######## div_24bit_seq ########
### Nets reached from selected ports, div_24bit_seq

Scale bar: 20 µm.
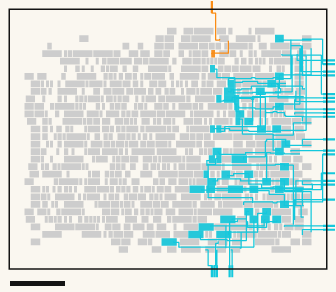

[src/rtl/div_24bit_seq.sv]
// ----------------------------------------------------------------------------
// div_24bit_seq
//
// Sequential unsigned restoring divider. It accepts one request at a time
// through a valid/ready handshake and spends one cycle per quotient bit. It
// then holds the quotient and remainder until the consumer takes them. A zero
// divisor skips the iterations and returns an all-ones quotient, with the
// dividend as the remainder and the div-by-zero flag set.
//
// Ports
//   i_clk          clock, all state updates on the rising edge
//   i_rst          synchronous active-high reset
//   i_in_valid     request present
//   o_in_ready     divider idle and able to accept a request
//   i_dividend     unsigned dividend, sampled on accept
//   i_divisor      unsigned divisor, sampled on accept
//   o_out_valid    result available
//   i_out_ready    consumer takes the result
//   o_quotient     unsigned quotient
//   o_remainder    unsigned remainder
//   o_div_by_zero  result came from a zero divisor
// ----------------------------------------------------------------------------
module div_24bit_seq #(
    parameter int WIDTH = 24
) (
    input  logic             i_clk,
    input  logic             i_rst,
    input  logic             i_in_valid,
    output logic             o_in_ready,
    input  logic [WIDTH-1:0] i_dividend,
    input  logic [WIDTH-1:0] i_divisor,
    output logic             o_out_valid,
    input  logic             i_out_ready,
    output logic [WIDTH-1:0] o_quotient,
    output logic [WIDTH-1:0] o_remainder,
    output logic             o_div_by_zero
);

    localparam int CNT_W = (WIDTH > 1) ? $clog2(WIDTH) : 1;
    localparam logic [CNT_W-1:0] CNT_LAST = CNT_W'(WIDTH - 1);

    typedef enum logic [1:0] {
        ST_IDLE = 2'd0,
        ST_BUSY = 2'd1,
        ST_DONE = 2'd2
    } state_t;

    state_t           state_q, state_d;
    logic [WIDTH-1:0] q_q, q_d;        // quotient shift register
    logic [WIDTH:0]   r_q, r_d;        // partial remainder, one guard bit
    logic [WIDTH-1:0] div_q, div_d;    // latched divisor
    logic [CNT_W-1:0] cnt_q, cnt_d;    // iteration counter
    logic             dbz_q, dbz_d;
    logic             in_ready_q, in_ready_d;
    logic             out_valid_q, out_valid_d;
    logic [2*WIDTH:0] step_s;          // {next remainder, next quotient}

    // One restoring iteration: shift the quotient MSB into the remainder, then
    // trial-subtract the divisor. The quotient bit is set when no borrow occurs.
    function automatic logic [2*WIDTH:0] div_step(
        input logic [WIDTH:0]   rem,
        input logic [WIDTH-1:0] quo,
        input logic [WIDTH-1:0] dvs
    );
        logic [WIDTH:0]   r_sh;
        logic [WIDTH:0]   diff;
        logic [WIDTH-1:0] q_sh;
        r_sh = {rem[WIDTH-1:0], quo[WIDTH-1]};
        q_sh = {quo[WIDTH-2:0], 1'b0};
        diff = r_sh - {1'b0, dvs};
        if (diff[WIDTH] == 1'b0) begin
            r_sh    = diff;
            q_sh[0] = 1'b1;
        end else begin
            q_sh[0] = 1'b0;
        end
        return {r_sh, q_sh};
    endfunction

    // Next-state and datapath logic for the IDLE/BUSY/DONE sequencer.
    always_comb begin
        state_d = state_q;
        q_d     = q_q;
        r_d     = r_q;
        div_d   = div_q;
        cnt_d   = cnt_q;
        dbz_d   = dbz_q;
        step_s  = div_step(r_q, q_q, div_q);

        case (state_q)
            ST_IDLE: begin
                if (i_in_valid) begin
                    div_d = i_divisor;
                    cnt_d = {CNT_W{1'b0}};
                    if (i_divisor == {WIDTH{1'b0}}) begin
                        // Zero divisor: the final result is loaded directly,
                        // so the iteration phase is skipped.
                        q_d     = {WIDTH{1'b1}};
                        r_d     = {1'b0, i_dividend};
                        dbz_d   = 1'b1;
                        state_d = ST_DONE;
                    end else begin
                        q_d     = i_dividend;
                        r_d     = {(WIDTH + 1){1'b0}};
                        dbz_d   = 1'b0;
                        state_d = ST_BUSY;
                    end
                end else begin
                    state_d = ST_IDLE;
                end
            end
            ST_BUSY: begin
                r_d   = step_s[2*WIDTH:WIDTH];
                q_d   = step_s[WIDTH-1:0];
                cnt_d = cnt_q + CNT_W'(1);
                if (cnt_q == CNT_LAST) begin
                    state_d = ST_DONE;
                end else begin
                    state_d = ST_BUSY;
                end
            end
            ST_DONE: begin
                if (i_out_ready) begin
                    state_d = ST_IDLE;
                end else begin
                    state_d = ST_DONE;
                end
            end
            default: begin
                state_d = ST_IDLE;
            end
        endcase

        // Handshake flags are registered, so they are derived from the next state.
        in_ready_d  = (state_d == ST_IDLE);
        out_valid_d = (state_d == ST_DONE);
    end

    // State and datapath registers with synchronous reset.
    always_ff @(posedge i_clk) begin
        if (i_rst) begin
            state_q     <= ST_IDLE;
            q_q         <= {WIDTH{1'b0}};
            r_q         <= {(WIDTH + 1){1'b0}};
            div_q       <= {WIDTH{1'b0}};
            cnt_q       <= {CNT_W{1'b0}};
            dbz_q       <= 1'b0;
            in_ready_q  <= 1'b1;
            out_valid_q <= 1'b0;
        end else begin
            state_q     <= state_d;
            q_q         <= q_d;
            r_q         <= r_d;
            div_q       <= div_d;
            cnt_q       <= cnt_d;
            dbz_q       <= dbz_d;
            in_ready_q  <= in_ready_d;
            out_valid_q <= out_valid_d;
        end
    end

    assign o_in_ready    = in_ready_q;
    assign o_out_valid   = out_valid_q;
    assign o_quotient    = q_q;
    assign o_remainder   = r_q[WIDTH-1:0];
    assign o_div_by_zero = dbz_q;

endmodule

[config.mk]
export PLATFORM = sky130hd
export DESIGN_NAME = div_24bit_seq
export DESIGN_NICKNAME = d
export VERILOG_FILES = /design/src/rtl/div_24bit_seq.sv
export SDC_FILE = /design/constraint.sdc
export NUM_CORES = 1
export LEC_CHECK = 0
export CORE_ASPECT_RATIO = 0.8
export CORE_MARGIN = 5
export CORE_UTILIZATION = 58
export CTS_BUF_LIST = sky130_fd_sc_hd__clkbuf_4 sky130_fd_sc_hd__clkbuf_8
export DETAILED_ROUTE_END_ITERATION = 10
export PLACE_DENSITY = 0.95
export SYNTH_ARGS = -nofsm -noshare
export SYNTH_HDL_FRONTEND = slang
export SYNTH_SLANG_ARGS = --single-unit
export TNS_END_PERCENT = 20
[constraint.sdc]
create_clock -name i_clk -period 4.4 [get_ports i_clk]
set_input_delay 0.44 -clock i_clk [delete_from_list [all_inputs] [get_ports i_clk]]
set_output_delay 0.44 -clock i_clk [all_outputs]
set_load 0.01 [all_outputs]
######## control_fsm ########
<file path="src/rtl/control_fsm_pkg.sv">
// control_fsm_pkg: shared types and constants for the RV32I multi-cycle control FSM.
// Latency: n/a (types, constants and one combinational helper only).
// Backpressure: n/a.
// Contents: alu_op_t class, control_state_t, opcode constants, mux select encodings,
// and is_supported_opcode() used to flag illegal instructions in DECODE.
package control_fsm_pkg;

  // Operation class handed to the ALU decoder.
  typedef enum logic [1:0] {
    ALU_OP__MEMORY_ACCESS      = 2'b00,
    ALU_OP__BRANCH             = 2'b01,
    ALU_OP__REGISTER_OPERATION = 2'b10,
    ALU_OP__UNSET              = 2'b11
  } alu_op_t;

  typedef enum logic [3:0] {
    ST_FETCH,
    ST_DECODE,
    ST_MEM_ADR,
    ST_MEM_READ,
    ST_MEM_WB,
    ST_MEM_WRITE,
    ST_EXEC_R,
    ST_EXEC_I,
    ST_LUI,
    ST_ALU_WB,
    ST_JAL,
    ST_JALR,
    ST_JALR_LINK,
    ST_BRANCH
  } control_state_t;

  localparam logic [6:0] OPCODE__LOAD   = 7'b0000011;
  localparam logic [6:0] OPCODE__STORE  = 7'b0100011;
  localparam logic [6:0] OPCODE__OP     = 7'b0110011;
  localparam logic [6:0] OPCODE__OP_IMM = 7'b0010011;
  localparam logic [6:0] OPCODE__BRANCH = 7'b1100011;
  localparam logic [6:0] OPCODE__JAL    = 7'b1101111;
  localparam logic [6:0] OPCODE__JALR   = 7'b1100111;
  localparam logic [6:0] OPCODE__LUI    = 7'b0110111;
  localparam logic [6:0] OPCODE__AUIPC  = 7'b0010111;

  // ALU A operand select
  localparam logic [1:0] SRC_A__PC     = 2'b00;
  localparam logic [1:0] SRC_A__OLD_PC = 2'b01;
  localparam logic [1:0] SRC_A__RS1    = 2'b10;
  localparam logic [1:0] SRC_A__ZERO   = 2'b11;

  // ALU B operand select
  localparam logic [1:0] SRC_B__RS2  = 2'b00;
  localparam logic [1:0] SRC_B__IMM  = 2'b01;
  localparam logic [1:0] SRC_B__FOUR = 2'b10;

  // Result mux select
  localparam logic [1:0] RESULT__ALU_OUT    = 2'b00;
  localparam logic [1:0] RESULT__MEM_DATA   = 2'b01;
  localparam logic [1:0] RESULT__ALU_RESULT = 2'b10;

  function automatic logic is_supported_opcode(input logic [6:0] op);
    case (op)
      OPCODE__LOAD, OPCODE__STORE, OPCODE__OP, OPCODE__OP_IMM, OPCODE__BRANCH,
      OPCODE__JAL, OPCODE__JALR, OPCODE__LUI, OPCODE__AUIPC: return 1'b1;
      default: return 1'b0;
    endcase
  endfunction

endpackage

</file>
<file path="src/rtl/control_fsm_branch_cond.sv">
// control_fsm_branch_cond: resolves branch taken from funct3 and the ALU zero flag.
// Latency: combinational.
// Backpressure: none.
// Ports: funct3 (instr[14:12]), zero (ALU result == 0) -> taken.
module control_fsm_branch_cond (
  input  logic [2:0] funct3,
  input  logic       zero,
  output logic       taken
);

  // BEQ subtracts, so equality means a zero result. Every other branch either
  // subtracts (BNE) or uses a compare op that yields 1 when the condition holds,
  // so a non-zero result means taken.
  assign taken = (funct3 == 3'b000) ? zero : ~zero;

endmodule

</file>
<file path="src/rtl/control_fsm.sv">
// control_fsm: multi-cycle RV32I main control (fetch/decode/execute/memory/writeback).
// Latency: 3-5 cycles per instruction plus one cycle per memory wait cycle.
// Backpressure: FETCH, MEM_READ, MEM_WRITE hold on mem_ready=0 only when
// CONTROL_FSM_MEM_WAIT_EN is defined; otherwise mem_ready is ignored (port kept).
// Ports: clk, reset (sync, active-high), opcode, funct3, zero, mem_ready in;
// alu_op, alu_src_a, alu_src_b, result_src, adr_src, ir_write, pc_update,
// reg_write, mem_write, illegal_instr out (combinational from state).
module control_fsm
  import control_fsm_pkg::*;
(
  input  logic       clk,
  input  logic       reset,
  input  logic [6:0] opcode,
  input  logic [2:0] funct3,
  input  logic       zero,
  input  logic       mem_ready,
  output alu_op_t    alu_op,
  output logic [1:0] alu_src_a,
  output logic [1:0] alu_src_b,
  output logic [1:0] result_src,
  output logic       adr_src,
  output logic       ir_write,
  output logic       pc_update,
  output logic       reg_write,
  output logic       mem_write,
  output logic       illegal_instr
);

  control_state_t state_q, state_d;
  logic           mem_rdy;
  logic           taken;

`ifdef CONTROL_FSM_MEM_WAIT_EN
  assign mem_rdy = mem_ready;
`else
  // Memory is assumed single-cycle; the port stays for interface stability.
  logic unused_mem_ready;
  assign unused_mem_ready = mem_ready;
  assign mem_rdy          = 1'b1;
`endif

  control_fsm_branch_cond u_branch_cond (
    .funct3 (funct3),
    .zero   (zero),
    .taken  (taken)
  );

  always_comb begin : next_state
    state_d = state_q;
    case (state_q)
      ST_FETCH:     if (mem_rdy) state_d = ST_DECODE;
      ST_DECODE: begin
        case (opcode)
          OPCODE__LOAD, OPCODE__STORE: state_d = ST_MEM_ADR;
          OPCODE__OP:                  state_d = ST_EXEC_R;
          OPCODE__OP_IMM:              state_d = ST_EXEC_I;
          OPCODE__BRANCH:              state_d = ST_BRANCH;
          OPCODE__JAL:                 state_d = ST_JAL;
          OPCODE__JALR:                state_d = ST_JALR;
          OPCODE__LUI:                 state_d = ST_LUI;
          // AUIPC: DECODE already left old_pc+imm in alu_out.
          OPCODE__AUIPC:               state_d = ST_ALU_WB;
          default:                     state_d = ST_FETCH;
        endcase
      end
      // opcode[5] separates STORE (0100011) from LOAD (0000011).
      ST_MEM_ADR:   state_d = opcode[5] ? ST_MEM_WRITE : ST_MEM_READ;
      ST_MEM_READ:  if (mem_rdy) state_d = ST_MEM_WB;
      ST_MEM_WB:    state_d = ST_FETCH;
      ST_MEM_WRITE: if (mem_rdy) state_d = ST_FETCH;
      ST_EXEC_R:    state_d = ST_ALU_WB;
      ST_EXEC_I:    state_d = ST_ALU_WB;
      ST_LUI:       state_d = ST_ALU_WB;
      ST_ALU_WB:    state_d = ST_FETCH;
      ST_JAL:       state_d = ST_ALU_WB;
      ST_JALR:      state_d = ST_JALR_LINK;
      ST_JALR_LINK: state_d = ST_FETCH;
      ST_BRANCH:    state_d = ST_FETCH;
      default:      state_d = ST_FETCH;
    endcase
  end

  always_ff @(posedge clk) begin
    if (reset) state_q <= ST_FETCH;
    else       state_q <= state_d;
  end

  always_comb begin : outputs
    alu_op        = ALU_OP__MEMORY_ACCESS;
    alu_src_a     = SRC_A__PC;
    alu_src_b     = SRC_B__RS2;
    result_src    = RESULT__ALU_OUT;
    adr_src       = 1'b0;
    ir_write      = 1'b0;
    pc_update     = 1'b0;
    reg_write     = 1'b0;
    mem_write     = 1'b0;
    illegal_instr = 1'b0;
    case (state_q)
      ST_FETCH: begin
        alu_src_b  = SRC_B__FOUR;
        result_src = RESULT__ALU_RESULT;
        // Latch IR and advance PC only on the cycle the fetch completes.
        ir_write   = mem_rdy;
        pc_update  = mem_rdy;
      end
      ST_DECODE: begin
        alu_src_a     = SRC_A__OLD_PC;
        alu_src_b     = SRC_B__IMM;
        illegal_instr = ~is_supported_opcode(opcode);
      end
      ST_MEM_ADR: begin
        alu_src_a = SRC_A__RS1;
        alu_src_b = SRC_B__IMM;
      end
      ST_MEM_READ:  adr_src = 1'b1;
      ST_MEM_WB: begin
        result_src = RESULT__MEM_DATA;
        reg_write  = 1'b1;
      end
      ST_MEM_WRITE: begin
        adr_src   = 1'b1;
        mem_write = 1'b1;
      end
      ST_EXEC_R: begin
        alu_src_a = SRC_A__RS1;
        alu_src_b = SRC_B__RS2;
        alu_op    = ALU_OP__REGISTER_OPERATION;
      end
      ST_EXEC_I: begin
        alu_src_a = SRC_A__RS1;
        alu_src_b = SRC_B__IMM;
        alu_op    = ALU_OP__UNSET;
      end
      ST_LUI: begin
        alu_src_a = SRC_A__ZERO;
        alu_src_b = SRC_B__IMM;
      end
      ST_ALU_WB: begin
        result_src = RESULT__ALU_OUT;
        reg_write  = 1'b1;
      end
      ST_JAL: begin
        // Target old_pc+imm is in alu_out from DECODE; compute old_pc+4 for the link.
        alu_src_a  = SRC_A__OLD_PC;
        alu_src_b  = SRC_B__FOUR;
        result_src = RESULT__ALU_OUT;
        pc_update  = 1'b1;
      end
      ST_JALR: begin
        alu_src_a  = SRC_A__RS1;
        alu_src_b  = SRC_B__IMM;
        result_src = RESULT__ALU_RESULT;
        pc_update  = 1'b1;
      end
      ST_JALR_LINK: begin
        alu_src_a  = SRC_A__OLD_PC;
        alu_src_b  = SRC_B__FOUR;
        result_src = RESULT__ALU_RESULT;
        reg_write  = 1'b1;
      end
      ST_BRANCH: begin
        alu_src_a  = SRC_A__RS1;
        alu_src_b  = SRC_B__RS2;
        alu_op     = ALU_OP__BRANCH;
        result_src = RESULT__ALU_OUT;
        pc_update  = taken;
      end
      default: ;
    endcase
    // Reset aborts whatever is in flight: no strobe may escape this cycle.
    if (reset) begin
      alu_op        = ALU_OP__MEMORY_ACCESS;
      alu_src_a     = SRC_A__PC;
      alu_src_b     = SRC_B__RS2;
      result_src    = RESULT__ALU_OUT;
      adr_src       = 1'b0;
      ir_write      = 1'b0;
      pc_update     = 1'b0;
      reg_write     = 1'b0;
      mem_write     = 1'b0;
      illegal_instr = 1'b0;
    end
  end

endmodule

</file>
<file path="config.mk">
export PLATFORM = sky130hd
export DESIGN_NAME = control_fsm
export DESIGN_NICKNAME = d
export VERILOG_FILES = /design/src/rtl/control_fsm_pkg.sv /design/src/rtl/control_fsm_branch_cond.sv /design/src/rtl/control_fsm.sv
export SDC_FILE = /design/constraint.sdc
export NUM_CORES = 1
export LEC_CHECK = 0
export ABC_AREA = 1
export CAP_MARGIN = 20
export CORE_MARGIN = 5
export CORE_UTILIZATION = 35
export CTS_CLUSTER_DIAMETER = 150
export DETAILED_ROUTE_END_ITERATION = 16
export GPL_ROUTABILITY_DRIVEN = 0
export PLACE_DENSITY = 0.69
export SLEW_MARGIN = 20
export SYNTH_ARGS = -nofsm -noshare
export SYNTH_HDL_FRONTEND = slang
export SYNTH_SLANG_ARGS = --single-unit
export TNS_END_PERCENT = 10
</file>
<file path="constraint.sdc">
create_clock -name clk -period 1.4 [get_ports clk]
set_input_delay 0.14 -clock clk [delete_from_list [all_inputs] [get_ports clk]]
set_output_delay 0.14 -clock clk [all_outputs]
set_load 0.05 [all_outputs]
</file>
######## fetch_pc_ctrl ########
[src/rtl/riscv_pkg.sv]
// Shared fetch-stage constants: FSM state encoding, reset PC, increment and NOP.
package riscv_pkg;

  localparam logic [31:0] RESET_PC_DEFAULT = 32'h0000_0000;
  localparam logic [31:0] PC_INC_DEFAULT   = 32'd4;
  localparam logic [31:0] NOP_INSTR        = 32'h0000_0013;

  localparam logic [2:0] ST_IDLE  = 3'd0;
  localparam logic [2:0] ST_REQ   = 3'd1;
  localparam logic [2:0] ST_WAIT  = 3'd2;
  localparam logic [2:0] ST_HOLD  = 3'd3;
  localparam logic [2:0] ST_FLUSH = 3'd4;

  typedef enum logic [2:0] {
    S_IDLE  = ST_IDLE,
    S_REQ   = ST_REQ,
    S_WAIT  = ST_WAIT,
    S_HOLD  = ST_HOLD,
    S_FLUSH = ST_FLUSH
  } fetch_state_e;

endpackage

[src/rtl/pc_adder.sv]
// Sequential PC increment; wraps modulo 2^32 with no carry out.
module pc_adder (
  input  logic [31:0] a,
  input  logic [31:0] inc,
  output logic [31:0] sum
);

  assign sum = a + inc;

endmodule

[src/rtl/fetch_pc_ctrl.sv]
// IF-stage PC sequencer: one outstanding imem request, registered IF/ID outputs,
// trap/branch redirects that squash wrong-path fetches.
//
// state   | meaning
// IDLE    | first cycle after reset, nothing issued
// REQ     | request pending on imem at pc
// WAIT    | request accepted, waiting for its response
// HOLD    | instruction presented to IF/ID until if_ready
// FLUSH   | wrong-path response still outstanding, drop it when it arrives
module fetch_pc_ctrl
  import riscv_pkg::*;
#(
  parameter logic [31:0] RESET_PC = RESET_PC_DEFAULT,
  parameter logic [31:0] PC_INC   = PC_INC_DEFAULT
) (
  input  logic        clk,
  input  logic        rst_n,
  input  logic        redirect_valid,
  input  logic [31:0] redirect_pc,
  input  logic        trap_valid,
  input  logic [31:0] trap_pc,
  output logic        imem_req_valid,
  output logic [31:0] imem_req_addr,
  input  logic        imem_req_ready,
  input  logic        imem_rsp_valid,
  input  logic [31:0] imem_rsp_data,
  output logic        if_valid,
  output logic [31:0] if_pc,
  output logic [31:0] if_instr,
  input  logic        if_ready,
  output logic        misalign
);

  fetch_state_e state, state_nxt;
  logic [31:0]  pc, pc_nxt, pc_plus, req_pc;
  logic [31:0]  target;
  logic         redir_req, target_bad, redir;
  logic         issue, capture;

  assign target     = trap_valid ? trap_pc : redirect_pc;
  assign redir_req  = trap_valid | redirect_valid;
  assign target_bad = |target[1:0];
  // A misaligned target cancels the whole redirect, trap included.
  assign redir      = redir_req & ~target_bad;

  pc_adder u_pc_adder (
    .a   (pc),
    .inc (PC_INC),
    .sum (pc_plus)
  );

  always_comb begin
    state_nxt = state;
    pc_nxt    = pc;
    issue     = 1'b0;
    capture   = 1'b0;
    case (state)
      S_IDLE: state_nxt = S_REQ;
      S_REQ: begin
        if (imem_req_ready) begin
          issue     = 1'b1;
          pc_nxt    = pc_plus;
          state_nxt = redir ? S_FLUSH : S_WAIT;
        end
      end
      S_WAIT: begin
        if (imem_rsp_valid) begin
          capture   = ~redir;
          state_nxt = redir ? S_REQ : S_HOLD;
        end else if (redir) begin
          state_nxt = S_FLUSH;
        end
      end
      S_HOLD: begin
        if (redir || if_ready) state_nxt = S_REQ;
      end
      S_FLUSH: begin
        if (imem_rsp_valid) state_nxt = S_REQ;
      end
      default: state_nxt = S_IDLE;
    endcase
    // Every state takes the redirect target on the same edge.
    if (redir) pc_nxt = target;
  end

  always_ff @(posedge clk) begin
    if (!rst_n) state <= S_IDLE;
    else        state <= state_nxt;
  end

  always_ff @(posedge clk) begin
    if (!rst_n) begin
      pc       <= RESET_PC;
      req_pc   <= RESET_PC;
      if_valid <= 1'b0;
      if_pc    <= '0;
      if_instr <= NOP_INSTR;
      misalign <= 1'b0;
    end else begin
      pc       <= pc_nxt;
      if (issue) req_pc <= pc;
      if (capture) begin
        if_pc    <= req_pc;
        if_instr <= imem_rsp_data;
      end
      if_valid <= (state_nxt == S_HOLD);
      misalign <= redir_req & target_bad;
    end
  end

  assign imem_req_valid = (state == S_REQ);
  assign imem_req_addr  = pc;

endmodule

[config.mk]
export PLATFORM = sky130hd
export DESIGN_NAME = fetch_pc_ctrl
export DESIGN_NICKNAME = d
export VERILOG_FILES = /design/src/rtl/riscv_pkg.sv /design/src/rtl/pc_adder.sv /design/src/rtl/fetch_pc_ctrl.sv
export SDC_FILE = /design/constraint.sdc
export NUM_CORES = 1
export LEC_CHECK = 0
export CAP_MARGIN = 20
export CORE_MARGIN = 10
export CORE_UTILIZATION = 49
export DETAILED_ROUTE_END_ITERATION = 8
export HOLD_SLACK_MARGIN = 0.1
export PLACE_DENSITY_LB_ADDON = 0.15
export SYNTH_ARGS = -nofsm -noshare
export SYNTH_HDL_FRONTEND = slang
export SYNTH_SLANG_ARGS = --single-unit
export TNS_END_PERCENT = 100
[constraint.sdc]
create_clock -name clk -period 5.39 [get_ports clk]
set_input_delay 1.078 -clock clk [delete_from_list [all_inputs] [get_ports clk]]
set_output_delay 1.078 -clock clk [all_outputs]
set_load 0.05 [all_outputs]
######## debouncer ########
### src/rtl/debouncer_pkg.sv
// Shared types and helpers for the per-bit debouncer.
package debouncer_pkg;

  // Per-bit qualification state: idle on the accepted level, or counting a candidate change.
  typedef enum logic {
    ST_STABLE = 1'b0,
    ST_COUNT  = 1'b1
  } deb_state_t;

  localparam int DEB_STABLE_CYCLES_DEF = 16;

  // Counter width for a qualification window of `cycles` samples.
  // The counter only ever holds 0..cycles-1.
  function automatic int deb_cnt_w(int cycles);
    return $clog2(cycles);
  endfunction

endpackage

### src/rtl/debounce_cell.sv
// Single-bit debounce FSM: qualifies a level change over STABLE_CYCLES samples,
// then emits a one-cycle rise/fall pulse.
// Optional sticky abort flag is enabled with DEBOUNCER_GLITCH_FLAG_EN.
module debounce_cell
  import debouncer_pkg::*;
#(
  parameter int   STABLE_CYCLES = DEB_STABLE_CYCLES_DEF,
  parameter logic RESET_BIT     = 1'b0
) (
  input  logic clk,
  input  logic reset,
  input  logic in_bit,
  output logic out_bit,
  output logic rise,
  output logic fall,
  output logic busy
`ifdef DEBOUNCER_GLITCH_FLAG_EN
  ,
  input  logic glitch_clr,
  output logic glitch_flag
`endif
);

  localparam int            CW       = deb_cnt_w(STABLE_CYCLES);
  localparam logic [CW-1:0] CNT_ONE  = CW'(1);
  localparam logic [CW-1:0] CNT_LAST = CW'(STABLE_CYCLES - 1);

  deb_state_t    state_q, state_d;
  logic [CW-1:0] cnt_q, cnt_d;
  logic          out_q, out_d;
  logic          rise_q, rise_d;
  logic          fall_q, fall_d;
  logic          busy_q, busy_d;
`ifdef DEBOUNCER_GLITCH_FLAG_EN
  logic          abort;
  logic          glitch_q, glitch_d;
`endif

  // Next-state logic: a sample equal to the current level always aborts, even on the accept edge.
  always_comb begin
    state_d = state_q;
    cnt_d   = cnt_q;
    out_d   = out_q;
    rise_d  = 1'b0;
    fall_d  = 1'b0;
`ifdef DEBOUNCER_GLITCH_FLAG_EN
    abort   = 1'b0;
`endif
    case (state_q)
      ST_STABLE: begin
        if (in_bit != out_q) begin
          state_d = ST_COUNT;
          cnt_d   = CNT_ONE;
        end else begin
          cnt_d   = '0;
        end
      end
      ST_COUNT: begin
        if (in_bit == out_q) begin
          state_d = ST_STABLE;
          cnt_d   = '0;
`ifdef DEBOUNCER_GLITCH_FLAG_EN
          abort   = 1'b1;
`endif
        end else if (cnt_q == CNT_LAST) begin
          state_d = ST_STABLE;
          cnt_d   = '0;
          out_d   = in_bit;
          rise_d  = in_bit;
          fall_d  = ~in_bit;
        end else begin
          cnt_d   = cnt_q + CNT_ONE;
        end
      end
      default: begin
        state_d = ST_STABLE;
        cnt_d   = '0;
      end
    endcase
    busy_d = (state_d == ST_COUNT);
`ifdef DEBOUNCER_GLITCH_FLAG_EN
    // Set beats clear when both happen on the same edge.
    glitch_d = abort ? 1'b1 : (glitch_clr ? 1'b0 : glitch_q);
`endif
  end

  // State and registered outputs; reset discards any count in progress.
  always_ff @(posedge clk or posedge reset) begin
    if (reset) begin
      state_q  <= ST_STABLE;
      cnt_q    <= '0;
      out_q    <= RESET_BIT;
      rise_q   <= 1'b0;
      fall_q   <= 1'b0;
      busy_q   <= 1'b0;
`ifdef DEBOUNCER_GLITCH_FLAG_EN
      glitch_q <= 1'b0;
`endif
    end else begin
      state_q  <= state_d;
      cnt_q    <= cnt_d;
      out_q    <= out_d;
      rise_q   <= rise_d;
      fall_q   <= fall_d;
      busy_q   <= busy_d;
`ifdef DEBOUNCER_GLITCH_FLAG_EN
      glitch_q <= glitch_d;
`endif
    end
  end

  assign out_bit = out_q;
  assign rise    = rise_q;
  assign fall    = fall_q;
  assign busy    = busy_q;
`ifdef DEBOUNCER_GLITCH_FLAG_EN
  assign glitch_flag = glitch_q;
`endif

endmodule

### src/rtl/debouncer.sv
// N-bit debouncer with per-bit edge pulses; each bit is an independent debounce_cell.
// Define DEBOUNCER_GLITCH_FLAG_EN to add glitch_clr/glitch_flag ports.
module debouncer
  import debouncer_pkg::*;
#(
  parameter int           N             = 4,
  parameter int           STABLE_CYCLES = DEB_STABLE_CYCLES_DEF,
  parameter logic [N-1:0] RESET_VAL     = '0
) (
  input  logic         clk,
  input  logic         reset,
  input  logic [N-1:0] in_d,
  output logic [N-1:0] out_q,
  output logic [N-1:0] rise_p,
  output logic [N-1:0] fall_p,
  output logic [N-1:0] busy
`ifdef DEBOUNCER_GLITCH_FLAG_EN
  ,
  input  logic [N-1:0] glitch_clr,
  output logic [N-1:0] glitch_flag
`endif
);

  // A one-sample window would make the FSM degenerate; refuse to elaborate.
  generate
    if (STABLE_CYCLES < 2) begin : g_bad_cycles
      $error("debouncer: STABLE_CYCLES must be >= 2");
    end
  endgenerate

  // One independent cell per bit.
  generate
    for (genvar gi = 0; gi < N; gi++) begin : g_cell
      debounce_cell #(
        .STABLE_CYCLES (STABLE_CYCLES),
        .RESET_BIT     (RESET_VAL[gi])
      ) u_cell (
        .clk         (clk),
        .reset       (reset),
        .in_bit      (in_d[gi]),
        .out_bit     (out_q[gi]),
        .rise        (rise_p[gi]),
        .fall        (fall_p[gi]),
        .busy        (busy[gi])
`ifdef DEBOUNCER_GLITCH_FLAG_EN
        ,
        .glitch_clr  (glitch_clr[gi]),
        .glitch_flag (glitch_flag[gi])
`endif
      );
    end
  endgenerate

endmodule

### config.mk
export PLATFORM = sky130hd
export DESIGN_NAME = debouncer
export DESIGN_NICKNAME = d
export VERILOG_FILES = /design/src/rtl/debouncer_pkg.sv /design/src/rtl/debounce_cell.sv /design/src/rtl/debouncer.sv
export SDC_FILE = /design/constraint.sdc
export NUM_CORES = 1
export LEC_CHECK = 0
export CAP_MARGIN = 20
export CORE_ASPECT_RATIO = 0.9
export CORE_MARGIN = 2
export CORE_UTILIZATION = 52
export DETAILED_ROUTE_END_ITERATION = 10
export PLACE_DENSITY = 0.79
export SLEW_MARGIN = 10
export SYNTH_ARGS = -nofsm -noshare
export SYNTH_HDL_FRONTEND = slang
export SYNTH_SLANG_ARGS = --single-unit
### constraint.sdc
create_clock -name clk -period 1.35 [get_ports clk]
set_input_delay 0.27 -clock clk [delete_from_list [all_inputs] [get_ports clk]]
set_output_delay 0.27 -clock clk [all_outputs]
set_load 0.005 [all_outputs]
### Placed standard cells, control_fsm

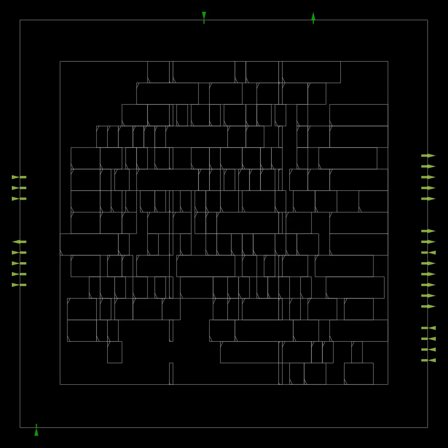
tally of filler cells in the layout: 143
core region area: 1689 µm²
tapcells inserted: 17
number of placement rows: 15

==> notes.md, control_fsm <==
fresh numbers from the pnr run: clock skew=0.007428 ns, cells after synthesis=110, invs w/o clock=19, crit-path max FO=6, multi-input logic area=488.0 µm², met1 Usage GRT=0.1571, register area=85.08 µm², CP max-delay cell=dfxtp_2, CTS resizes=13, power in combinational cells=0.291 mW, total congestion overflow=0, status=finished with violations, setup violators final=11, Crit path max-delay family=simple AND/OR/NAND/NOR gates, Pre-Place Util=0.3563, Critical R2R Capture=state_q[0], Cell area leaders=nand2_1 (17%), dfxtp_1 (13%), nor2_1 (11%), nand3_1 (10%), inv_1 (8.7%), Multiplexer share=0, xor/xnor share=0, worst setup margin=-0.1482 ns, Hold Buf Count CTS=0, DRT iter0 DRCs=10, Dominant comb cell=simple AND/OR/NAND/NOR gates, total I/O pin count=28, Clock group=0.142 mW, Antenna diodes=0, Metal-1 WL=724 µm, failing checks=setup timing, pre-CTS setup slack=-0.08549 ns, DR vias/cell=between 5 and 6, crit path buf inv count=3, largest register by flop count=state_q
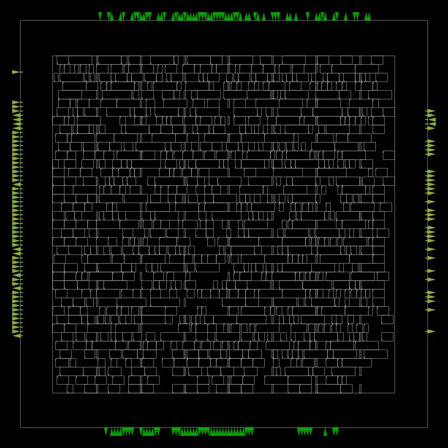
*Placed standard cells, fetch_pc_ctrl*
post-layout util: 0.7343
Finished Layout Cells: 1042

==> notes.md, fetch_pc_ctrl <==
fresh numbers from the pnr run: status=complete, no violations, Metal-1 WL=approximately 7600 µm, Pins Over Slew Limit=0, layout cells sized above 1=0.08231, setup violators final=0, bufs w/o clock=207, met3 GRT Util=0.06907, CTS clk-pin slew, worst paths=about 0.06 ns, Pwr top=clock, GRT Overall Usage=0.2168, Tot Pwr=approximately 2.5 mW, Post-DRT Antenna Nets=0, TritonCTS clock tree=yes, DR vias/cell=~5.6, crit path buf inv count=1, Remaining DRCs=0, CTS resizes=0, Sink Count=133, top layer reached by signal wires=met4, routed wl met2=around 9000 µm, I/O Buffers=~200, sw frac=0.2665, required time worst endpoint=5.73 ns, buffer share of cell area=0.2492, H-tree levels=4, area leader, netlist=dfxtp_1, cells in synth_stat.txt=approximately 710, flop count=around 130, asr flop ratio synth=0, Commonest Layout Cell=nand2_1, Post-synth regs=133, clkbuf count=23, Min-Delay Path Depth=2, Cell Area, Synth=about 5700 µm², Final HPWL DP=13470 µm, largest net degree at the start of global routing=71, clock-cell share of area=0.06880, fin crit share=0.6500, shortest period the worst path allows=3.503 ns, Slew @ Worst Pin=between 1 and 1.5 ns, global routing usage on met2=0.3527, Worst-Skew Late Latency=0.42 ns, Mean Syn Cell Area=about 8.0 µm²
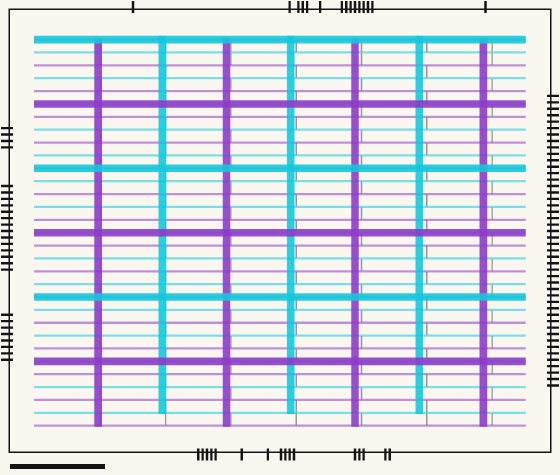
*PDN straps and rails, div_24bit_seq*
Scale bar: 20 µm. Pins as bars on the die edge. Tap cells in gray.
- VDD: cyan
- VSS: purple
- met5 straps: 6
- rows: 30
- met4 straps: 7
- tap cells: 112
Max rail drop VDD: 253.6 µV
die width: 114.1 µm
Die Y: 93.30 µm
core region area: 8483 µm²

Notes on 'Nets reached from selected ports' of div_24bit_seq above:
- i_dividend: cyan (bits 24; direction input; edge 19 right, 5 bottom; end cells 48; buffers 24; wire 1370 µm)
- i_in_valid: orange (bits 1; direction input; edge top; end cells 1; buffers 1; wire 24.2 µm)
total I/O pin count: 103
I/O Buffers: 102

==> notes.md, div_24bit_seq <==
fresh numbers from the pnr run: Crit path max-delay family=AND-OR/OR-AND gates, Dominant cell area share=0.3263, clkbuf count=10, Compound Share, Synth=0.2614, global routing usage on met2=0.4264, sequential cell fraction of total power=0.302, Top class by area=combinational gates, worst setup margin=0.8956 ns, Sink Count=82, number of placement rows=30, Dominant comb cell=AND-OR/OR-AND gates, status=complete, no violations, invs w/o clock=30, bufs w/o clock=between 100 and 150, Setup TNS Final=0 ns, clock-cell share of area=0.02879, Post-Route WL=15070 µm, busiest grt layer=met2, via count=between 5000 and 6000, Pre-Place Util=0.5931, CTS resizes=0, Metal-1 WL=6466 µm, Multi-Input Combinational=~470, Antenna diodes=0, H-tree levels=3, Reg2Reg Launch Point=o_quotient[23], critical-path cell list=inv_1 -> ha_1 -> fa_1 -> nand2b_1 -> a21o_1 -> a21oi_2 -> nand4b_4 -> a21oi_4 -> o211ai_4 -> buf_4 -> o21ai_1 -> a2111oi_2, multi-input logic area=3108 µm², WHS Endpoint=div_q[15], Critical Path AT=3.76 ns, met3 GRT Util=0.06662
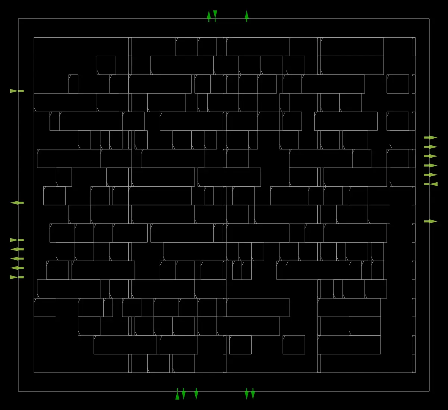
*Placed standard cells, debouncer*
post-layout util: 0.6442
flop count: 32
core region area: 2725 µm²
Seq area share: 0.4562

==> notes.md, debouncer <==
fresh numbers from the pnr run: status=complete, no violations, area leader, netlist=dfrtp_1, Pwr top=sequential cells, Commonest Layout Cell=dfrtp_1, Clock Tree Buf Depth=2, combinational share of cell area=0.3029, Initial DRT Pass Iterations=2, CTS clk-pin slew, worst paths=0.09 ns, Pre-Place Util=0.5390, Worst-Skew Late Latency=0.32 ns, register area=800.8 µm², Post-synth top flop=dfrtp_1, sequential cell power=~1.1 mW, crit-path max FO=5, Metal-1 WL=around 1100 µm, Post-DRT Antenna Nets=0, Die Y=54.42 µm, fin nets=157, Dominant comb cell=simple AND/OR/NAND/NOR gates, Sink Count=32, DRT iter0 DRCs=14, CP max-delay cell=dfrtp_1, die width=60.03 µm, Finished Layout Cells=188, clock skew=0.005433 ns, CTS resizes=16, Slew headroom=0.8036, tally of filler cells in the layout=around 220, Crit path max-delay family=flip-flops

######## mean_reflector_flat ########
### PDN straps and rails, mean_reflector_flat

Scale bar: 100 µm. Pins as bars on the die edge. Tap cells in gray.
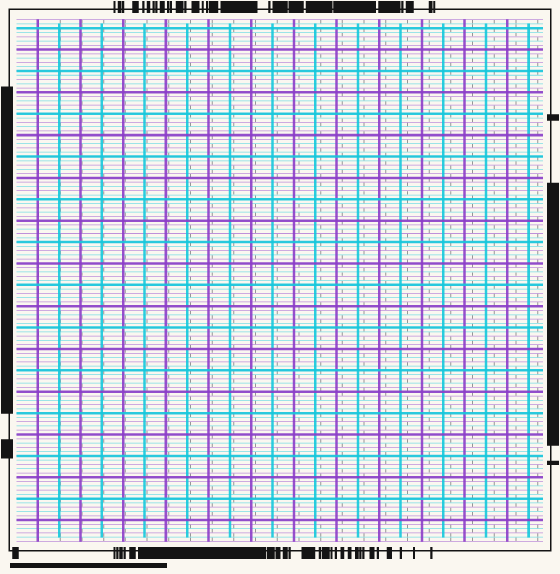

[src/rtl/mean_reflector_pkg.sv]
// mean_reflector shared types and constants
// Default geometry, derived widths, saturation bounds and FSM states
package mean_reflector_pkg;

    localparam int NUM_QUBIT_DEF  = 4;
    localparam int DATA_WIDTH_DEF = 32;

    localparam int N      = 1 << NUM_QUBIT_DEF;
    localparam int SUM_W  = DATA_WIDTH_DEF + NUM_QUBIT_DEF;
    localparam int MEAN_W = DATA_WIDTH_DEF + 1;

    localparam longint SAT_MAX = (64'sd1 <<< (DATA_WIDTH_DEF - 1)) - 1;
    localparam longint SAT_MIN = -(64'sd1 <<< (DATA_WIDTH_DEF - 1));

    typedef enum logic [1:0] {
        IDLE = 2'd0,
        MEAN = 2'd1,
        EMIT = 2'd2
    } state_e;

endpackage

[src/rtl/mean_reflector_if.sv]
// mean_reflector handshake bundle
// master drives vectors and out_ready, slave is the reflector
interface mean_reflector_if #(
    parameter int NUM_QUBIT  = 4,
    parameter int DATA_WIDTH = 32
);
    localparam int VN = 1 << NUM_QUBIT;

    logic                            in_valid;
    logic                            in_ready;
    logic [VN*DATA_WIDTH-1:0]        in_vec;
    logic [DATA_WIDTH+NUM_QUBIT-1:0] in_sum;
    logic                            out_valid;
    logic                            out_ready;
    logic [DATA_WIDTH-1:0]           out_data;
    logic [NUM_QUBIT-1:0]            out_index;
    logic                            out_last;
    logic                            busy;

    modport master (
        output in_valid, in_vec, in_sum, out_ready,
        input  in_ready, out_valid, out_data, out_index, out_last, busy
    );

    modport slave (
        input  in_valid, in_vec, in_sum, out_ready,
        output in_ready, out_valid, out_data, out_index, out_last, busy
    );

endinterface

[src/rtl/mean_reflector_reflect_sat.sv]
// reflect_sat: saturated 2*mean - a
// Widened by three bits so the difference never wraps before clamping
module reflect_sat #(
    parameter int DATA_WIDTH = 32,
    parameter int MEAN_W     = DATA_WIDTH + 1
) (
    input  logic signed [MEAN_W-1:0]     mean,
    input  logic signed [DATA_WIDTH-1:0] amp,
    output logic signed [DATA_WIDTH-1:0] res
);
    localparam int CW = DATA_WIDTH + 3;
    localparam logic signed [CW-1:0] HI = {4'b0000, {(DATA_WIDTH-1){1'b1}}};
    localparam logic signed [CW-1:0] LO = {4'b1111, {(DATA_WIDTH-1){1'b0}}};

    logic signed [CW-1:0] m_x;
    logic signed [CW-1:0] a_x;
    logic signed [CW-1:0] diff;

    // reflect about the mean, then clamp to the amplitude range
    always_comb begin
        m_x  = {{(CW-MEAN_W){mean[MEAN_W-1]}}, mean};
        a_x  = {{3{amp[DATA_WIDTH-1]}}, amp};
        diff = (m_x <<< 1) - a_x;
        if (diff > HI) begin
            res = HI[DATA_WIDTH-1:0];
        end else if (diff < LO) begin
            res = LO[DATA_WIDTH-1:0];
        end else begin
            res = diff[DATA_WIDTH-1:0];
        end
    end

endmodule

[src/rtl/mean_reflector.sv]
// mean_reflector: inversion about the mean, one beat per handshake
// Captures a vector and its sum, derives the mean, streams reflections
module mean_reflector
    import mean_reflector_pkg::*;
#(
    parameter int NUM_QUBIT  = 4,
    parameter int DATA_WIDTH = 32
) (
    input logic              clk,
    input logic              rst_n,
    mean_reflector_if.slave  bus
);
    localparam int VN    = 1 << NUM_QUBIT;
    localparam int SW    = DATA_WIDTH + NUM_QUBIT;
    localparam int MW    = DATA_WIDTH + 1;
    localparam int VW    = VN * DATA_WIDTH;
    localparam logic [NUM_QUBIT-1:0] LAST = NUM_QUBIT'(VN - 1);

    state_e                state_q, state_d;
    logic [NUM_QUBIT-1:0]  idx_q, idx_d;
    logic signed [MW-1:0]  mean_q, mean_d;
    logic [VW-1:0]         vec_q, vec_d;
    logic signed [SW-1:0]  sum_q, sum_d;

    logic signed [DATA_WIDTH-1:0] amp;
    logic signed [DATA_WIDTH-1:0] refl;

    // FSM, capture and index advance
    always_comb begin
        state_d = state_q;
        idx_d   = idx_q;
        mean_d  = mean_q;
        vec_d   = vec_q;
        sum_d   = sum_q;
        unique case (state_q)
            IDLE: begin
                if (bus.in_valid) begin
                    vec_d   = bus.in_vec;
                    sum_d   = bus.in_sum;
                    state_d = MEAN;
                end
            end
            MEAN: begin
                mean_d  = MW'(sum_q >>> NUM_QUBIT);
                idx_d   = '0;
                state_d = EMIT;
            end
            EMIT: begin
                if (bus.out_ready) begin
                    if (idx_q == LAST) begin
                        state_d = IDLE;
                    end else begin
                        idx_d = idx_q + 1'b1;
                    end
                end
            end
            default: state_d = IDLE;
        endcase
    end

    // state registers, cleared asynchronously
    always_ff @(posedge clk or negedge rst_n) begin
        if (!rst_n) begin
            state_q <= IDLE;
            idx_q   <= '0;
            mean_q  <= '0;
            vec_q   <= '0;
            sum_q   <= '0;
        end else begin
            state_q <= state_d;
            idx_q   <= idx_d;
            mean_q  <= mean_d;
            vec_q   <= vec_d;
            sum_q   <= sum_d;
        end
    end

    reflect_sat #(
        .DATA_WIDTH (DATA_WIDTH),
        .MEAN_W     (MW)
    ) u_reflect_sat (
        .mean (mean_q),
        .amp  (amp),
        .res  (refl)
    );

    // output mux, driven purely from registered state
    always_comb begin
        amp           = vec_q[int'(idx_q)*DATA_WIDTH +: DATA_WIDTH];
        bus.in_ready  = (state_q == IDLE);
        bus.busy      = (state_q != IDLE);
        bus.out_valid = (state_q == EMIT);
        bus.out_index = idx_q;
        bus.out_last  = (state_q == EMIT) && (idx_q == LAST);
        bus.out_data  = (state_q == EMIT) ? refl : '0;
    end

endmodule

[src/flat_wrapper.sv]
// flat-port wrapper written by rule: the top's interface ports become plain ports
module mean_reflector_flat import mean_reflector_pkg::*;
#(
    parameter int NUM_QUBIT  = 4,
    parameter int DATA_WIDTH = 32
)
  (clk, rst_n, bus_in_valid, bus_in_vec, bus_in_sum, bus_out_ready, bus_in_ready, bus_out_valid, bus_out_data, bus_out_index, bus_out_last, bus_busy);
  mean_reflector_if #(.NUM_QUBIT(NUM_QUBIT), .DATA_WIDTH(DATA_WIDTH)) bus_i ();
  input logic clk;
  input logic rst_n;
  input wire logic [$bits(bus_i.in_valid)-1:0] bus_in_valid;
  input wire logic [$bits(bus_i.in_vec)-1:0] bus_in_vec;
  input wire logic [$bits(bus_i.in_sum)-1:0] bus_in_sum;
  input wire logic [$bits(bus_i.out_ready)-1:0] bus_out_ready;
  output wire logic [$bits(bus_i.in_ready)-1:0] bus_in_ready;
  output wire logic [$bits(bus_i.out_valid)-1:0] bus_out_valid;
  output wire logic [$bits(bus_i.out_data)-1:0] bus_out_data;
  output wire logic [$bits(bus_i.out_index)-1:0] bus_out_index;
  output wire logic [$bits(bus_i.out_last)-1:0] bus_out_last;
  output wire logic [$bits(bus_i.busy)-1:0] bus_busy;
  assign bus_i.in_valid = bus_in_valid;
  assign bus_i.in_vec = bus_in_vec;
  assign bus_i.in_sum = bus_in_sum;
  assign bus_i.out_ready = bus_out_ready;
  assign bus_in_ready = bus_i.in_ready;
  assign bus_out_valid = bus_i.out_valid;
  assign bus_out_data = bus_i.out_data;
  assign bus_out_index = bus_i.out_index;
  assign bus_out_last = bus_i.out_last;
  assign bus_busy = bus_i.busy;
  mean_reflector #(.NUM_QUBIT(NUM_QUBIT), .DATA_WIDTH(DATA_WIDTH)) u_core (.clk(clk), .rst_n(rst_n), .bus(bus_i));
endmodule
[config.mk]
export PLATFORM = sky130hd
export DESIGN_NAME = mean_reflector_flat
export DESIGN_NICKNAME = d
export VERILOG_FILES = /design/src/rtl/mean_reflector_pkg.sv /design/src/rtl/mean_reflector_if.sv /design/src/rtl/mean_reflector_reflect_sat.sv /design/src/rtl/mean_reflector.sv /design/src/flat_wrapper.sv
export SDC_FILE = /design/constraint.sdc
export NUM_CORES = 1
export LEC_CHECK = 0
export ABC_AREA = 1
export CORE_MARGIN = 4
export CORE_UTILIZATION = 25
export CTS_CLUSTER_DIAMETER = 120
export DETAILED_ROUTE_END_ITERATION = 7
export HOLD_SLACK_MARGIN = 0.02
export PLACE_DENSITY = 0.54
export SLEW_MARGIN = 20
export SYNTH_ARGS = -nofsm -noshare
export SYNTH_HDL_FRONTEND = slang
export SYNTH_SLANG_ARGS = --single-unit
[constraint.sdc]
create_clock -name clk -period 5.1 [get_ports clk]
set_clock_uncertainty 0.1 [all_clocks]
set_input_delay 0.765 -clock clk [delete_from_list [all_inputs] [get_ports clk]]
set_output_delay 0.765 -clock clk [all_outputs]
set_load 0.01 [all_outputs]
######## nonce_sequencer_flat ########
### config.mk
export PLATFORM = sky130hd
export DESIGN_NAME = nonce_sequencer_flat
export DESIGN_NICKNAME = d
export VERILOG_FILES = /design/src/rtl/hashcore_pkg.sv /design/src/rtl/nonce_sequencer_if.sv /design/src/rtl/gn_fifo.sv /design/src/rtl/nonce_sequencer.sv /design/src/flat_wrapper.sv
export SDC_FILE = /design/constraint.sdc
export NUM_CORES = 1
export LEC_CHECK = 0
export CORE_MARGIN = 2
export CORE_UTILIZATION = 52
export DETAILED_ROUTE_END_ITERATION = 10
export HOLD_SLACK_MARGIN = 0.15
export PLACE_DENSITY_LB_ADDON = 0.25
export SYNTH_ARGS = -nofsm -noshare
export SYNTH_HDL_FRONTEND = slang
export SYNTH_HIERARCHICAL = 1
export SYNTH_SLANG_ARGS = --single-unit
### constraint.sdc
create_clock -name hash_clk -period 4.9 [get_ports hash_clk]
set_clock_uncertainty 0.15 [all_clocks]
set_input_delay 0.98 -clock hash_clk [delete_from_list [all_inputs] [get_ports hash_clk]]
set_output_delay 0.98 -clock hash_clk [all_outputs]
set_load 0.01 [all_outputs]
### src/rtl/hashcore_pkg.sv
// Shared hash-core types and constants for the nonce path.
// Pure declarations: no logic, no latency, no flow control.
package hashcore_pkg;

    localparam int DEFAULT_PIPE_DEPTH = 32;
    localparam int NONCE_W            = 32;

    typedef logic [NONCE_W-1:0] nonce_t;

    function automatic int clog2(input int value);
        int r;
        int v;
        r = 0;
        v = value - 1;
        while (v > 0) begin
            r = r + 1;
            v = v >> 1;
        end
        return r;
    endfunction

endpackage

### src/rtl/nonce_sequencer_if.sv
// Core-side nonce/match pair plus the golden-nonce valid/ready drain.
// master = sequencer, slave = core and comms front end.
interface nonce_sequencer_if;
    import hashcore_pkg::*;

    nonce_t nonce_out;
    logic   gn_match;
    nonce_t gn_data;
    logic   gn_valid;
    logic   gn_ready;

    modport master (
        output nonce_out,
        output gn_data,
        output gn_valid,
        input  gn_match,
        input  gn_ready
    );

    modport slave (
        input  nonce_out,
        input  gn_data,
        input  gn_valid,
        output gn_match,
        output gn_ready
    );

endinterface

### src/rtl/gn_fifo.sv
// Synchronous FIFO, registered write, head visible one cycle after push (no fall-through).
// Backpressure: push while full is dropped unless a pop frees the slot in the same cycle.
module gn_fifo
    import hashcore_pkg::*;
#(
    parameter  int WIDTH = 32,
    parameter  int DEPTH = 4,
    localparam int AW    = clog2(DEPTH),
    localparam int CW    = clog2(DEPTH + 1)
) (
    input  logic             hash_clk,
    input  logic             reset_n,
    input  logic             push,
    input  logic [WIDTH-1:0] push_dat,
    input  logic             pop,
    output logic [WIDTH-1:0] pop_dat,
    output logic             full,
    output logic             empty,
    output logic [CW-1:0]    count
);

    logic [WIDTH-1:0] mem [DEPTH];
    logic [AW-1:0]    wr_ptr;
    logic [AW-1:0]    rd_ptr;
    logic             do_push;
    logic             do_pop;

    assign empty   = (count == '0);
    assign full    = (count == CW'(DEPTH));
    assign do_pop  = pop & ~empty;
    assign do_push = push & (~full | do_pop);
    // Empty head reads as zero so the drain port never shows stale data.
    assign pop_dat = empty ? '0 : mem[rd_ptr];

    always_ff @(posedge hash_clk) begin
        if (do_push) begin
            mem[wr_ptr] <= push_dat;
        end
    end

    always_ff @(posedge hash_clk or negedge reset_n) begin
        if (!reset_n) begin
            wr_ptr <= '0;
            rd_ptr <= '0;
            count  <= '0;
        end else begin
            if (do_push) begin
                wr_ptr <= wr_ptr + AW'(1);
            end
            if (do_pop) begin
                rd_ptr <= rd_ptr + AW'(1);
            end
            if (do_push && !do_pop) begin
                count <= count + CW'(1);
            end else if (do_pop && !do_push) begin
                count <= count - CW'(1);
            end
        end
    end

endmodule

### src/rtl/nonce_sequencer.sv
// Nonce counter for a fixed-depth hash pipeline; back-maps match flags to nonces into a FIFO.
// Capture visible one cycle after the match; FIFO full drops the capture and sets gn_overflow.
module nonce_sequencer
    import hashcore_pkg::*;
#(
    parameter  int PREFIX_W      = 3,
    parameter  int PIPE_DEPTH    = DEFAULT_PIPE_DEPTH,
    parameter  int NONCE_STRIDE  = 1,
    parameter  int GN_FIFO_DEPTH = 4,
    parameter  int STOP_ON_WRAP  = 0,
    localparam int CNT_W         = NONCE_W - PREFIX_W,
    localparam int PFX_PORT_W    = (PREFIX_W > 0) ? PREFIX_W : 1,
    localparam int GC_W          = clog2(GN_FIFO_DEPTH + 1),
    localparam int FILL_W        = clog2(PIPE_DEPTH + 1)
) (
    input  logic                  hash_clk,
    input  logic                  reset_n,
    input  logic                  enable,
    input  logic                  load,
    input  nonce_t                load_nonce,
    input  logic [PFX_PORT_W-1:0] nonce_prefix,
    nonce_sequencer_if.master     bus,
    output logic [GC_W-1:0]       gn_count,
    output logic                  gn_strobe,
    output logic                  gn_overflow,
    output logic                  wrapped,
    output logic                  primed
);

    localparam logic [CNT_W-1:0] STEP = CNT_W'(NONCE_STRIDE);
    localparam logic [CNT_W-1:0] BACK = CNT_W'(PIPE_DEPTH * NONCE_STRIDE);

    logic [CNT_W-1:0]  cnt;
    logic [FILL_W-1:0] fill;
    logic              halt;
    logic [CNT_W:0]    cnt_sum;
    logic              advance;
    logic              capture;
    logic              fifo_full;
    logic              fifo_empty;
    logic              fifo_pop;
    nonce_t            cand;
    logic              unused_bits;

    assign cnt_sum  = {1'b0, cnt} + {1'b0, STEP};
    assign advance  = enable & ~halt & ~load;
    assign primed   = (fill == FILL_W'(PIPE_DEPTH));
    assign capture  = primed & bus.gn_match & ~load;
    assign fifo_pop = bus.gn_ready & ~fifo_empty;

    // The match belongs to the nonce issued PIPE_DEPTH advances ago; fill guarantees
    // those advances were consecutive, so plain subtraction recovers it.
    generate
        if (PREFIX_W > 0) begin : g_pfx
            assign bus.nonce_out = {nonce_prefix, cnt};
            assign cand          = {nonce_prefix, cnt - BACK};
            assign unused_bits   = ^load_nonce[NONCE_W-1:CNT_W];
        end else begin : g_nopfx
            assign bus.nonce_out = cnt;
            assign cand          = cnt - BACK;
            assign unused_bits   = nonce_prefix[0];
        end
    endgenerate

    always_ff @(posedge hash_clk or negedge reset_n) begin
        if (!reset_n) begin
            cnt         <= '0;
            fill        <= '0;
            halt        <= 1'b0;
            wrapped     <= 1'b0;
            gn_overflow <= 1'b0;
            gn_strobe   <= 1'b0;
        end else begin
            gn_strobe <= capture;
            if (capture && fifo_full && !fifo_pop) begin
                gn_overflow <= 1'b1;
            end
            if (load) begin
                cnt         <= load_nonce[CNT_W-1:0];
                fill        <= '0;
                halt        <= 1'b0;
                wrapped     <= 1'b0;
                gn_overflow <= 1'b0;
            end else if (advance) begin
                cnt <= cnt_sum[CNT_W-1:0];
                if (cnt_sum[CNT_W]) begin
                    wrapped <= 1'b1;
                end
                // Halting on wrap leaves the pipeline unmappable, same as a pause.
                if (cnt_sum[CNT_W] && STOP_ON_WRAP != 0) begin
                    halt <= 1'b1;
                    fill <= '0;
                end else if (fill != FILL_W'(PIPE_DEPTH)) begin
                    fill <= fill + FILL_W'(1);
                end
            end else begin
                fill <= '0;
            end
        end
    end

    gn_fifo #(
        .WIDTH (NONCE_W),
        .DEPTH (GN_FIFO_DEPTH)
    ) u_gn_fifo (
        .hash_clk (hash_clk),
        .reset_n  (reset_n),
        .push     (capture),
        .push_dat (cand),
        .pop      (bus.gn_ready),
        .pop_dat  (bus.gn_data),
        .full     (fifo_full),
        .empty    (fifo_empty),
        .count    (gn_count)
    );

    assign bus.gn_valid = ~fifo_empty;

endmodule

### src/flat_wrapper.sv
// flat-port wrapper written by rule: the top's interface ports become plain ports
module nonce_sequencer_flat import hashcore_pkg::*;
#(
    parameter  int PREFIX_W      = 3,
    parameter  int PIPE_DEPTH    = DEFAULT_PIPE_DEPTH,
    parameter  int NONCE_STRIDE  = 1,
    parameter  int GN_FIFO_DEPTH = 4,
    parameter  int STOP_ON_WRAP  = 0,
    localparam int CNT_W         = NONCE_W - PREFIX_W,
    localparam int PFX_PORT_W    = (PREFIX_W > 0) ? PREFIX_W : 1,
    localparam int GC_W          = clog2(GN_FIFO_DEPTH + 1),
    localparam int FILL_W        = clog2(PIPE_DEPTH + 1)
)
  (hash_clk, reset_n, enable, load, load_nonce, nonce_prefix, gn_count, gn_strobe, gn_overflow, wrapped, primed, bus_nonce_out, bus_gn_data, bus_gn_valid, bus_gn_match, bus_gn_ready);
  nonce_sequencer_if bus_i ();
  input  logic hash_clk;
  input  logic reset_n;
  input  logic enable;
  input  logic load;
  input  nonce_t load_nonce;
  input  logic [PFX_PORT_W-1:0] nonce_prefix;
  output logic [GC_W-1:0] gn_count;
  output logic gn_strobe;
  output logic gn_overflow;
  output logic wrapped;
  output logic primed;
  output wire logic [$bits(bus_i.nonce_out)-1:0] bus_nonce_out;
  output wire logic [$bits(bus_i.gn_data)-1:0] bus_gn_data;
  output wire logic [$bits(bus_i.gn_valid)-1:0] bus_gn_valid;
  input wire logic [$bits(bus_i.gn_match)-1:0] bus_gn_match;
  input wire logic [$bits(bus_i.gn_ready)-1:0] bus_gn_ready;
  assign bus_nonce_out = bus_i.nonce_out;
  assign bus_gn_data = bus_i.gn_data;
  assign bus_gn_valid = bus_i.gn_valid;
  assign bus_i.gn_match = bus_gn_match;
  assign bus_i.gn_ready = bus_gn_ready;
  nonce_sequencer #(.PREFIX_W(PREFIX_W), .PIPE_DEPTH(PIPE_DEPTH), .NONCE_STRIDE(NONCE_STRIDE), .GN_FIFO_DEPTH(GN_FIFO_DEPTH), .STOP_ON_WRAP(STOP_ON_WRAP)) u_core (.hash_clk(hash_clk), .reset_n(reset_n), .enable(enable), .load(load), .load_nonce(load_nonce), .nonce_prefix(nonce_prefix), .bus(bus_i), .gn_count(gn_count), .gn_strobe(gn_strobe), .gn_overflow(gn_overflow), .wrapped(wrapped), .primed(primed));
endmodule
######## add16_sequencer ########
==> src/rtl/gb80_alu_pkg.sv <==
// Shared definitions for the 16-bit add sequencer: op codes, flag bit positions, FSM states.
// Latency: none (declarations only).
// Backpressure: none.
package gb80_alu_pkg;

  // Operation select carried on i_op
  typedef enum logic [1:0] {
    OP_ADD16     = 2'b00,
    OP_ADD_SP_E8 = 2'b01,
    OP_INC16     = 2'b10,
    OP_DEC16     = 2'b11
  } op_e;

  // Bit positions inside the {Z,N,H,C} flag nibble
  localparam int FLAG_Z = 3;
  localparam int FLAG_N = 2;
  localparam int FLAG_H = 1;
  localparam int FLAG_C = 0;

  // Sequencer states: one byte-wide adder pass per LO/HI state
  typedef enum logic [1:0] {
    ST_IDLE = 2'b00,
    ST_LO   = 2'b01,
    ST_HI   = 2'b10
  } state_e;

endpackage

==> src/rtl/bit_adder.sv <==
// Byte-wide adder with carry-in, carry-out and nibble (half) carry.
// Latency: combinational.
// Backpressure: none.
module bit_adder #(
  parameter int DATA_WIDTH = 8
) (
  input  logic [DATA_WIDTH-1:0] i_a,
  input  logic [DATA_WIDTH-1:0] i_b,
  input  logic                  i_cin,
  output logic [DATA_WIDTH-1:0] o_sum,
  output logic                  o_cout,
  output logic                  o_hcarry
);

  // Full add; nibble carry recovered from the sum bit just above the low nibble
  always_comb begin
    {o_cout, o_sum} = {1'b0, i_a} + {1'b0, i_b} + {{DATA_WIDTH{1'b0}}, i_cin};
    o_hcarry        = i_a[4] ^ i_b[4] ^ o_sum[4];
  end

endmodule

==> src/rtl/add16_sequencer.sv <==
// 16-bit add/inc/dec computed as two byte passes through one shared 8-bit adder.
// Latency: o_done/o_result/o_flags three cycles after i_start is sampled in IDLE.
// Backpressure: i_start ignored while busy; a new start is accepted in the o_done cycle.
// Build option: define ADD16_SP_OFFSET_EN to enable ADD_SP_E8; otherwise op 01 returns A and flags unchanged.
module add16_sequencer
  import gb80_alu_pkg::*;
#(
  parameter int WIDTH = 8
) (
  input  logic        i_clk,
  input  logic        i_rst_n,
  input  logic        i_start,
  input  logic [1:0]  i_op,
  input  logic [15:0] i_op_a,
  input  logic [15:0] i_op_b,
  input  logic [3:0]  i_flags_in,
  output logic        o_busy,
  output logic        o_done,
  output logic [15:0] o_result,
  output logic [3:0]  o_flags
);

  state_e           r_state;
  op_e              r_op;
  logic [15:0]      r_a;
  logic [15:0]      r_b;
  logic [3:0]       r_flags_lat;
  logic [WIDTH-1:0] r_lo_sum;
  logic             r_c7;
  logic             r_c3;

  logic [15:0]      w_eff_b;
  logic [WIDTH-1:0] w_add_a;
  logic [WIDTH-1:0] w_add_b;
  logic             w_add_cin;
  logic [WIDTH-1:0] w_sum;
  logic             w_cout;
  logic             w_hc;
  logic [15:0]      w_res;
  logic [3:0]       w_flg;

  // Effective B operand chosen from the requested operation
  always_comb begin
    w_eff_b = i_op_b;
    case (op_e'(i_op))
      OP_ADD16:     w_eff_b = i_op_b;
`ifdef ADD16_SP_OFFSET_EN
      OP_ADD_SP_E8: w_eff_b = {{8{i_op_b[7]}}, i_op_b[7:0]};
`else
      OP_ADD_SP_E8: w_eff_b = 16'h0000;
`endif
      OP_INC16:     w_eff_b = 16'h0001;
      OP_DEC16:     w_eff_b = 16'hFFFF;
      default:      w_eff_b = i_op_b;
    endcase
  end

  // Steer the shared adder: low bytes in LO, high bytes plus LO carry otherwise
  always_comb begin
    if (r_state == ST_LO) begin
      w_add_a   = r_a[WIDTH-1:0];
      w_add_b   = r_b[WIDTH-1:0];
      w_add_cin = 1'b0;
    end else begin
      w_add_a   = r_a[2*WIDTH-1:WIDTH];
      w_add_b   = r_b[2*WIDTH-1:WIDTH];
      w_add_cin = r_c7;
    end
  end

  bit_adder #(
    .DATA_WIDTH(WIDTH)
  ) u_bit_adder (
    .i_a      (w_add_a),
    .i_b      (w_add_b),
    .i_cin    (w_add_cin),
    .o_sum    (w_sum),
    .o_cout   (w_cout),
    .o_hcarry (w_hc)
  );

  // Final result and flags, valid while the HI pass is on the adder
  always_comb begin
    w_res = {w_sum, r_lo_sum};
    w_flg = r_flags_lat;
    case (r_op)
      OP_ADD16: begin
        w_flg[FLAG_Z] = r_flags_lat[FLAG_Z];
        w_flg[FLAG_N] = 1'b0;
        w_flg[FLAG_H] = w_hc;
        w_flg[FLAG_C] = w_cout;
      end
      OP_ADD_SP_E8: begin
`ifdef ADD16_SP_OFFSET_EN
        w_flg[FLAG_Z] = 1'b0;
        w_flg[FLAG_N] = 1'b0;
        w_flg[FLAG_H] = r_c3;
        w_flg[FLAG_C] = r_c7;
`else
        w_res = r_a;
        w_flg = r_flags_lat;
`endif
      end
      default: w_flg = r_flags_lat;
    endcase
  end

  // Sequencer FSM with registered status and result outputs
  always_ff @(posedge i_clk) begin
    if (!i_rst_n) begin
      r_state     <= ST_IDLE;
      r_op        <= OP_ADD16;
      r_a         <= 16'h0000;
      r_b         <= 16'h0000;
      r_flags_lat <= 4'b0000;
      r_lo_sum    <= '0;
      r_c7        <= 1'b0;
      r_c3        <= 1'b0;
      o_busy      <= 1'b0;
      o_done      <= 1'b0;
      o_result    <= 16'h0000;
      o_flags     <= 4'b0000;
    end else begin
      o_done <= 1'b0;
      case (r_state)
        ST_IDLE: begin
          if (i_start) begin
            r_op        <= op_e'(i_op);
            r_a         <= i_op_a;
            r_b         <= w_eff_b;
            r_flags_lat <= i_flags_in;
            r_state     <= ST_LO;
            o_busy      <= 1'b1;
          end
        end
        ST_LO: begin
          r_lo_sum <= w_sum;
          r_c7     <= w_cout;
          r_c3     <= w_hc;
          r_state  <= ST_HI;
        end
        ST_HI: begin
          o_result <= w_res;
          o_flags  <= w_flg;
          o_done   <= 1'b1;
          o_busy   <= 1'b0;
          r_state  <= ST_IDLE;
        end
        default: begin
          r_state <= ST_IDLE;
          o_busy  <= 1'b0;
        end
      endcase
    end
  end

endmodule

==> config.mk <==
export PLATFORM = sky130hd
export DESIGN_NAME = add16_sequencer
export DESIGN_NICKNAME = d
export VERILOG_FILES = /design/src/rtl/gb80_alu_pkg.sv /design/src/rtl/bit_adder.sv /design/src/rtl/add16_sequencer.sv
export SDC_FILE = /design/constraint.sdc
export NUM_CORES = 1
export LEC_CHECK = 0
export CAP_MARGIN = 5
export CORE_MARGIN = 1.5
export CORE_UTILIZATION = 50
export CTS_CLUSTER_DIAMETER = 100
export DETAILED_ROUTE_END_ITERATION = 10
export GPL_ROUTABILITY_DRIVEN = 0
export PLACE_DENSITY = 0.77
export REMOVE_ABC_BUFFERS = 1
export SLEW_MARGIN = 40
export SYNTH_ARGS = -nofsm -noshare
export SYNTH_HDL_FRONTEND = slang
export SYNTH_SLANG_ARGS = --single-unit
export TNS_END_PERCENT = 1
==> constraint.sdc <==
create_clock -name i_clk -period 5.57 [get_ports i_clk]
set_clock_uncertainty 0.2 [all_clocks]
set_input_delay 1.3925 -clock i_clk [delete_from_list [all_inputs] [get_ports i_clk]]
set_output_delay 1.3925 -clock i_clk [all_outputs]
set_load 0.005 [all_outputs]
######## rst_sequencer ########
--- config.mk ---
export PLATFORM = sky130hd
export DESIGN_NAME = rst_sequencer
export DESIGN_NICKNAME = d
export VERILOG_FILES = /design/src/rtl/rst_sequencer.sv
export SDC_FILE = /design/constraint.sdc
export NUM_CORES = 1
export LEC_CHECK = 0
export CAP_MARGIN = 5
export CORE_AREA = 2 2 47 71
export DETAILED_ROUTE_END_ITERATION = 12
export DIE_AREA = 0 0 49 73
export PLACE_DENSITY = 0.68
export SYNTH_ARGS = -nofsm -noshare
export SYNTH_HDL_FRONTEND = slang
export SYNTH_SLANG_ARGS = --single-unit
--- constraint.sdc ---
create_clock -name clk_i -period 2.07 [get_ports clk_i]
set_input_delay 0.414 -clock clk_i [delete_from_list [all_inputs] [get_ports clk_i]]
set_output_delay 0.414 -clock clk_i [all_outputs]
set_load 0.02 [all_outputs]
--- src/rtl/rst_sequencer.sv ---
// Reset sequencer: waits for a stable PLL lock, then releases the peripheral,
// memory and core reset domains in order. Any fault (PLL loss, watchdog or
// software request) asserts all domain resets for a minimum hold time and
// restarts the sequence from lock qualification.
module rst_sequencer #(
  parameter int LOCK_STABLE_CYC = 1024,
  parameter int STAGE_GAP_CYC   = 16,
  parameter int MIN_ASSERT_CYC  = 32
) (
  input  logic       clk_i,
  input  logic       rst_ni,
  input  logic       pll_locked_i,
  input  logic       wdt_reset_i,
  input  logic       sw_reset_i,
  input  logic       prog_mode_i,
  output logic       periph_rst_no,
  output logic       mem_rst_no,
  output logic       core_rst_no,
  output logic       rst_done_o,
  output logic [2:0] rst_cause_o
);

  localparam int MAX_AB = (LOCK_STABLE_CYC > STAGE_GAP_CYC) ? LOCK_STABLE_CYC : STAGE_GAP_CYC;
  localparam int MAX_P  = (MAX_AB > MIN_ASSERT_CYC) ? MAX_AB : MIN_ASSERT_CYC;
  localparam int CW     = $clog2(MAX_P + 1);

  localparam logic [CW-1:0] LOCK_TERM = CW'(LOCK_STABLE_CYC - 1);
  localparam logic [CW-1:0] GAP_TERM  = CW'(STAGE_GAP_CYC - 1);
  localparam logic [CW-1:0] HOLD_TERM = CW'(MIN_ASSERT_CYC - 1);

  localparam logic [2:0] S_WAIT_LOCK  = 3'd0;
  localparam logic [2:0] S_REL_PERIPH = 3'd1;
  localparam logic [2:0] S_REL_MEM    = 3'd2;
  localparam logic [2:0] S_RUN        = 3'd3;
  localparam logic [2:0] S_HOLD       = 3'd4;

  localparam logic [2:0] CAUSE_POR = 3'b001;
  localparam logic [2:0] CAUSE_PLL = 3'b010;
  localparam logic [2:0] CAUSE_WDT = 3'b011;
  localparam logic [2:0] CAUSE_SW  = 3'b100;

  logic [1:0]    rst_sync;
  logic [1:0]    lock_sync;
  logic          run_en;
  logic          locked_s;
  logic [2:0]    state;
  logic [CW-1:0] cnt;
  logic          fault;
  logic [2:0]    fault_cause;

  // Reset deassertion synchronizer; state logic holds until it has filled.
  always_ff @(posedge clk_i or negedge rst_ni) begin
    if (!rst_ni) rst_sync <= 2'b00;
    else         rst_sync <= {rst_sync[0], 1'b1};
  end

  // PLL lock synchronizer.
  always_ff @(posedge clk_i or negedge rst_ni) begin
    if (!rst_ni) lock_sync <= 2'b00;
    else         lock_sync <= {lock_sync[0], pll_locked_i};
  end

  assign run_en   = rst_sync[1];
  assign locked_s = lock_sync[1];

  // Fault detection with cause priority PLL loss > WDT > SW. Only live once
  // at least one domain has been released; HOLD and WAIT_LOCK ignore requests.
  always_comb begin
    fault       = 1'b0;
    fault_cause = CAUSE_SW;
    if (state == S_REL_PERIPH || state == S_REL_MEM || state == S_RUN) begin
      if (!locked_s) begin
        fault       = 1'b1;
        fault_cause = CAUSE_PLL;
      end else if (wdt_reset_i) begin
        fault       = 1'b1;
        fault_cause = CAUSE_WDT;
      end else if (sw_reset_i) begin
        fault       = 1'b1;
        fault_cause = CAUSE_SW;
      end
    end
  end

  // Sequencer FSM; one shared counter, cleared on every state transition.
  always_ff @(posedge clk_i or negedge rst_ni) begin
    if (!rst_ni) begin
      state         <= S_WAIT_LOCK;
      cnt           <= '0;
      periph_rst_no <= 1'b0;
      mem_rst_no    <= 1'b0;
      core_rst_no   <= 1'b0;
      rst_cause_o   <= CAUSE_POR;
    end else if (run_en) begin
      if (fault) begin
        state         <= S_HOLD;
        cnt           <= '0;
        periph_rst_no <= 1'b0;
        mem_rst_no    <= 1'b0;
        core_rst_no   <= 1'b0;
        rst_cause_o   <= fault_cause;
      end else begin
        case (state)
          S_WAIT_LOCK: begin
            if (!locked_s) begin
              cnt <= '0;
            end else if (cnt == LOCK_TERM) begin
              state         <= S_REL_PERIPH;
              cnt           <= '0;
              periph_rst_no <= 1'b1;
            end else begin
              cnt <= cnt + 1'b1;
            end
          end
          S_REL_PERIPH: begin
            if (cnt == GAP_TERM) begin
              state      <= S_REL_MEM;
              cnt        <= '0;
              mem_rst_no <= 1'b1;
            end else begin
              cnt <= cnt + 1'b1;
            end
          end
          S_REL_MEM: begin
            if (cnt == GAP_TERM) begin
              state       <= S_RUN;
              cnt         <= '0;
              core_rst_no <= !prog_mode_i;
            end else begin
              cnt <= cnt + 1'b1;
            end
          end
          S_RUN: begin
            core_rst_no <= !prog_mode_i;
          end
          S_HOLD: begin
            if (cnt == HOLD_TERM) begin
              state <= S_WAIT_LOCK;
              cnt   <= '0;
            end else begin
              cnt <= cnt + 1'b1;
            end
          end
          default: begin
            state         <= S_WAIT_LOCK;
            cnt           <= '0;
            periph_rst_no <= 1'b0;
            mem_rst_no    <= 1'b0;
            core_rst_no   <= 1'b0;
          end
        endcase
      end
    end
  end

  assign rst_done_o = (state == S_RUN);

endmodule


==> notes/layouts.md <==
Pictures saved along the way, in no particular order.

Where the registers sit.
shot_01.png
Scale bar: 50 µm. Other sequential cells in the stronger gray, the rest of the logic in the fainter gray.
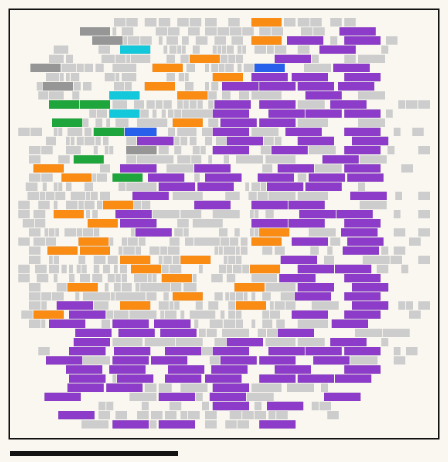
shot_02.png
Scale bar: 100 µm. Other sequential cells in the stronger gray, the rest of the logic in the fainter gray.
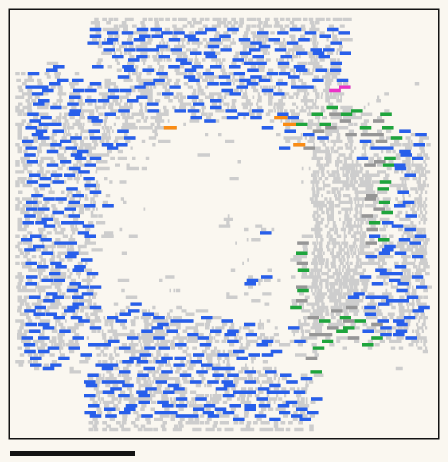
shot_03.png
Scale bar: 20 µm. Other sequential cells in the stronger gray, the rest of the logic in the fainter gray.
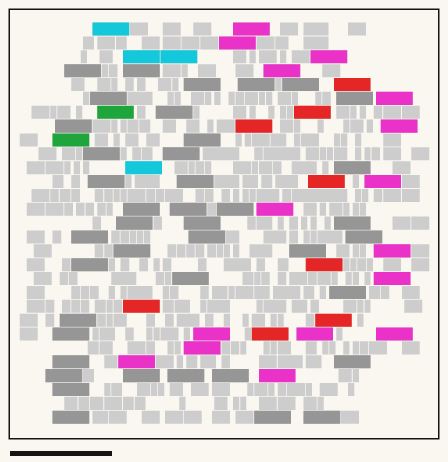
shot_04.png
Scale bar: 10 µm. Other sequential cells in the stronger gray, the rest of the logic in the fainter gray.
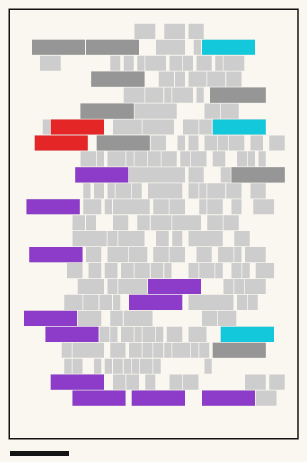
shot_01.png is nonce_sequencer_flat.
shot_03.png is add16_sequencer.
shot_04.png is rst_sequencer.
shot_02.png is mean_reflector_flat.
The one with the most cells is shot_02.png.

### Nets reached from selected ports, mean_reflector_flat

Scale bar: 100 µm.
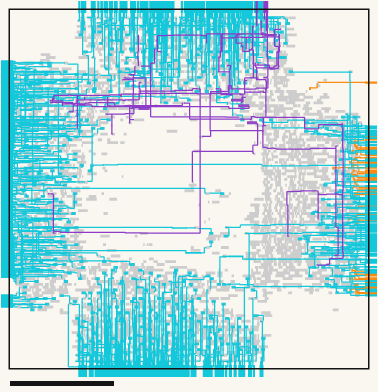
- bus_out_index: purple (bits 4; direction output; edge top; end cells 4; buffers 13; wire 3340 µm)
- bus_in_vec: cyan (bits 512; direction input; edge 162 left, 141 bottom, 138 top, 71 right; end cells 512; buffers 512; wire 28.1 mm)
- bus_out_data: orange (bits 32; direction output; edge right; end cells 32; buffers 32; wire 553 µm)
total I/O pin count: 592
I/O Buffers: 587

Notes on 'PDN straps and rails' of mean_reflector_flat above:
- VSS: purple
- VDD: cyan
- rows: 122
- met4 straps: 24
- signal pins: 592
- tap cells: 1488
Max rail drop VDD: 975.2 µV
die width: 343.4 µm

==> notes.md, mean_reflector_flat <==
fresh numbers from the pnr run: tally of filler cells in the layout=about 11000, asr flop ratio synth=1.000, Metal-1 WL=49790 µm, number of enable flip-flop cells=0, Post-synth seq share=0.5178, Crit path max-delay family=buffers and inverters, r2r setup slk=about 2.4 ns, Setup TNS Final=-15.08 ns, Antenna diodes=24, Basic Gates by Area=0.08203, Commonest Layout Cell=dfrtp_1, worst setup margin=-0.5122 ns, Setup Fix Bufs, Post-CTS=10, fin nets=between 3000 and 4000, design area=42760 µm², combinational share of cell area=0.3201, largest registers=u_core.vec_q x512, u_core.mean_q x32, u_core.sum_q x32, number of placement rows=around 120, Top class by area=sequential cells, status=finished with violations, flop count=582, routed wl met2=55190 µm, Post-synth regs=roughly 580, Syn Nets=3129, Final GP Congestion=0.8490, Post-DP Area=37750 µm², Syn. warnings=0, failing checks=setup timing, setup violators final=32
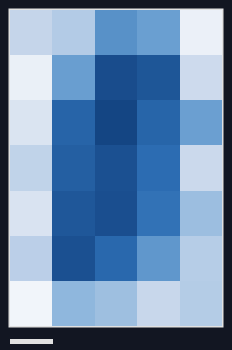
*Placement density heat map, rst_sequencer*
Scale bar: 10 µm. The die is cut into 5 by 7 equal tiles; white is low, dark blue is high, 0 to 100% covered.
- tiles over 75% full: 34%
- mean over tiles: 51%
- emptiest ninth of the die: upper left
core region area: 3034 µm²
post-layout util: 0.6181

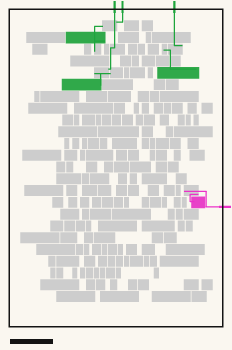
*Nets reached from selected ports, rst_sequencer*
Scale bar: 10 µm.
- prog_mode_i: magenta (bits 1; direction input; edge right; end cells 1; buffers 1; wire 16.1 µm)
- rst_cause_o: green (bits 3; direction output; edge top; end cells 3; buffers 3; wire 56.8 µm)
I/O Buffers: 12
total I/O pin count: 13

==> notes.md, rst_sequencer <==
fresh numbers from the pnr run: Final HPWL DP=2589 µm, Root Driver=clkbuf_8, area of the chip=3577 µm², xor/xnor share=0.02487, Leak=roughly 0.79 nW, MaxCap Viol Count=0, combinational share of cell area=0.4163, GRT Overall Usage=0.2151, Crit. End Element=flip-flop, Die Y=73 µm, via count=1351, sequential cell fraction of total power=0.462, layout cells sized above 1=0.2552, required time worst endpoint=2.26 ns, Metal-1 WL=~1500 µm, routed wl met2=1959 µm, multi-input logic area=780.7 µm², Critical R2R Capture=state[0], status=complete, no violations, Hold Buf Count CTS=0, Reg2Reg Launch Point=cnt[5], hold wc startpoint=lock_sync[0], met3 routed WL=160 µm, met1 Usage GRT=0.2444, invs w/o clock=8, Worst setup SP type=input port, r2r setup slk=around 0.050 ns, Psw=0.3826 mW, CTS clk-pin slew, worst paths=0.08 ns, Post-synth top flop=dfrtp_1, R2R cell count=5, fin nets=200, first-pass GRT wire length=5865 µm
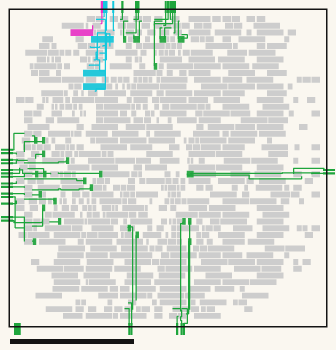
*Nets reached from selected ports, nonce_sequencer_flat*
Scale bar: 50 µm.
- gn_count: cyan (bits 3; direction output; edge top; end cells 3; buffers 3; wire 117 µm)
- load_nonce: green (bits 32; direction input; edge 14 left, 8 bottom, 8 top, 2 right; end cells 29; buffers 29; wire 727 µm)
- gn_strobe: magenta (bits 1; direction output; edge top; end cells 1; buffers 1; wire 7.80 µm)
total I/O pin count: 113
I/O Buffers: 109

==> notes.md, nonce_sequencer_flat <==
fresh numbers from the pnr run: fin nets=about 700, Cell Area, Synth=7919 µm², Syn Nets=597, setup violators final=0, total congestion overflow=0, fin crit share=0.8023, max reg flops=128, bufs w/o clock=between 100 and 150, chip area in the Yosys report=7919 µm², Yosys top cell by instances=edfxtp_1, tapcells inserted=188, Setup Fix Bufs, Post-CTS=0, sw frac=0.2928, Compound Share, Synth=0.03523, combinational share of cell area=0.2763, area of the chip=16230 µm², largest register by flop count=u_core/u_gn_fifo/mem, Leak=3.370 nW, Pre-Place Util=0.5268, Min-Delay Path Depth=1, Antenna diodes=0, Dominant comb cell=simple AND/OR/NAND/NOR gates, status=complete, no violations, top layer reached by signal wires=met4, Critical Path AT=2.80 ns, MaxCap Viol Count=0, final-report hold violation count=0, Initial DRT Pass Iterations=5, internal power=3.128 mW, area grow syn2layout=22.39%
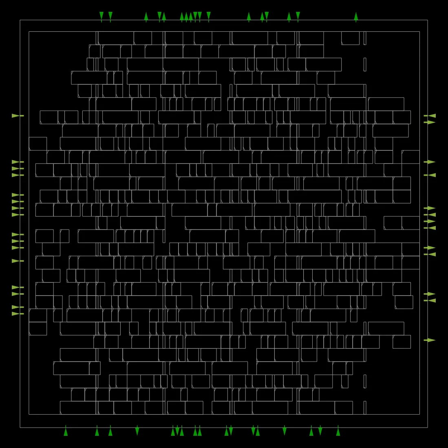
*Placed standard cells, add16_sequencer*
number of placement rows: 29
Finished Layout Cells: 543
flop count: 71

==> notes.md, add16_sequencer <==
fresh numbers from the pnr run: Crit path max-delay family=AND-OR/OR-AND gates, status=complete, no violations, tally of filler cells in the layout=between 500 and 600, Final HPWL DP=4933 µm, Reg2Reg Launch Point=r_state[0], bufs w/o clock=66, Cell Area, Synth=3279 µm², busiest grt layer=met2, top layer reached by signal wires=met4, via count=3000, Pins Over Slew Limit=0, WHS Endpoint=r_lo_sum[6], logic gate share of total power=0.158, vias in the first global route=~2600, initial antenna violation count=0, total congestion overflow=0, global routing usage on met2=0.3497, routed wl met2=3538 µm, Cell area leaders=dfxtp_1 (43%), nand2_1 (15%), a21boi_0 (6.9%), a21oi_1 (6.3%), o211a_1 (4.0%), Root Driver=clkbuf_8, area leader, netlist=dfxtp_1, Clock group=0.409 mW, tapcells inserted=77, final-report hold violation count=0, power in combinational cells=0.181 mW

######## cbus_arbiter_flat ########
==> config.mk <==
export PLATFORM = sky130hd
export DESIGN_NAME = cbus_arbiter_flat
export DESIGN_NICKNAME = d
export VERILOG_FILES = /design/src/rtl/cbus_pkg.sv /design/src/rtl/cbus_arbiter_if.sv /design/src/rtl/rr_picker.sv /design/src/rtl/cbus_arbiter.sv /design/src/flat_wrapper.sv
export SDC_FILE = /design/constraint.sdc
export NUM_CORES = 1
export LEC_CHECK = 0
export CORE_AREA = 3 3 256 258
export CTS_CLUSTER_DIAMETER = 200
export DETAILED_ROUTE_END_ITERATION = 10
export DIE_AREA = 0 0 259 261
export PLACE_DENSITY = 0.35
export SLEW_MARGIN = 20
export SYNTH_ARGS = -nofsm -noshare
export SYNTH_HDL_FRONTEND = slang
export SYNTH_SLANG_ARGS = --single-unit
==> constraint.sdc <==
create_clock -name clk -period 1.42 [get_ports clk]
set_input_delay 0.142 -clock clk [delete_from_list [all_inputs] [get_ports clk]]
set_output_delay 0.142 -clock clk [all_outputs]
set_load 0.02 [all_outputs]
==> src/rtl/cbus_pkg.sv <==
// Shared CBus types for the arbiter: request/response bundles, burst codes,
// arbiter state encoding and a small index helper.
package cbus_pkg;

  localparam int ADDR_W = 64;
  localparam int DATA_W = 64;

  typedef enum logic [1:0] {
    BURST_FIXED = 2'd0,
    BURST_INCR  = 2'd1,
    BURST_WRAP  = 2'd2
  } cbus_burst_e;

  typedef struct packed {
    logic              valid;
    logic [ADDR_W-1:0] addr;
    logic [DATA_W-1:0] wdata;
    logic [2:0]        size;
    logic [1:0]        burst;
    logic [7:0]        len;
    logic [7:0]        wstrobe;
  } cbus_req_t;

  typedef struct packed {
    logic              ready;
    logic              last;
    logic [DATA_W-1:0] rdata;
  } cbus_resp_t;

  typedef enum logic {
    ST_IDLE = 1'b0,
    ST_BUSY = 1'b1
  } arb_state_t;

  // Increment with wrap at n, so a non-power-of-two requester count never
  // lands the pointer on a nonexistent index.
  function automatic int wrap_inc(input int idx, input int n);
    return (idx + 1 >= n) ? 0 : idx + 1;
  endfunction

endpackage

==> src/rtl/cbus_arbiter_if.sv <==
// Bundle of requester-side and memory-side CBus signals around the arbiter.
// Valid/ready: a requester holds valid and payload stable until it sees ready && last.
interface cbus_arbiter_if #(
  parameter int NUM_REQ = 2
);
  localparam int IDX_W = $clog2(NUM_REQ);

  logic [NUM_REQ-1:0] req_valid;
  logic [63:0]        req_addr    [NUM_REQ];
  logic [63:0]        req_wdata   [NUM_REQ];
  logic [2:0]         req_size    [NUM_REQ];
  logic [1:0]         req_burst   [NUM_REQ];
  logic [7:0]         req_len     [NUM_REQ];
  logic [7:0]         req_wstrobe [NUM_REQ];
  logic [63:0]        req_rdata   [NUM_REQ];
  logic [NUM_REQ-1:0] req_ready;
  logic [NUM_REQ-1:0] req_last;

  logic        mem_valid;
  logic [63:0] mem_addr;
  logic [63:0] mem_wdata;
  logic [2:0]  mem_size;
  logic [1:0]  mem_burst;
  logic [7:0]  mem_len;
  logic [7:0]  mem_wstrobe;
  logic [63:0] mem_rdata;
  logic        mem_ready;
  logic        mem_last;

  logic             grant_valid;
  logic [IDX_W-1:0] grant_idx;

  modport slave (
    input  req_valid, req_addr, req_wdata, req_size, req_burst, req_len, req_wstrobe,
    output req_rdata, req_ready, req_last,
    output mem_valid, mem_addr, mem_wdata, mem_size, mem_burst, mem_len, mem_wstrobe,
    input  mem_rdata, mem_ready, mem_last,
    output grant_valid, grant_idx
  );

  modport master (
    output req_valid, req_addr, req_wdata, req_size, req_burst, req_len, req_wstrobe,
    input  req_rdata, req_ready, req_last,
    input  mem_valid, mem_addr, mem_wdata, mem_size, mem_burst, mem_len, mem_wstrobe,
    output mem_rdata, mem_ready, mem_last,
    input  grant_valid, grant_idx
  );

endinterface

==> src/rtl/rr_picker.sv <==
// Combinational round-robin selector: first set bit of valid at or above start,
// otherwise the lowest set bit (wrap-around).
module rr_picker #(
  parameter  int NUM_REQ = 2,
  localparam int IDX_W   = $clog2(NUM_REQ)
) (
  input  logic [NUM_REQ-1:0] valid,
  input  logic [IDX_W-1:0]   start,
  output logic               found,
  output logic [IDX_W-1:0]   idx
);

  logic             hit_hi;
  logic [IDX_W-1:0] idx_hi;
  logic [IDX_W-1:0] idx_lo;

  always_comb begin
    found  = 1'b0;
    hit_hi = 1'b0;
    idx_hi = '0;
    idx_lo = '0;
    // Descending scan so the lowest qualifying index is written last and wins.
    for (int i = NUM_REQ - 1; i >= 0; i--) begin
      if (valid[i]) begin
        found  = 1'b1;
        idx_lo = IDX_W'(i);
        if (IDX_W'(i) >= start) begin
          hit_hi = 1'b1;
          idx_hi = IDX_W'(i);
        end
      end
    end
    idx = hit_hi ? idx_hi : idx_lo;
  end

endmodule

==> src/rtl/cbus_arbiter.sv <==
// Round-robin arbiter sharing one CBus master port among NUM_REQ requesters;
// the owner keeps the port until the memory side returns ready && last.
module cbus_arbiter
  import cbus_pkg::*;
#(
  parameter  int NUM_REQ = 2,
  localparam int IDX_W   = $clog2(NUM_REQ)
) (
  input  logic             clk,
  input  logic             reset,
  cbus_arbiter_if.slave    bus,
  output arb_state_t       dbg_state,
  output logic [IDX_W-1:0] dbg_rr_ptr
);

  arb_state_t       state;
  logic [IDX_W-1:0] rr_ptr;
  logic [IDX_W-1:0] grant_idx;
  logic             grant_valid;
  logic             pick_found;
  logic [IDX_W-1:0] pick_idx;
  cbus_req_t        reqs [NUM_REQ];
  cbus_req_t        sel;
  cbus_resp_t       resp [NUM_REQ];

  rr_picker #(.NUM_REQ(NUM_REQ)) u_picker (
    .valid (bus.req_valid),
    .start (rr_ptr),
    .found (pick_found),
    .idx   (pick_idx)
  );

  always_ff @(posedge clk) begin
    if (reset) begin
      state       <= ST_IDLE;
      rr_ptr      <= '0;
      grant_idx   <= '0;
      grant_valid <= 1'b0;
    end else begin
      case (state)
        ST_IDLE: begin
          if (pick_found) begin
            state       <= ST_BUSY;
            grant_idx   <= pick_idx;
            grant_valid <= 1'b1;
          end
        end
        ST_BUSY: begin
          if (bus.mem_ready && bus.mem_last) begin
            state       <= ST_IDLE;
            grant_valid <= 1'b0;
            rr_ptr      <= IDX_W'(wrap_inc(int'(grant_idx), NUM_REQ));
          end
        end
      endcase
    end
  end

  // Request path: the owner's bundle passes through untouched while BUSY.
  always_comb begin
    for (int i = 0; i < NUM_REQ; i++) begin
      reqs[i] = '{valid:   bus.req_valid[i],
                  addr:    bus.req_addr[i],
                  wdata:   bus.req_wdata[i],
                  size:    bus.req_size[i],
                  burst:   bus.req_burst[i],
                  len:     bus.req_len[i],
                  wstrobe: bus.req_wstrobe[i]};
    end
    sel = '0;
    if (state == ST_BUSY) sel = reqs[grant_idx];
  end

  assign bus.mem_valid   = sel.valid;
  assign bus.mem_addr    = sel.addr;
  assign bus.mem_wdata   = sel.wdata;
  assign bus.mem_size    = sel.size;
  assign bus.mem_burst   = sel.burst;
  assign bus.mem_len     = sel.len;
  assign bus.mem_wstrobe = sel.wstrobe;

  // Response path: only the owner sees the memory response, same cycle.
  always_comb begin
    for (int i = 0; i < NUM_REQ; i++) begin
      resp[i] = '0;
      if (state == ST_BUSY && grant_idx == IDX_W'(i)) begin
        resp[i] = '{ready: bus.mem_ready, last: bus.mem_last, rdata: bus.mem_rdata};
      end
      bus.req_ready[i] = resp[i].ready;
      bus.req_last[i]  = resp[i].last;
      bus.req_rdata[i] = resp[i].rdata;
    end
  end

  assign bus.grant_valid = grant_valid;
  assign bus.grant_idx   = grant_idx;
  assign dbg_state       = state;
  assign dbg_rr_ptr      = rr_ptr;

`ifndef SYNTHESIS
  // The owner must keep its request up until the final beat completes.
  a_owner_holds_valid: assert property (
    @(posedge clk) disable iff (reset) (state == ST_BUSY) |-> bus.req_valid[grant_idx]
  );
`endif

endmodule

==> src/flat_wrapper.sv <==
// flat-port wrapper written by rule: the top's interface ports become plain ports
module cbus_arbiter_flat import cbus_pkg::*;
#(
  parameter  int NUM_REQ = 2,
  localparam int IDX_W   = $clog2(NUM_REQ)
)
  (clk, reset, dbg_state, dbg_rr_ptr, bus_req_valid, bus_req_addr, bus_req_wdata, bus_req_size, bus_req_burst, bus_req_len, bus_req_wstrobe, bus_req_rdata, bus_req_ready, bus_req_last, bus_mem_valid, bus_mem_addr, bus_mem_wdata, bus_mem_size, bus_mem_burst, bus_mem_len, bus_mem_wstrobe, bus_mem_rdata, bus_mem_ready, bus_mem_last, bus_grant_valid, bus_grant_idx);
  cbus_arbiter_if #(.NUM_REQ(NUM_REQ)) bus_i ();
  input  logic clk;
  input  logic reset;
  output arb_state_t dbg_state;
  output logic [IDX_W-1:0] dbg_rr_ptr;
  input wire logic [$bits(bus_i.req_valid)-1:0] bus_req_valid;
  input wire logic [$bits(bus_i.req_addr)-1:0] bus_req_addr;
  input wire logic [$bits(bus_i.req_wdata)-1:0] bus_req_wdata;
  input wire logic [$bits(bus_i.req_size)-1:0] bus_req_size;
  input wire logic [$bits(bus_i.req_burst)-1:0] bus_req_burst;
  input wire logic [$bits(bus_i.req_len)-1:0] bus_req_len;
  input wire logic [$bits(bus_i.req_wstrobe)-1:0] bus_req_wstrobe;
  output wire logic [$bits(bus_i.req_rdata)-1:0] bus_req_rdata;
  output wire logic [$bits(bus_i.req_ready)-1:0] bus_req_ready;
  output wire logic [$bits(bus_i.req_last)-1:0] bus_req_last;
  output wire logic [$bits(bus_i.mem_valid)-1:0] bus_mem_valid;
  output wire logic [$bits(bus_i.mem_addr)-1:0] bus_mem_addr;
  output wire logic [$bits(bus_i.mem_wdata)-1:0] bus_mem_wdata;
  output wire logic [$bits(bus_i.mem_size)-1:0] bus_mem_size;
  output wire logic [$bits(bus_i.mem_burst)-1:0] bus_mem_burst;
  output wire logic [$bits(bus_i.mem_len)-1:0] bus_mem_len;
  output wire logic [$bits(bus_i.mem_wstrobe)-1:0] bus_mem_wstrobe;
  input wire logic [$bits(bus_i.mem_rdata)-1:0] bus_mem_rdata;
  input wire logic [$bits(bus_i.mem_ready)-1:0] bus_mem_ready;
  input wire logic [$bits(bus_i.mem_last)-1:0] bus_mem_last;
  output wire logic [$bits(bus_i.grant_valid)-1:0] bus_grant_valid;
  output wire logic [$bits(bus_i.grant_idx)-1:0] bus_grant_idx;
  assign bus_i.req_valid = bus_req_valid;
  assign bus_i.req_addr = {>>{bus_req_addr}};
  assign bus_i.req_wdata = {>>{bus_req_wdata}};
  assign bus_i.req_size = {>>{bus_req_size}};
  assign bus_i.req_burst = {>>{bus_req_burst}};
  assign bus_i.req_len = {>>{bus_req_len}};
  assign bus_i.req_wstrobe = {>>{bus_req_wstrobe}};
  assign bus_req_rdata = {>>{bus_i.req_rdata}};
  assign bus_req_ready = bus_i.req_ready;
  assign bus_req_last = bus_i.req_last;
  assign bus_mem_valid = bus_i.mem_valid;
  assign bus_mem_addr = bus_i.mem_addr;
  assign bus_mem_wdata = bus_i.mem_wdata;
  assign bus_mem_size = bus_i.mem_size;
  assign bus_mem_burst = bus_i.mem_burst;
  assign bus_mem_len = bus_i.mem_len;
  assign bus_mem_wstrobe = bus_i.mem_wstrobe;
  assign bus_i.mem_rdata = bus_mem_rdata;
  assign bus_i.mem_ready = bus_mem_ready;
  assign bus_i.mem_last = bus_mem_last;
  assign bus_grant_valid = bus_i.grant_valid;
  assign bus_grant_idx = bus_i.grant_idx;
  cbus_arbiter #(.NUM_REQ(NUM_REQ)) u_core (.clk(clk), .reset(reset), .bus(bus_i), .dbg_state(dbg_state), .dbg_rr_ptr(dbg_rr_ptr));
endmodule
######## inst_decode ########
### src/rtl/inst_decode.sv
`default_nettype none
// ============================================================================
// Module   : inst_decode
// Purpose  : ARM ID stage - decode, condition check, 15x32 register file,
//            RAW hazard detection and the ID/EX pipeline register.
// Revision : 1.0 - initial release
// ============================================================================
module inst_decode #(
  parameter int DW     = 32,
  parameter int FWD_EN = 0
) (
  input  logic          clk,
  input  logic          rst,
  input  logic [31:0]   instruction_ID,
  input  logic [31:0]   pc_ID,
  input  logic [3:0]    status,
  input  logic          WB_EN_WB,
  input  logic [3:0]    Dest_WB,
  input  logic [DW-1:0] Value_WB,
  input  logic          WB_EN_MEM,
  input  logic [3:0]    Dest_MEM,
  output logic          hazard,
  output logic          WB_EN_EXE,
  output logic          MEM_R_EN_EXE,
  output logic          MEM_W_EN_EXE,
  output logic          S_EXE,
  output logic          B_EXE,
  output logic [3:0]    EXE_CMD_EXE,
  output logic [DW-1:0] Val_Rn_EXE,
  output logic [DW-1:0] Val_Rm_EXE,
  output logic [DW-1:0] pc_EXE,
  output logic [3:0]    Dest_EXE,
  output logic          imm_EXE,
  output logic [11:0]   shift_operand_EXE,
  output logic [23:0]   signed_imm_24_EXE,
  output logic          C_EXE
);

  localparam logic [1:0] c_mode_dp  = 2'b00;
  localparam logic [1:0] c_mode_mem = 2'b01;
  localparam logic [1:0] c_mode_br  = 2'b10;

  localparam logic [3:0] c_op_mov = 4'b1101;
  localparam logic [3:0] c_op_mvn = 4'b1111;
  localparam logic [3:0] c_op_add = 4'b0100;
  localparam logic [3:0] c_op_adc = 4'b0101;
  localparam logic [3:0] c_op_sub = 4'b0010;
  localparam logic [3:0] c_op_sbc = 4'b0110;
  localparam logic [3:0] c_op_and = 4'b0000;
  localparam logic [3:0] c_op_orr = 4'b1100;
  localparam logic [3:0] c_op_eor = 4'b0001;
  localparam logic [3:0] c_op_cmp = 4'b1010;
  localparam logic [3:0] c_op_tst = 4'b1000;

  logic [3:0]  w_cond;
  logic [1:0]  w_mode;
  logic        w_i;
  logic [3:0]  w_opcode;
  logic        w_s;
  logic [3:0]  w_rn;
  logic [3:0]  w_rd;
  logic [3:0]  w_rm;

  assign w_cond   = instruction_ID[31:28];
  assign w_mode   = instruction_ID[27:26];
  assign w_i      = instruction_ID[25];
  assign w_opcode = instruction_ID[24:21];
  assign w_s      = instruction_ID[20];
  assign w_rn     = instruction_ID[19:16];
  assign w_rd     = instruction_ID[15:12];
  assign w_rm     = instruction_ID[3:0];

  logic [3:0]  w_exe_cmd;
  logic        w_wb_en;
  logic        w_mem_r_en;
  logic        w_mem_w_en;
  logic        w_b;
  logic        w_s_ctl;
  logic        w_op_valid;
  logic        w_uses_rn;

  always_comb begin
    w_exe_cmd  = 4'b0000;
    w_wb_en    = 1'b0;
    w_mem_r_en = 1'b0;
    w_mem_w_en = 1'b0;
    w_b        = 1'b0;
    w_s_ctl    = 1'b0;
    w_op_valid = 1'b0;
    w_uses_rn  = 1'b0;
    case (w_mode)
      c_mode_dp: begin
        w_op_valid = 1'b1;
        w_wb_en    = 1'b1;
        w_uses_rn  = 1'b1;
        case (w_opcode)
          c_op_mov: begin w_exe_cmd = 4'b0001; w_uses_rn = 1'b0; end
          c_op_mvn: begin w_exe_cmd = 4'b1001; w_uses_rn = 1'b0; end
          c_op_add: w_exe_cmd = 4'b0010;
          c_op_adc: w_exe_cmd = 4'b0011;
          c_op_sub: w_exe_cmd = 4'b0100;
          c_op_sbc: w_exe_cmd = 4'b0101;
          c_op_and: w_exe_cmd = 4'b0110;
          c_op_orr: w_exe_cmd = 4'b0111;
          c_op_eor: w_exe_cmd = 4'b1000;
          c_op_cmp: begin w_exe_cmd = 4'b0100; w_wb_en = 1'b0; end
          c_op_tst: begin w_exe_cmd = 4'b0110; w_wb_en = 1'b0; end
          default: begin
            w_op_valid = 1'b0;
            w_wb_en    = 1'b0;
            w_uses_rn  = 1'b0;
          end
        endcase
        w_s_ctl = w_s & w_op_valid;
      end
      c_mode_mem: begin
        w_op_valid = 1'b1;
        w_uses_rn  = 1'b1;
        w_exe_cmd  = 4'b0010;
        w_mem_r_en = w_s;
        w_wb_en    = w_s;
        w_mem_w_en = ~w_s;
      end
      c_mode_br: w_b = 1'b1;
      default: ;
    endcase
  end

  logic w_n, w_z, w_c, w_v;
  logic w_cond_ok;

  assign {w_n, w_z, w_c, w_v} = status;

  always_comb begin
    case (w_cond)
      4'h0:    w_cond_ok = w_z;
      4'h1:    w_cond_ok = ~w_z;
      4'h2:    w_cond_ok = w_c;
      4'h3:    w_cond_ok = ~w_c;
      4'h4:    w_cond_ok = w_n;
      4'h5:    w_cond_ok = ~w_n;
      4'h6:    w_cond_ok = w_v;
      4'h7:    w_cond_ok = ~w_v;
      4'h8:    w_cond_ok = w_c & ~w_z;
      4'h9:    w_cond_ok = ~w_c | w_z;
      4'hA:    w_cond_ok = (w_n == w_v);
      4'hB:    w_cond_ok = (w_n != w_v);
      4'hC:    w_cond_ok = ~w_z & (w_n == w_v);
      4'hD:    w_cond_ok = w_z | (w_n != w_v);
      4'hE:    w_cond_ok = 1'b1;
      default: w_cond_ok = 1'b0;
    endcase
  end

  // Register file: R15 is not stored, reads of index 15 return pc_ID.
  logic [DW-1:0] r_rf [15];
  logic          w_wr_en;
  logic [3:0]    w_src2;
  logic [DW-1:0] w_val_rn;
  logic [DW-1:0] w_val_rm;

  assign w_wr_en = WB_EN_WB && rst && (Dest_WB != 4'd15);
  assign w_src2  = w_mem_w_en ? w_rd : w_rm;

  always_ff @(posedge clk) begin
    if (!rst) begin
      for (int k = 0; k < 15; k++) r_rf[k] <= '0;
    end else if (w_wr_en) begin
      r_rf[Dest_WB] <= Value_WB;
    end
  end

  always_comb begin
    if (w_rn == 4'd15)                     w_val_rn = DW'(pc_ID);
    else if (w_wr_en && (Dest_WB == w_rn)) w_val_rn = Value_WB;
    else                                   w_val_rn = r_rf[w_rn];
  end

  always_comb begin
    if (w_src2 == 4'd15)                     w_val_rm = DW'(pc_ID);
    else if (w_wr_en && (Dest_WB == w_src2)) w_val_rm = Value_WB;
    else                                     w_val_rm = r_rf[w_src2];
  end

  logic          r_wb_en, r_mem_r_en, r_mem_w_en, r_s, r_b, r_imm, r_c;
  logic [3:0]    r_exe_cmd, r_dest;
  logic [DW-1:0] r_val_rn, r_val_rm, r_pc;
  logic [11:0]   r_shift_operand;
  logic [23:0]   r_signed_imm_24;

  logic w_two_src, w_chk1, w_chk2, w_exe_hit, w_mem_hit, w_hazard, w_kill;

  assign w_two_src = ~w_i | w_mem_w_en;
  assign w_chk1    = w_uses_rn;
  assign w_chk2    = w_op_valid & w_two_src;
  assign w_exe_hit = r_wb_en &
                     ((w_chk1 & (r_dest == w_rn)) | (w_chk2 & (r_dest == w_src2)));
  assign w_mem_hit = WB_EN_MEM &
                     ((w_chk1 & (Dest_MEM == w_rn)) | (w_chk2 & (Dest_MEM == w_src2)));
  // With forwarding only a load result still in EXE cannot be bypassed.
  assign w_hazard  = (FWD_EN != 0) ? (w_exe_hit & r_mem_r_en) : (w_exe_hit | w_mem_hit);
  assign w_kill    = w_hazard | ~w_cond_ok;
  assign hazard    = w_hazard;

  always_ff @(posedge clk) begin
    if (!rst || r_b) begin
      r_wb_en         <= 1'b0;
      r_mem_r_en      <= 1'b0;
      r_mem_w_en      <= 1'b0;
      r_s             <= 1'b0;
      r_b             <= 1'b0;
      r_exe_cmd       <= 4'b0000;
      r_val_rn        <= '0;
      r_val_rm        <= '0;
      r_pc            <= '0;
      r_dest          <= 4'b0000;
      r_imm           <= 1'b0;
      r_shift_operand <= 12'h000;
      r_signed_imm_24 <= 24'h000000;
      r_c             <= 1'b0;
    end else begin
      r_wb_en         <= w_wb_en & ~w_kill;
      r_mem_r_en      <= w_mem_r_en & ~w_kill;
      r_mem_w_en      <= w_mem_w_en & ~w_kill;
      r_s             <= w_s_ctl & ~w_kill;
      r_b             <= w_b & ~w_kill;
      r_exe_cmd       <= w_exe_cmd;
      r_val_rn        <= w_val_rn;
      r_val_rm        <= w_val_rm;
      r_pc            <= DW'(pc_ID);
      r_dest          <= w_rd;
      r_imm           <= w_i;
      r_shift_operand <= instruction_ID[11:0];
      r_signed_imm_24 <= instruction_ID[23:0];
      r_c             <= status[1];
    end
  end

  assign WB_EN_EXE         = r_wb_en;
  assign MEM_R_EN_EXE      = r_mem_r_en;
  assign MEM_W_EN_EXE      = r_mem_w_en;
  assign S_EXE             = r_s;
  assign B_EXE             = r_b;
  assign EXE_CMD_EXE       = r_exe_cmd;
  assign Val_Rn_EXE        = r_val_rn;
  assign Val_Rm_EXE        = r_val_rm;
  assign pc_EXE            = r_pc;
  assign Dest_EXE          = r_dest;
  assign imm_EXE           = r_imm;
  assign shift_operand_EXE = r_shift_operand;
  assign signed_imm_24_EXE = r_signed_imm_24;
  assign C_EXE             = r_c;

endmodule
`default_nettype wire
### config.mk
export PLATFORM = sky130hd
export DESIGN_NAME = inst_decode
export DESIGN_NICKNAME = d
export VERILOG_FILES = /design/src/rtl/inst_decode.sv
export SDC_FILE = /design/constraint.sdc
export NUM_CORES = 1
export LEC_CHECK = 0
export ABC_AREA = 1
export CAP_MARGIN = 10
export CORE_MARGIN = 2
export CORE_UTILIZATION = 40
export CTS_CLUSTER_DIAMETER = 100
export DETAILED_ROUTE_END_ITERATION = 8
export PLACE_DENSITY_LB_ADDON = 0.12
export SLEW_MARGIN = 20
export SYNTH_ARGS = -nofsm -noshare
export SYNTH_HDL_FRONTEND = slang
export SYNTH_SLANG_ARGS = --single-unit
### constraint.sdc
create_clock -name clk -period 6.9 [get_ports clk]
set_input_delay 2.07 -clock clk [delete_from_list [all_inputs] [get_ports clk]]
set_output_delay 2.07 -clock clk [all_outputs]
set_load 0.05 [all_outputs]
######## dm_access_stage ########
[config.mk]
export PLATFORM = sky130hd
export DESIGN_NAME = dm_access_stage
export DESIGN_NICKNAME = d
export VERILOG_FILES = /design/src/rtl/dm_access_stage.sv
export SDC_FILE = /design/constraint.sdc
export NUM_CORES = 1
export LEC_CHECK = 0
export ABC_AREA = 1
export CORE_AREA = 3 3 112 103
export DETAILED_ROUTE_END_ITERATION = 8
export DIE_AREA = 0 0 115 106
export DONT_BUFFER_PORTS = 1
export PLACE_DENSITY_LB_ADDON = 0.25
export RECOVER_POWER = 100
export SYNTH_ARGS = -nofsm -noshare
export SYNTH_HDL_FRONTEND = slang
export SYNTH_SLANG_ARGS = --single-unit
[constraint.sdc]
create_clock -name clk -period 3.2 [get_ports clk]
set_input_delay 0.64 -clock clk [delete_from_list [all_inputs] [get_ports clk]]
set_output_delay 0.64 -clock clk [all_outputs]
set_load 0.02 [all_outputs]
[src/rtl/dm_access_stage.sv]
// Data-memory access stage: turns EX/DM load/store control into a req/ack memory transaction,
// stalls the pipeline until completion and formats load data. Optional macro: DM_TIMEOUT_EN.
module dm_access_stage #(
    parameter int TIMEOUT_CYCLES = 255,
    parameter int CNT_W          = 8
) (
    input  logic        clk,
    input  logic        reset,
    input  logic        mem_read,
    input  logic        mem_write,
    input  logic [1:0]  mem_size,
    input  logic        mem_unsigned,
    input  logic [31:0] addr,
    input  logic [31:0] write_data,
    input  logic [4:0]  rd_in,
    input  logic        mem_to_reg_in,
    input  logic        reg_write_in,
    output logic        mem_req,
    output logic        mem_we,
    output logic [31:0] mem_addr,
    output logic [3:0]  mem_be,
    output logic [31:0] mem_wdata,
    input  logic [31:0] mem_rdata,
    input  logic        mem_ack,
    output logic [31:0] read_data,
    output logic [4:0]  rd_out,
    output logic        mem_to_reg_out,
    output logic        reg_write_out,
    output logic        dm_stall,
    output logic        misalign_err,
    output logic        bus_err
);

    typedef enum logic [1:0] {IDLE, REQ, RESP} state_t;

    state_t      state, state_next;
    logic        access, misaligned, start, is_store, timeout;
    logic [3:0]  be_calc;
    logic [31:0] wdata_calc;
    logic [1:0]  ld_size;
    logic        ld_uns;
    logic [1:0]  ld_lane;
    logic        ld_is_load;

    if (TIMEOUT_CYCLES >= (1 << CNT_W)) begin : g_cnt_w_check
        $error("CNT_W too narrow for TIMEOUT_CYCLES");
    end

    function automatic logic [31:0] format_load(input logic [31:0] w, input logic [1:0] sz,
                                                input logic uns, input logic [1:0] lane);
        logic [7:0]  b;
        logic [15:0] h;
        logic [31:0] res;
        b   = 8'h00;
        h   = 16'h0000;
        res = w;
        case (sz)
            2'b00: begin
                case (lane)
                    2'd0:    b = w[7:0];
                    2'd1:    b = w[15:8];
                    2'd2:    b = w[23:16];
                    default: b = w[31:24];
                endcase
                res = {{24{~uns & b[7]}}, b};
            end
            2'b01: begin
                h   = lane[1] ? w[31:16] : w[15:0];
                res = {{16{~uns & h[15]}}, h};
            end
            default: res = w;
        endcase
        return res;
    endfunction

    assign access       = mem_read | mem_write;
    assign is_store     = mem_write & ~mem_read;
    assign misalign_err = access & misaligned;
    assign start        = access & ~misaligned;

    // NOTE: every variable assigned in a combinational block gets a default first, so no latch is inferred.
    always_comb begin
        misaligned = 1'b0;
        be_calc    = 4'b1111;
        wdata_calc = write_data;
        case (mem_size)
            2'b00: begin
                be_calc    = 4'b0001 << addr[1:0];
                wdata_calc = {4{write_data[7:0]}};
            end
            2'b01: begin
                misaligned = addr[0];
                be_calc    = addr[1] ? 4'b1100 : 4'b0011;
                wdata_calc = {2{write_data[15:0]}};
            end
            default: misaligned = (addr[1:0] != 2'b00);
        endcase
    end

`ifdef DM_TIMEOUT_EN
    logic [CNT_W-1:0] wait_cnt;

    assign timeout = (state == REQ) && !mem_ack && (wait_cnt == CNT_W'(TIMEOUT_CYCLES - 1));

    always_ff @(posedge clk or posedge reset) begin
        if (reset) begin
            wait_cnt <= '0;
            bus_err  <= 1'b0;
        end else begin
            wait_cnt <= (state == REQ && state_next == REQ) ? wait_cnt + 1'b1 : '0;
            bus_err  <= timeout;
        end
    end
`else
    assign timeout = 1'b0;
    assign bus_err = 1'b0;
`endif

    // NOTE: sequential state uses non-blocking assignments so all registers update from pre-edge values.
    always_ff @(posedge clk or posedge reset) begin
        if (reset) state <= IDLE;
        else       state <= state_next;
    end

    always_comb begin
        state_next = state;
        case (state)
            IDLE:    if (start) state_next = REQ;
            REQ:     if (mem_ack || timeout) state_next = RESP;
            RESP:    state_next = IDLE;
            default: state_next = IDLE;
        endcase
    end

    always_comb begin
        mem_req  = (state == REQ);
        dm_stall = (state == REQ) || (state == IDLE && start);
    end

    // Request fields are frozen at issue so the bus stays stable while the request is held.
    always_ff @(posedge clk or posedge reset) begin
        if (reset) begin
            mem_we     <= 1'b0;
            mem_addr   <= '0;
            mem_be     <= '0;
            mem_wdata  <= '0;
            read_data  <= '0;
            ld_size    <= '0;
            ld_uns     <= 1'b0;
            ld_lane    <= '0;
            ld_is_load <= 1'b0;
        end else begin
            if (state == IDLE && start) begin
                mem_we     <= is_store;
                mem_addr   <= {addr[31:2], 2'b00};
                mem_be     <= be_calc;
                mem_wdata  <= wdata_calc;
                ld_size    <= mem_size;
                ld_uns     <= mem_unsigned;
                ld_lane    <= addr[1:0];
                ld_is_load <= ~is_store;
            end
            if (state == REQ) begin
                if (mem_ack) begin
                    if (ld_is_load) read_data <= format_load(mem_rdata, ld_size, ld_uns, ld_lane);
                end else if (timeout) begin
                    read_data <= '0;
                end
            end
        end
    end

    assign rd_out         = rd_in;
    assign mem_to_reg_out = mem_to_reg_in;
    assign reg_write_out  = reg_write_in & ~misalign_err & ~bus_err;

endmodule

### Placement density heat map, cbus_arbiter_flat

Scale bar: 100 µm. The die is cut into 26 by 26 equal tiles; white is low, dark blue is high, 0 to 100% covered.
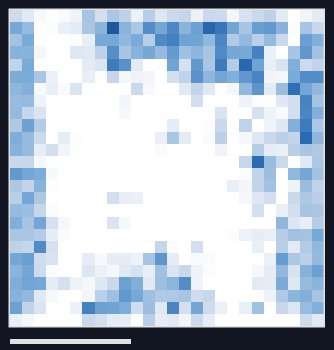
- mean over tiles: 19%
- fullest tile: 84%
- tiles over 75% full: 0.70%
- nearly empty tiles: 39%
- emptiest ninth of the die: center
post-layout util: 0.2148
core region area: 63200 µm²
Pre-Place Util: 0.05437

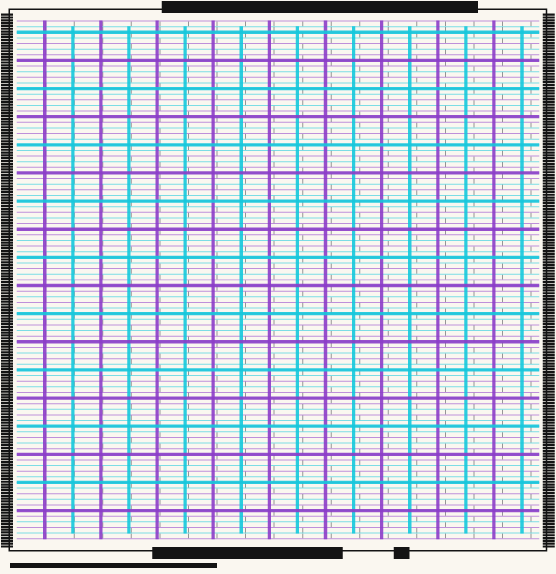
*PDN straps and rails, cbus_arbiter_flat*
Scale bar: 100 µm. Pins as bars on the die edge. Tap cells in gray.
- VSS: purple
- VDD: cyan
- rows: 92
- met1 rails: 93
die width: 259 µm
Die Y: 261 µm
Max rail drop VDD: 288.5 µV

==> notes.md, cbus_arbiter_flat <==
fresh numbers from the pnr run: status=finished with violations, failing checks=setup timing, r2r setup slk=0.08 ns, Hold WC Path Type=flip-flop to flip-flop, Multi-Input Combinational=445, R2R cell count=6, area of the chip=67600 µm², Worst-Skew Late Latency=around 0.23 ns, setup violators final=283, fin crit share=1.257, met1 Usage GRT=0.1158, chip area in the Yosys report=around 3400 µm², Hold WS=~0.52 ns, register area=87.58 µm², clock-cell share of area=0.005807, Cell Area, Synth=~3400 µm², worst setup margin=-0.3645 ns, tapcells inserted=846
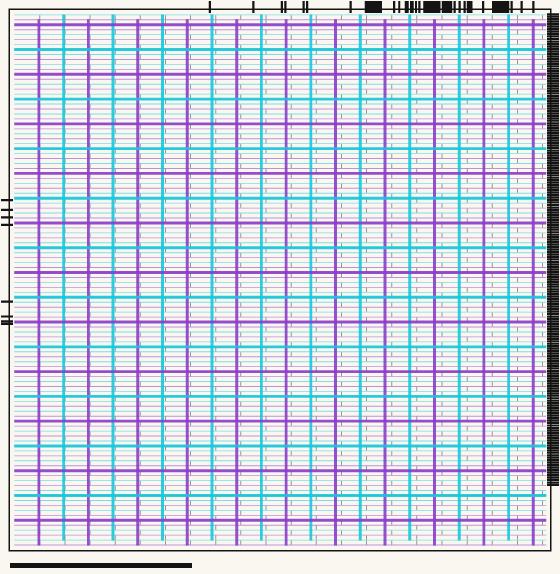
*PDN straps and rails, inst_decode*
Scale bar: 100 µm. Pins as bars on the die edge. Tap cells in gray.
- VDD: cyan
- VSS: purple
- tap cells: 1144
- signal pins: 260
- met5 straps: 21
Die Y: 296.4 µm
die width: 296.4 µm
core region area: 85010 µm²

==> notes.md, inst_decode <==
fresh numbers from the pnr run: WHS Endpoint=S_EXE, sw frac=0.2992, Leak=17.26 nW, tally of filler cells in the layout=around 8200, number of placement rows=107, hold wc startpoint=WB_EN_EXE, Crit path max-delay family=simple AND/OR/NAND/NOR gates, status=complete, no violations, DR WL/cell=24.20 µm, Basic Gates by Area=0.2657, area leader, netlist=edfxtp_1, cells in synth_stat.txt=4355, Crit path largest cell delay=0.53 ns, Pwr Density=262.1 nW/µm², Multi-Input Combinational=2872, Finished Layout Cells=about 5700, first-pass GRT wire length=around 200000 µm, design area=40210 µm²
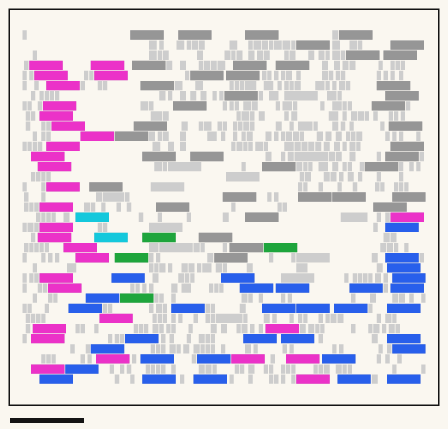
*Where the registers sit, dm_access_stage*
Scale bar: 20 µm. Other sequential cells in the stronger gray, the rest of the logic in the fainter gray.
- mem_addr: magenta (placed flops 30)
- mem_wdata: blue (placed flops 32)
- mem_be: green (placed flops 4)
- state: cyan (placed flops 2)
- not colored: 39
post-layout util: 0.5212
register area: 2678 µm²

==> notes.md, dm_access_stage <==
fresh numbers from the pnr run: Pwr top=sequential cells, failing checks=capacitance limit, slew limit, Max Fclk=436.0 MHz, Worst-Skew Late Latency=~0.34 ns, Pins Over Slew Limit=34, total congestion overflow=0, Max rail drop VDD=532.4 µV, bufs w/o clock=3, Hold WS=0.4071 ns, fin nets=~760, Top class by area=sequential cells, Basic Gates by Area=0.2709, xor/xnor share=0, Mean Syn Cell Area=7.750 µm², TritonCTS clock tree=yes, WS Path Type=flip-flop to flip-flop, status=finished with violations, Hold Buf Count CTS=0, Cell Area, Synth=5200 µm², CP most frequent cell=nand2_1, DR vias/cell=5.391, MaxCap Viol Count=1, largest registers=mem_wdata x32, read_data x32, mem_addr x30, largest net degree at the start of global routing=87, Final HPWL DP=9491 µm, Dominant cell area share=0.5149, pre-CTS setup slack=0.9573 ns, die width=115 µm, critical-path cell list=inv_1 -> nand2_1 -> nor2_1 -> nand2_1 -> a21oi_1 -> nand2_1 -> nand2_1, placed insts=roughly 760, r2r setup slk=just over 0.9 ns, Critical R2R Capture=read_data[8], global routing usage on met2=0.3190, Post-DRT Antenna Nets=0, number of enable flip-flop cells=0, Worst setup SP type=flip-flop, CP endpoint=read_data[8], CP max-delay cell=nand2_1, chip area in the Yosys report=5200 µm², number of placement rows=35, sw frac=0.4631, Yosys top cell by instances=nand2_1, RSZ-0062 raised after global routing=no

## Gallery

Placed standard cells.
picture 1
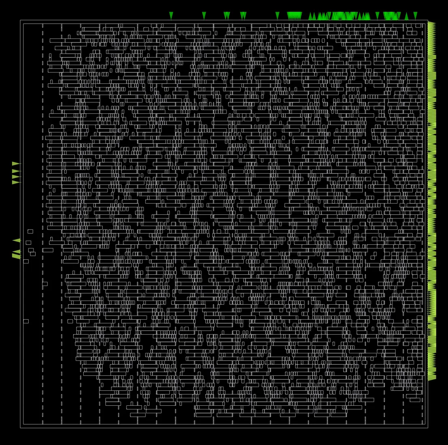
picture 2
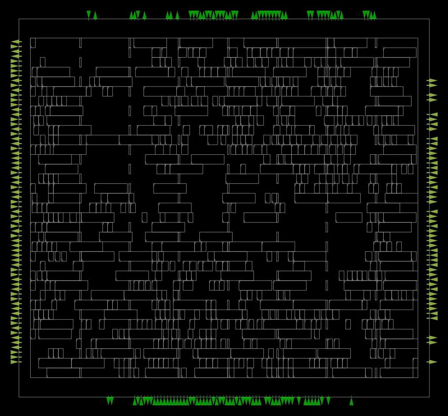
picture 3
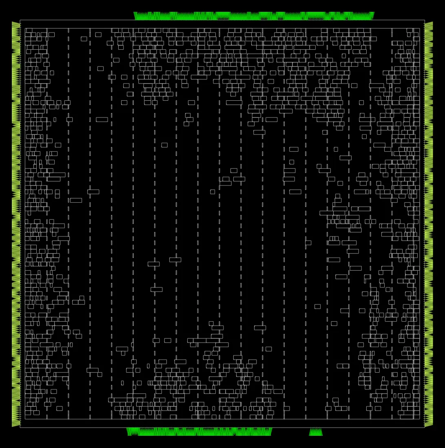
Of these, fewest sequential cells: picture 3
Of these, most sequential cells: picture 1
dm_access_stage: picture 2
cbus_arbiter_flat: picture 3
inst_decode: picture 1



## Gallery

Where the registers sit.
Plate I
Scale bar: 20 µm. Other sequential cells in the stronger gray, the rest of the logic in the fainter gray.
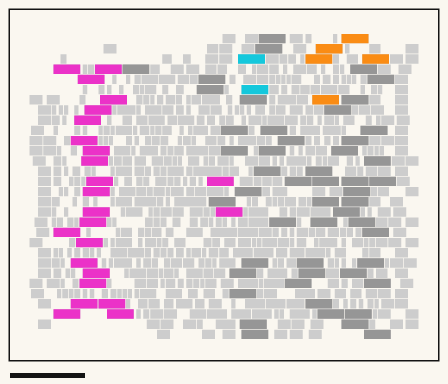
Plate II
Scale bar: 20 µm. Other sequential cells in the stronger gray, the rest of the logic in the fainter gray.
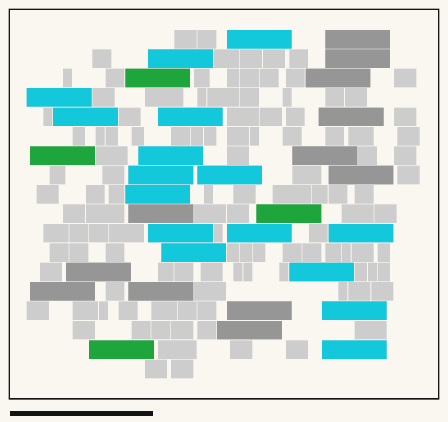
Plate III
Scale bar: 100 µm. Other sequential cells in the stronger gray, the rest of the logic in the fainter gray.
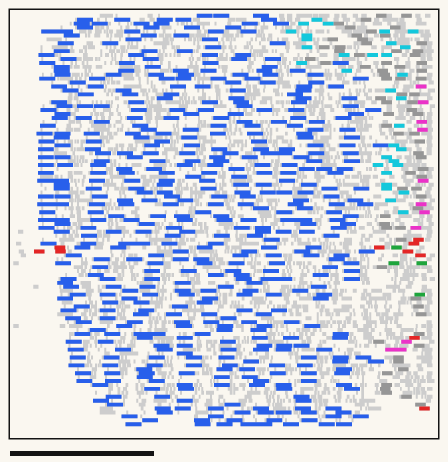
Plate IV
Scale bar: 50 µm. Other sequential cells in the stronger gray, the rest of the logic in the fainter gray.
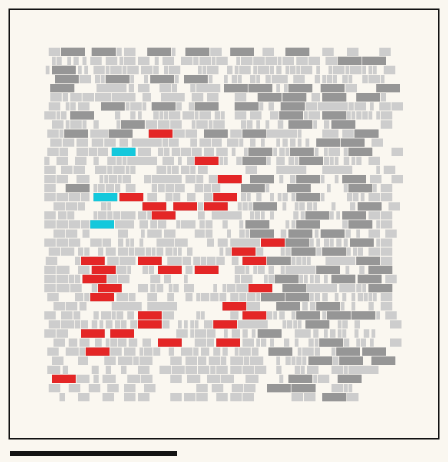
| from | picture |
|---|---|
| inst_decode | Plate III |
| debouncer | Plate II |
| fetch_pc_ctrl | Plate IV |
| div_24bit_seq | Plate I |

Key to Plate III:
- r_rf: blue (placed flops 512)
- signed_imm_24_EXE: red (placed flops 10)
- Val_Rn_EXE: cyan (placed flops 32; where upper right)
- EXE_CMD_EXE: green (placed flops 4; where middle right)
- shift_operand_EXE: magenta (placed flops 11)
- not colored: 74


==> layout pictures side by side <==
Placement density heat map.
panel A
Scale bar: 20 µm. The die is cut into 6 by 5 equal tiles; white is low, dark blue is high, 0 to 100% covered.
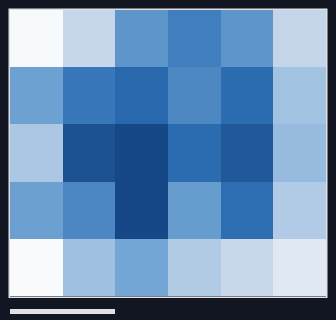
panel B
Scale bar: 20 µm. The die is cut into 11 by 9 equal tiles; white is low, dark blue is high, 0 to 100% covered.
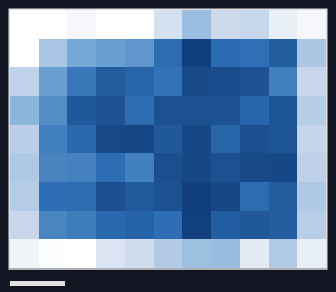
panel C
Scale bar: 100 µm. The die is cut into 34 by 34 equal tiles; white is low, dark blue is high, 0 to 100% covered.
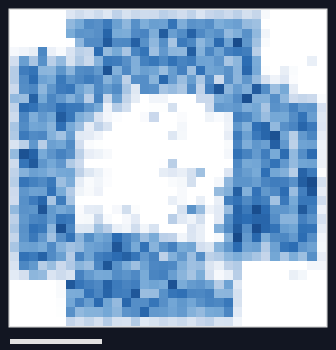
panel D
Scale bar: 50 µm. The die is cut into 13 by 13 equal tiles; white is low, dark blue is high, 0 to 100% covered.
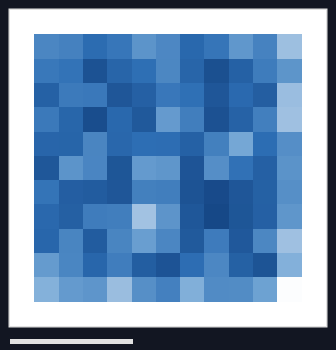
panel E
Scale bar: 50 µm. The die is cut into 13 by 13 equal tiles; white is low, dark blue is high, 0 to 100% covered.
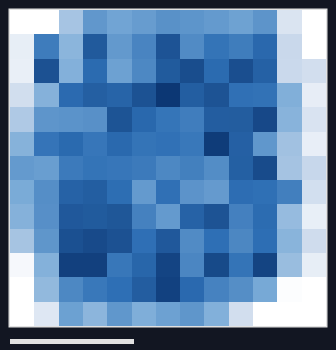
panel F
Scale bar: 20 µm. The die is cut into 8 by 8 equal tiles; white is low, dark blue is high, 0 to 100% covered.
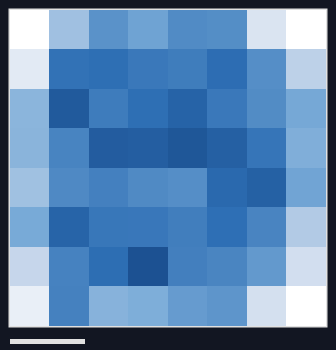
| from | picture |
|---|---|
| fetch_pc_ctrl | panel D |
| mean_reflector_flat | panel C |
| add16_sequencer | panel F |
| div_24bit_seq | panel B |
| nonce_sequencer_flat | panel E |
| debouncer | panel A |
Of these, smallest die: panel A
Of these, lowest utilization: panel C

Power and IR drop assume default switching activity.
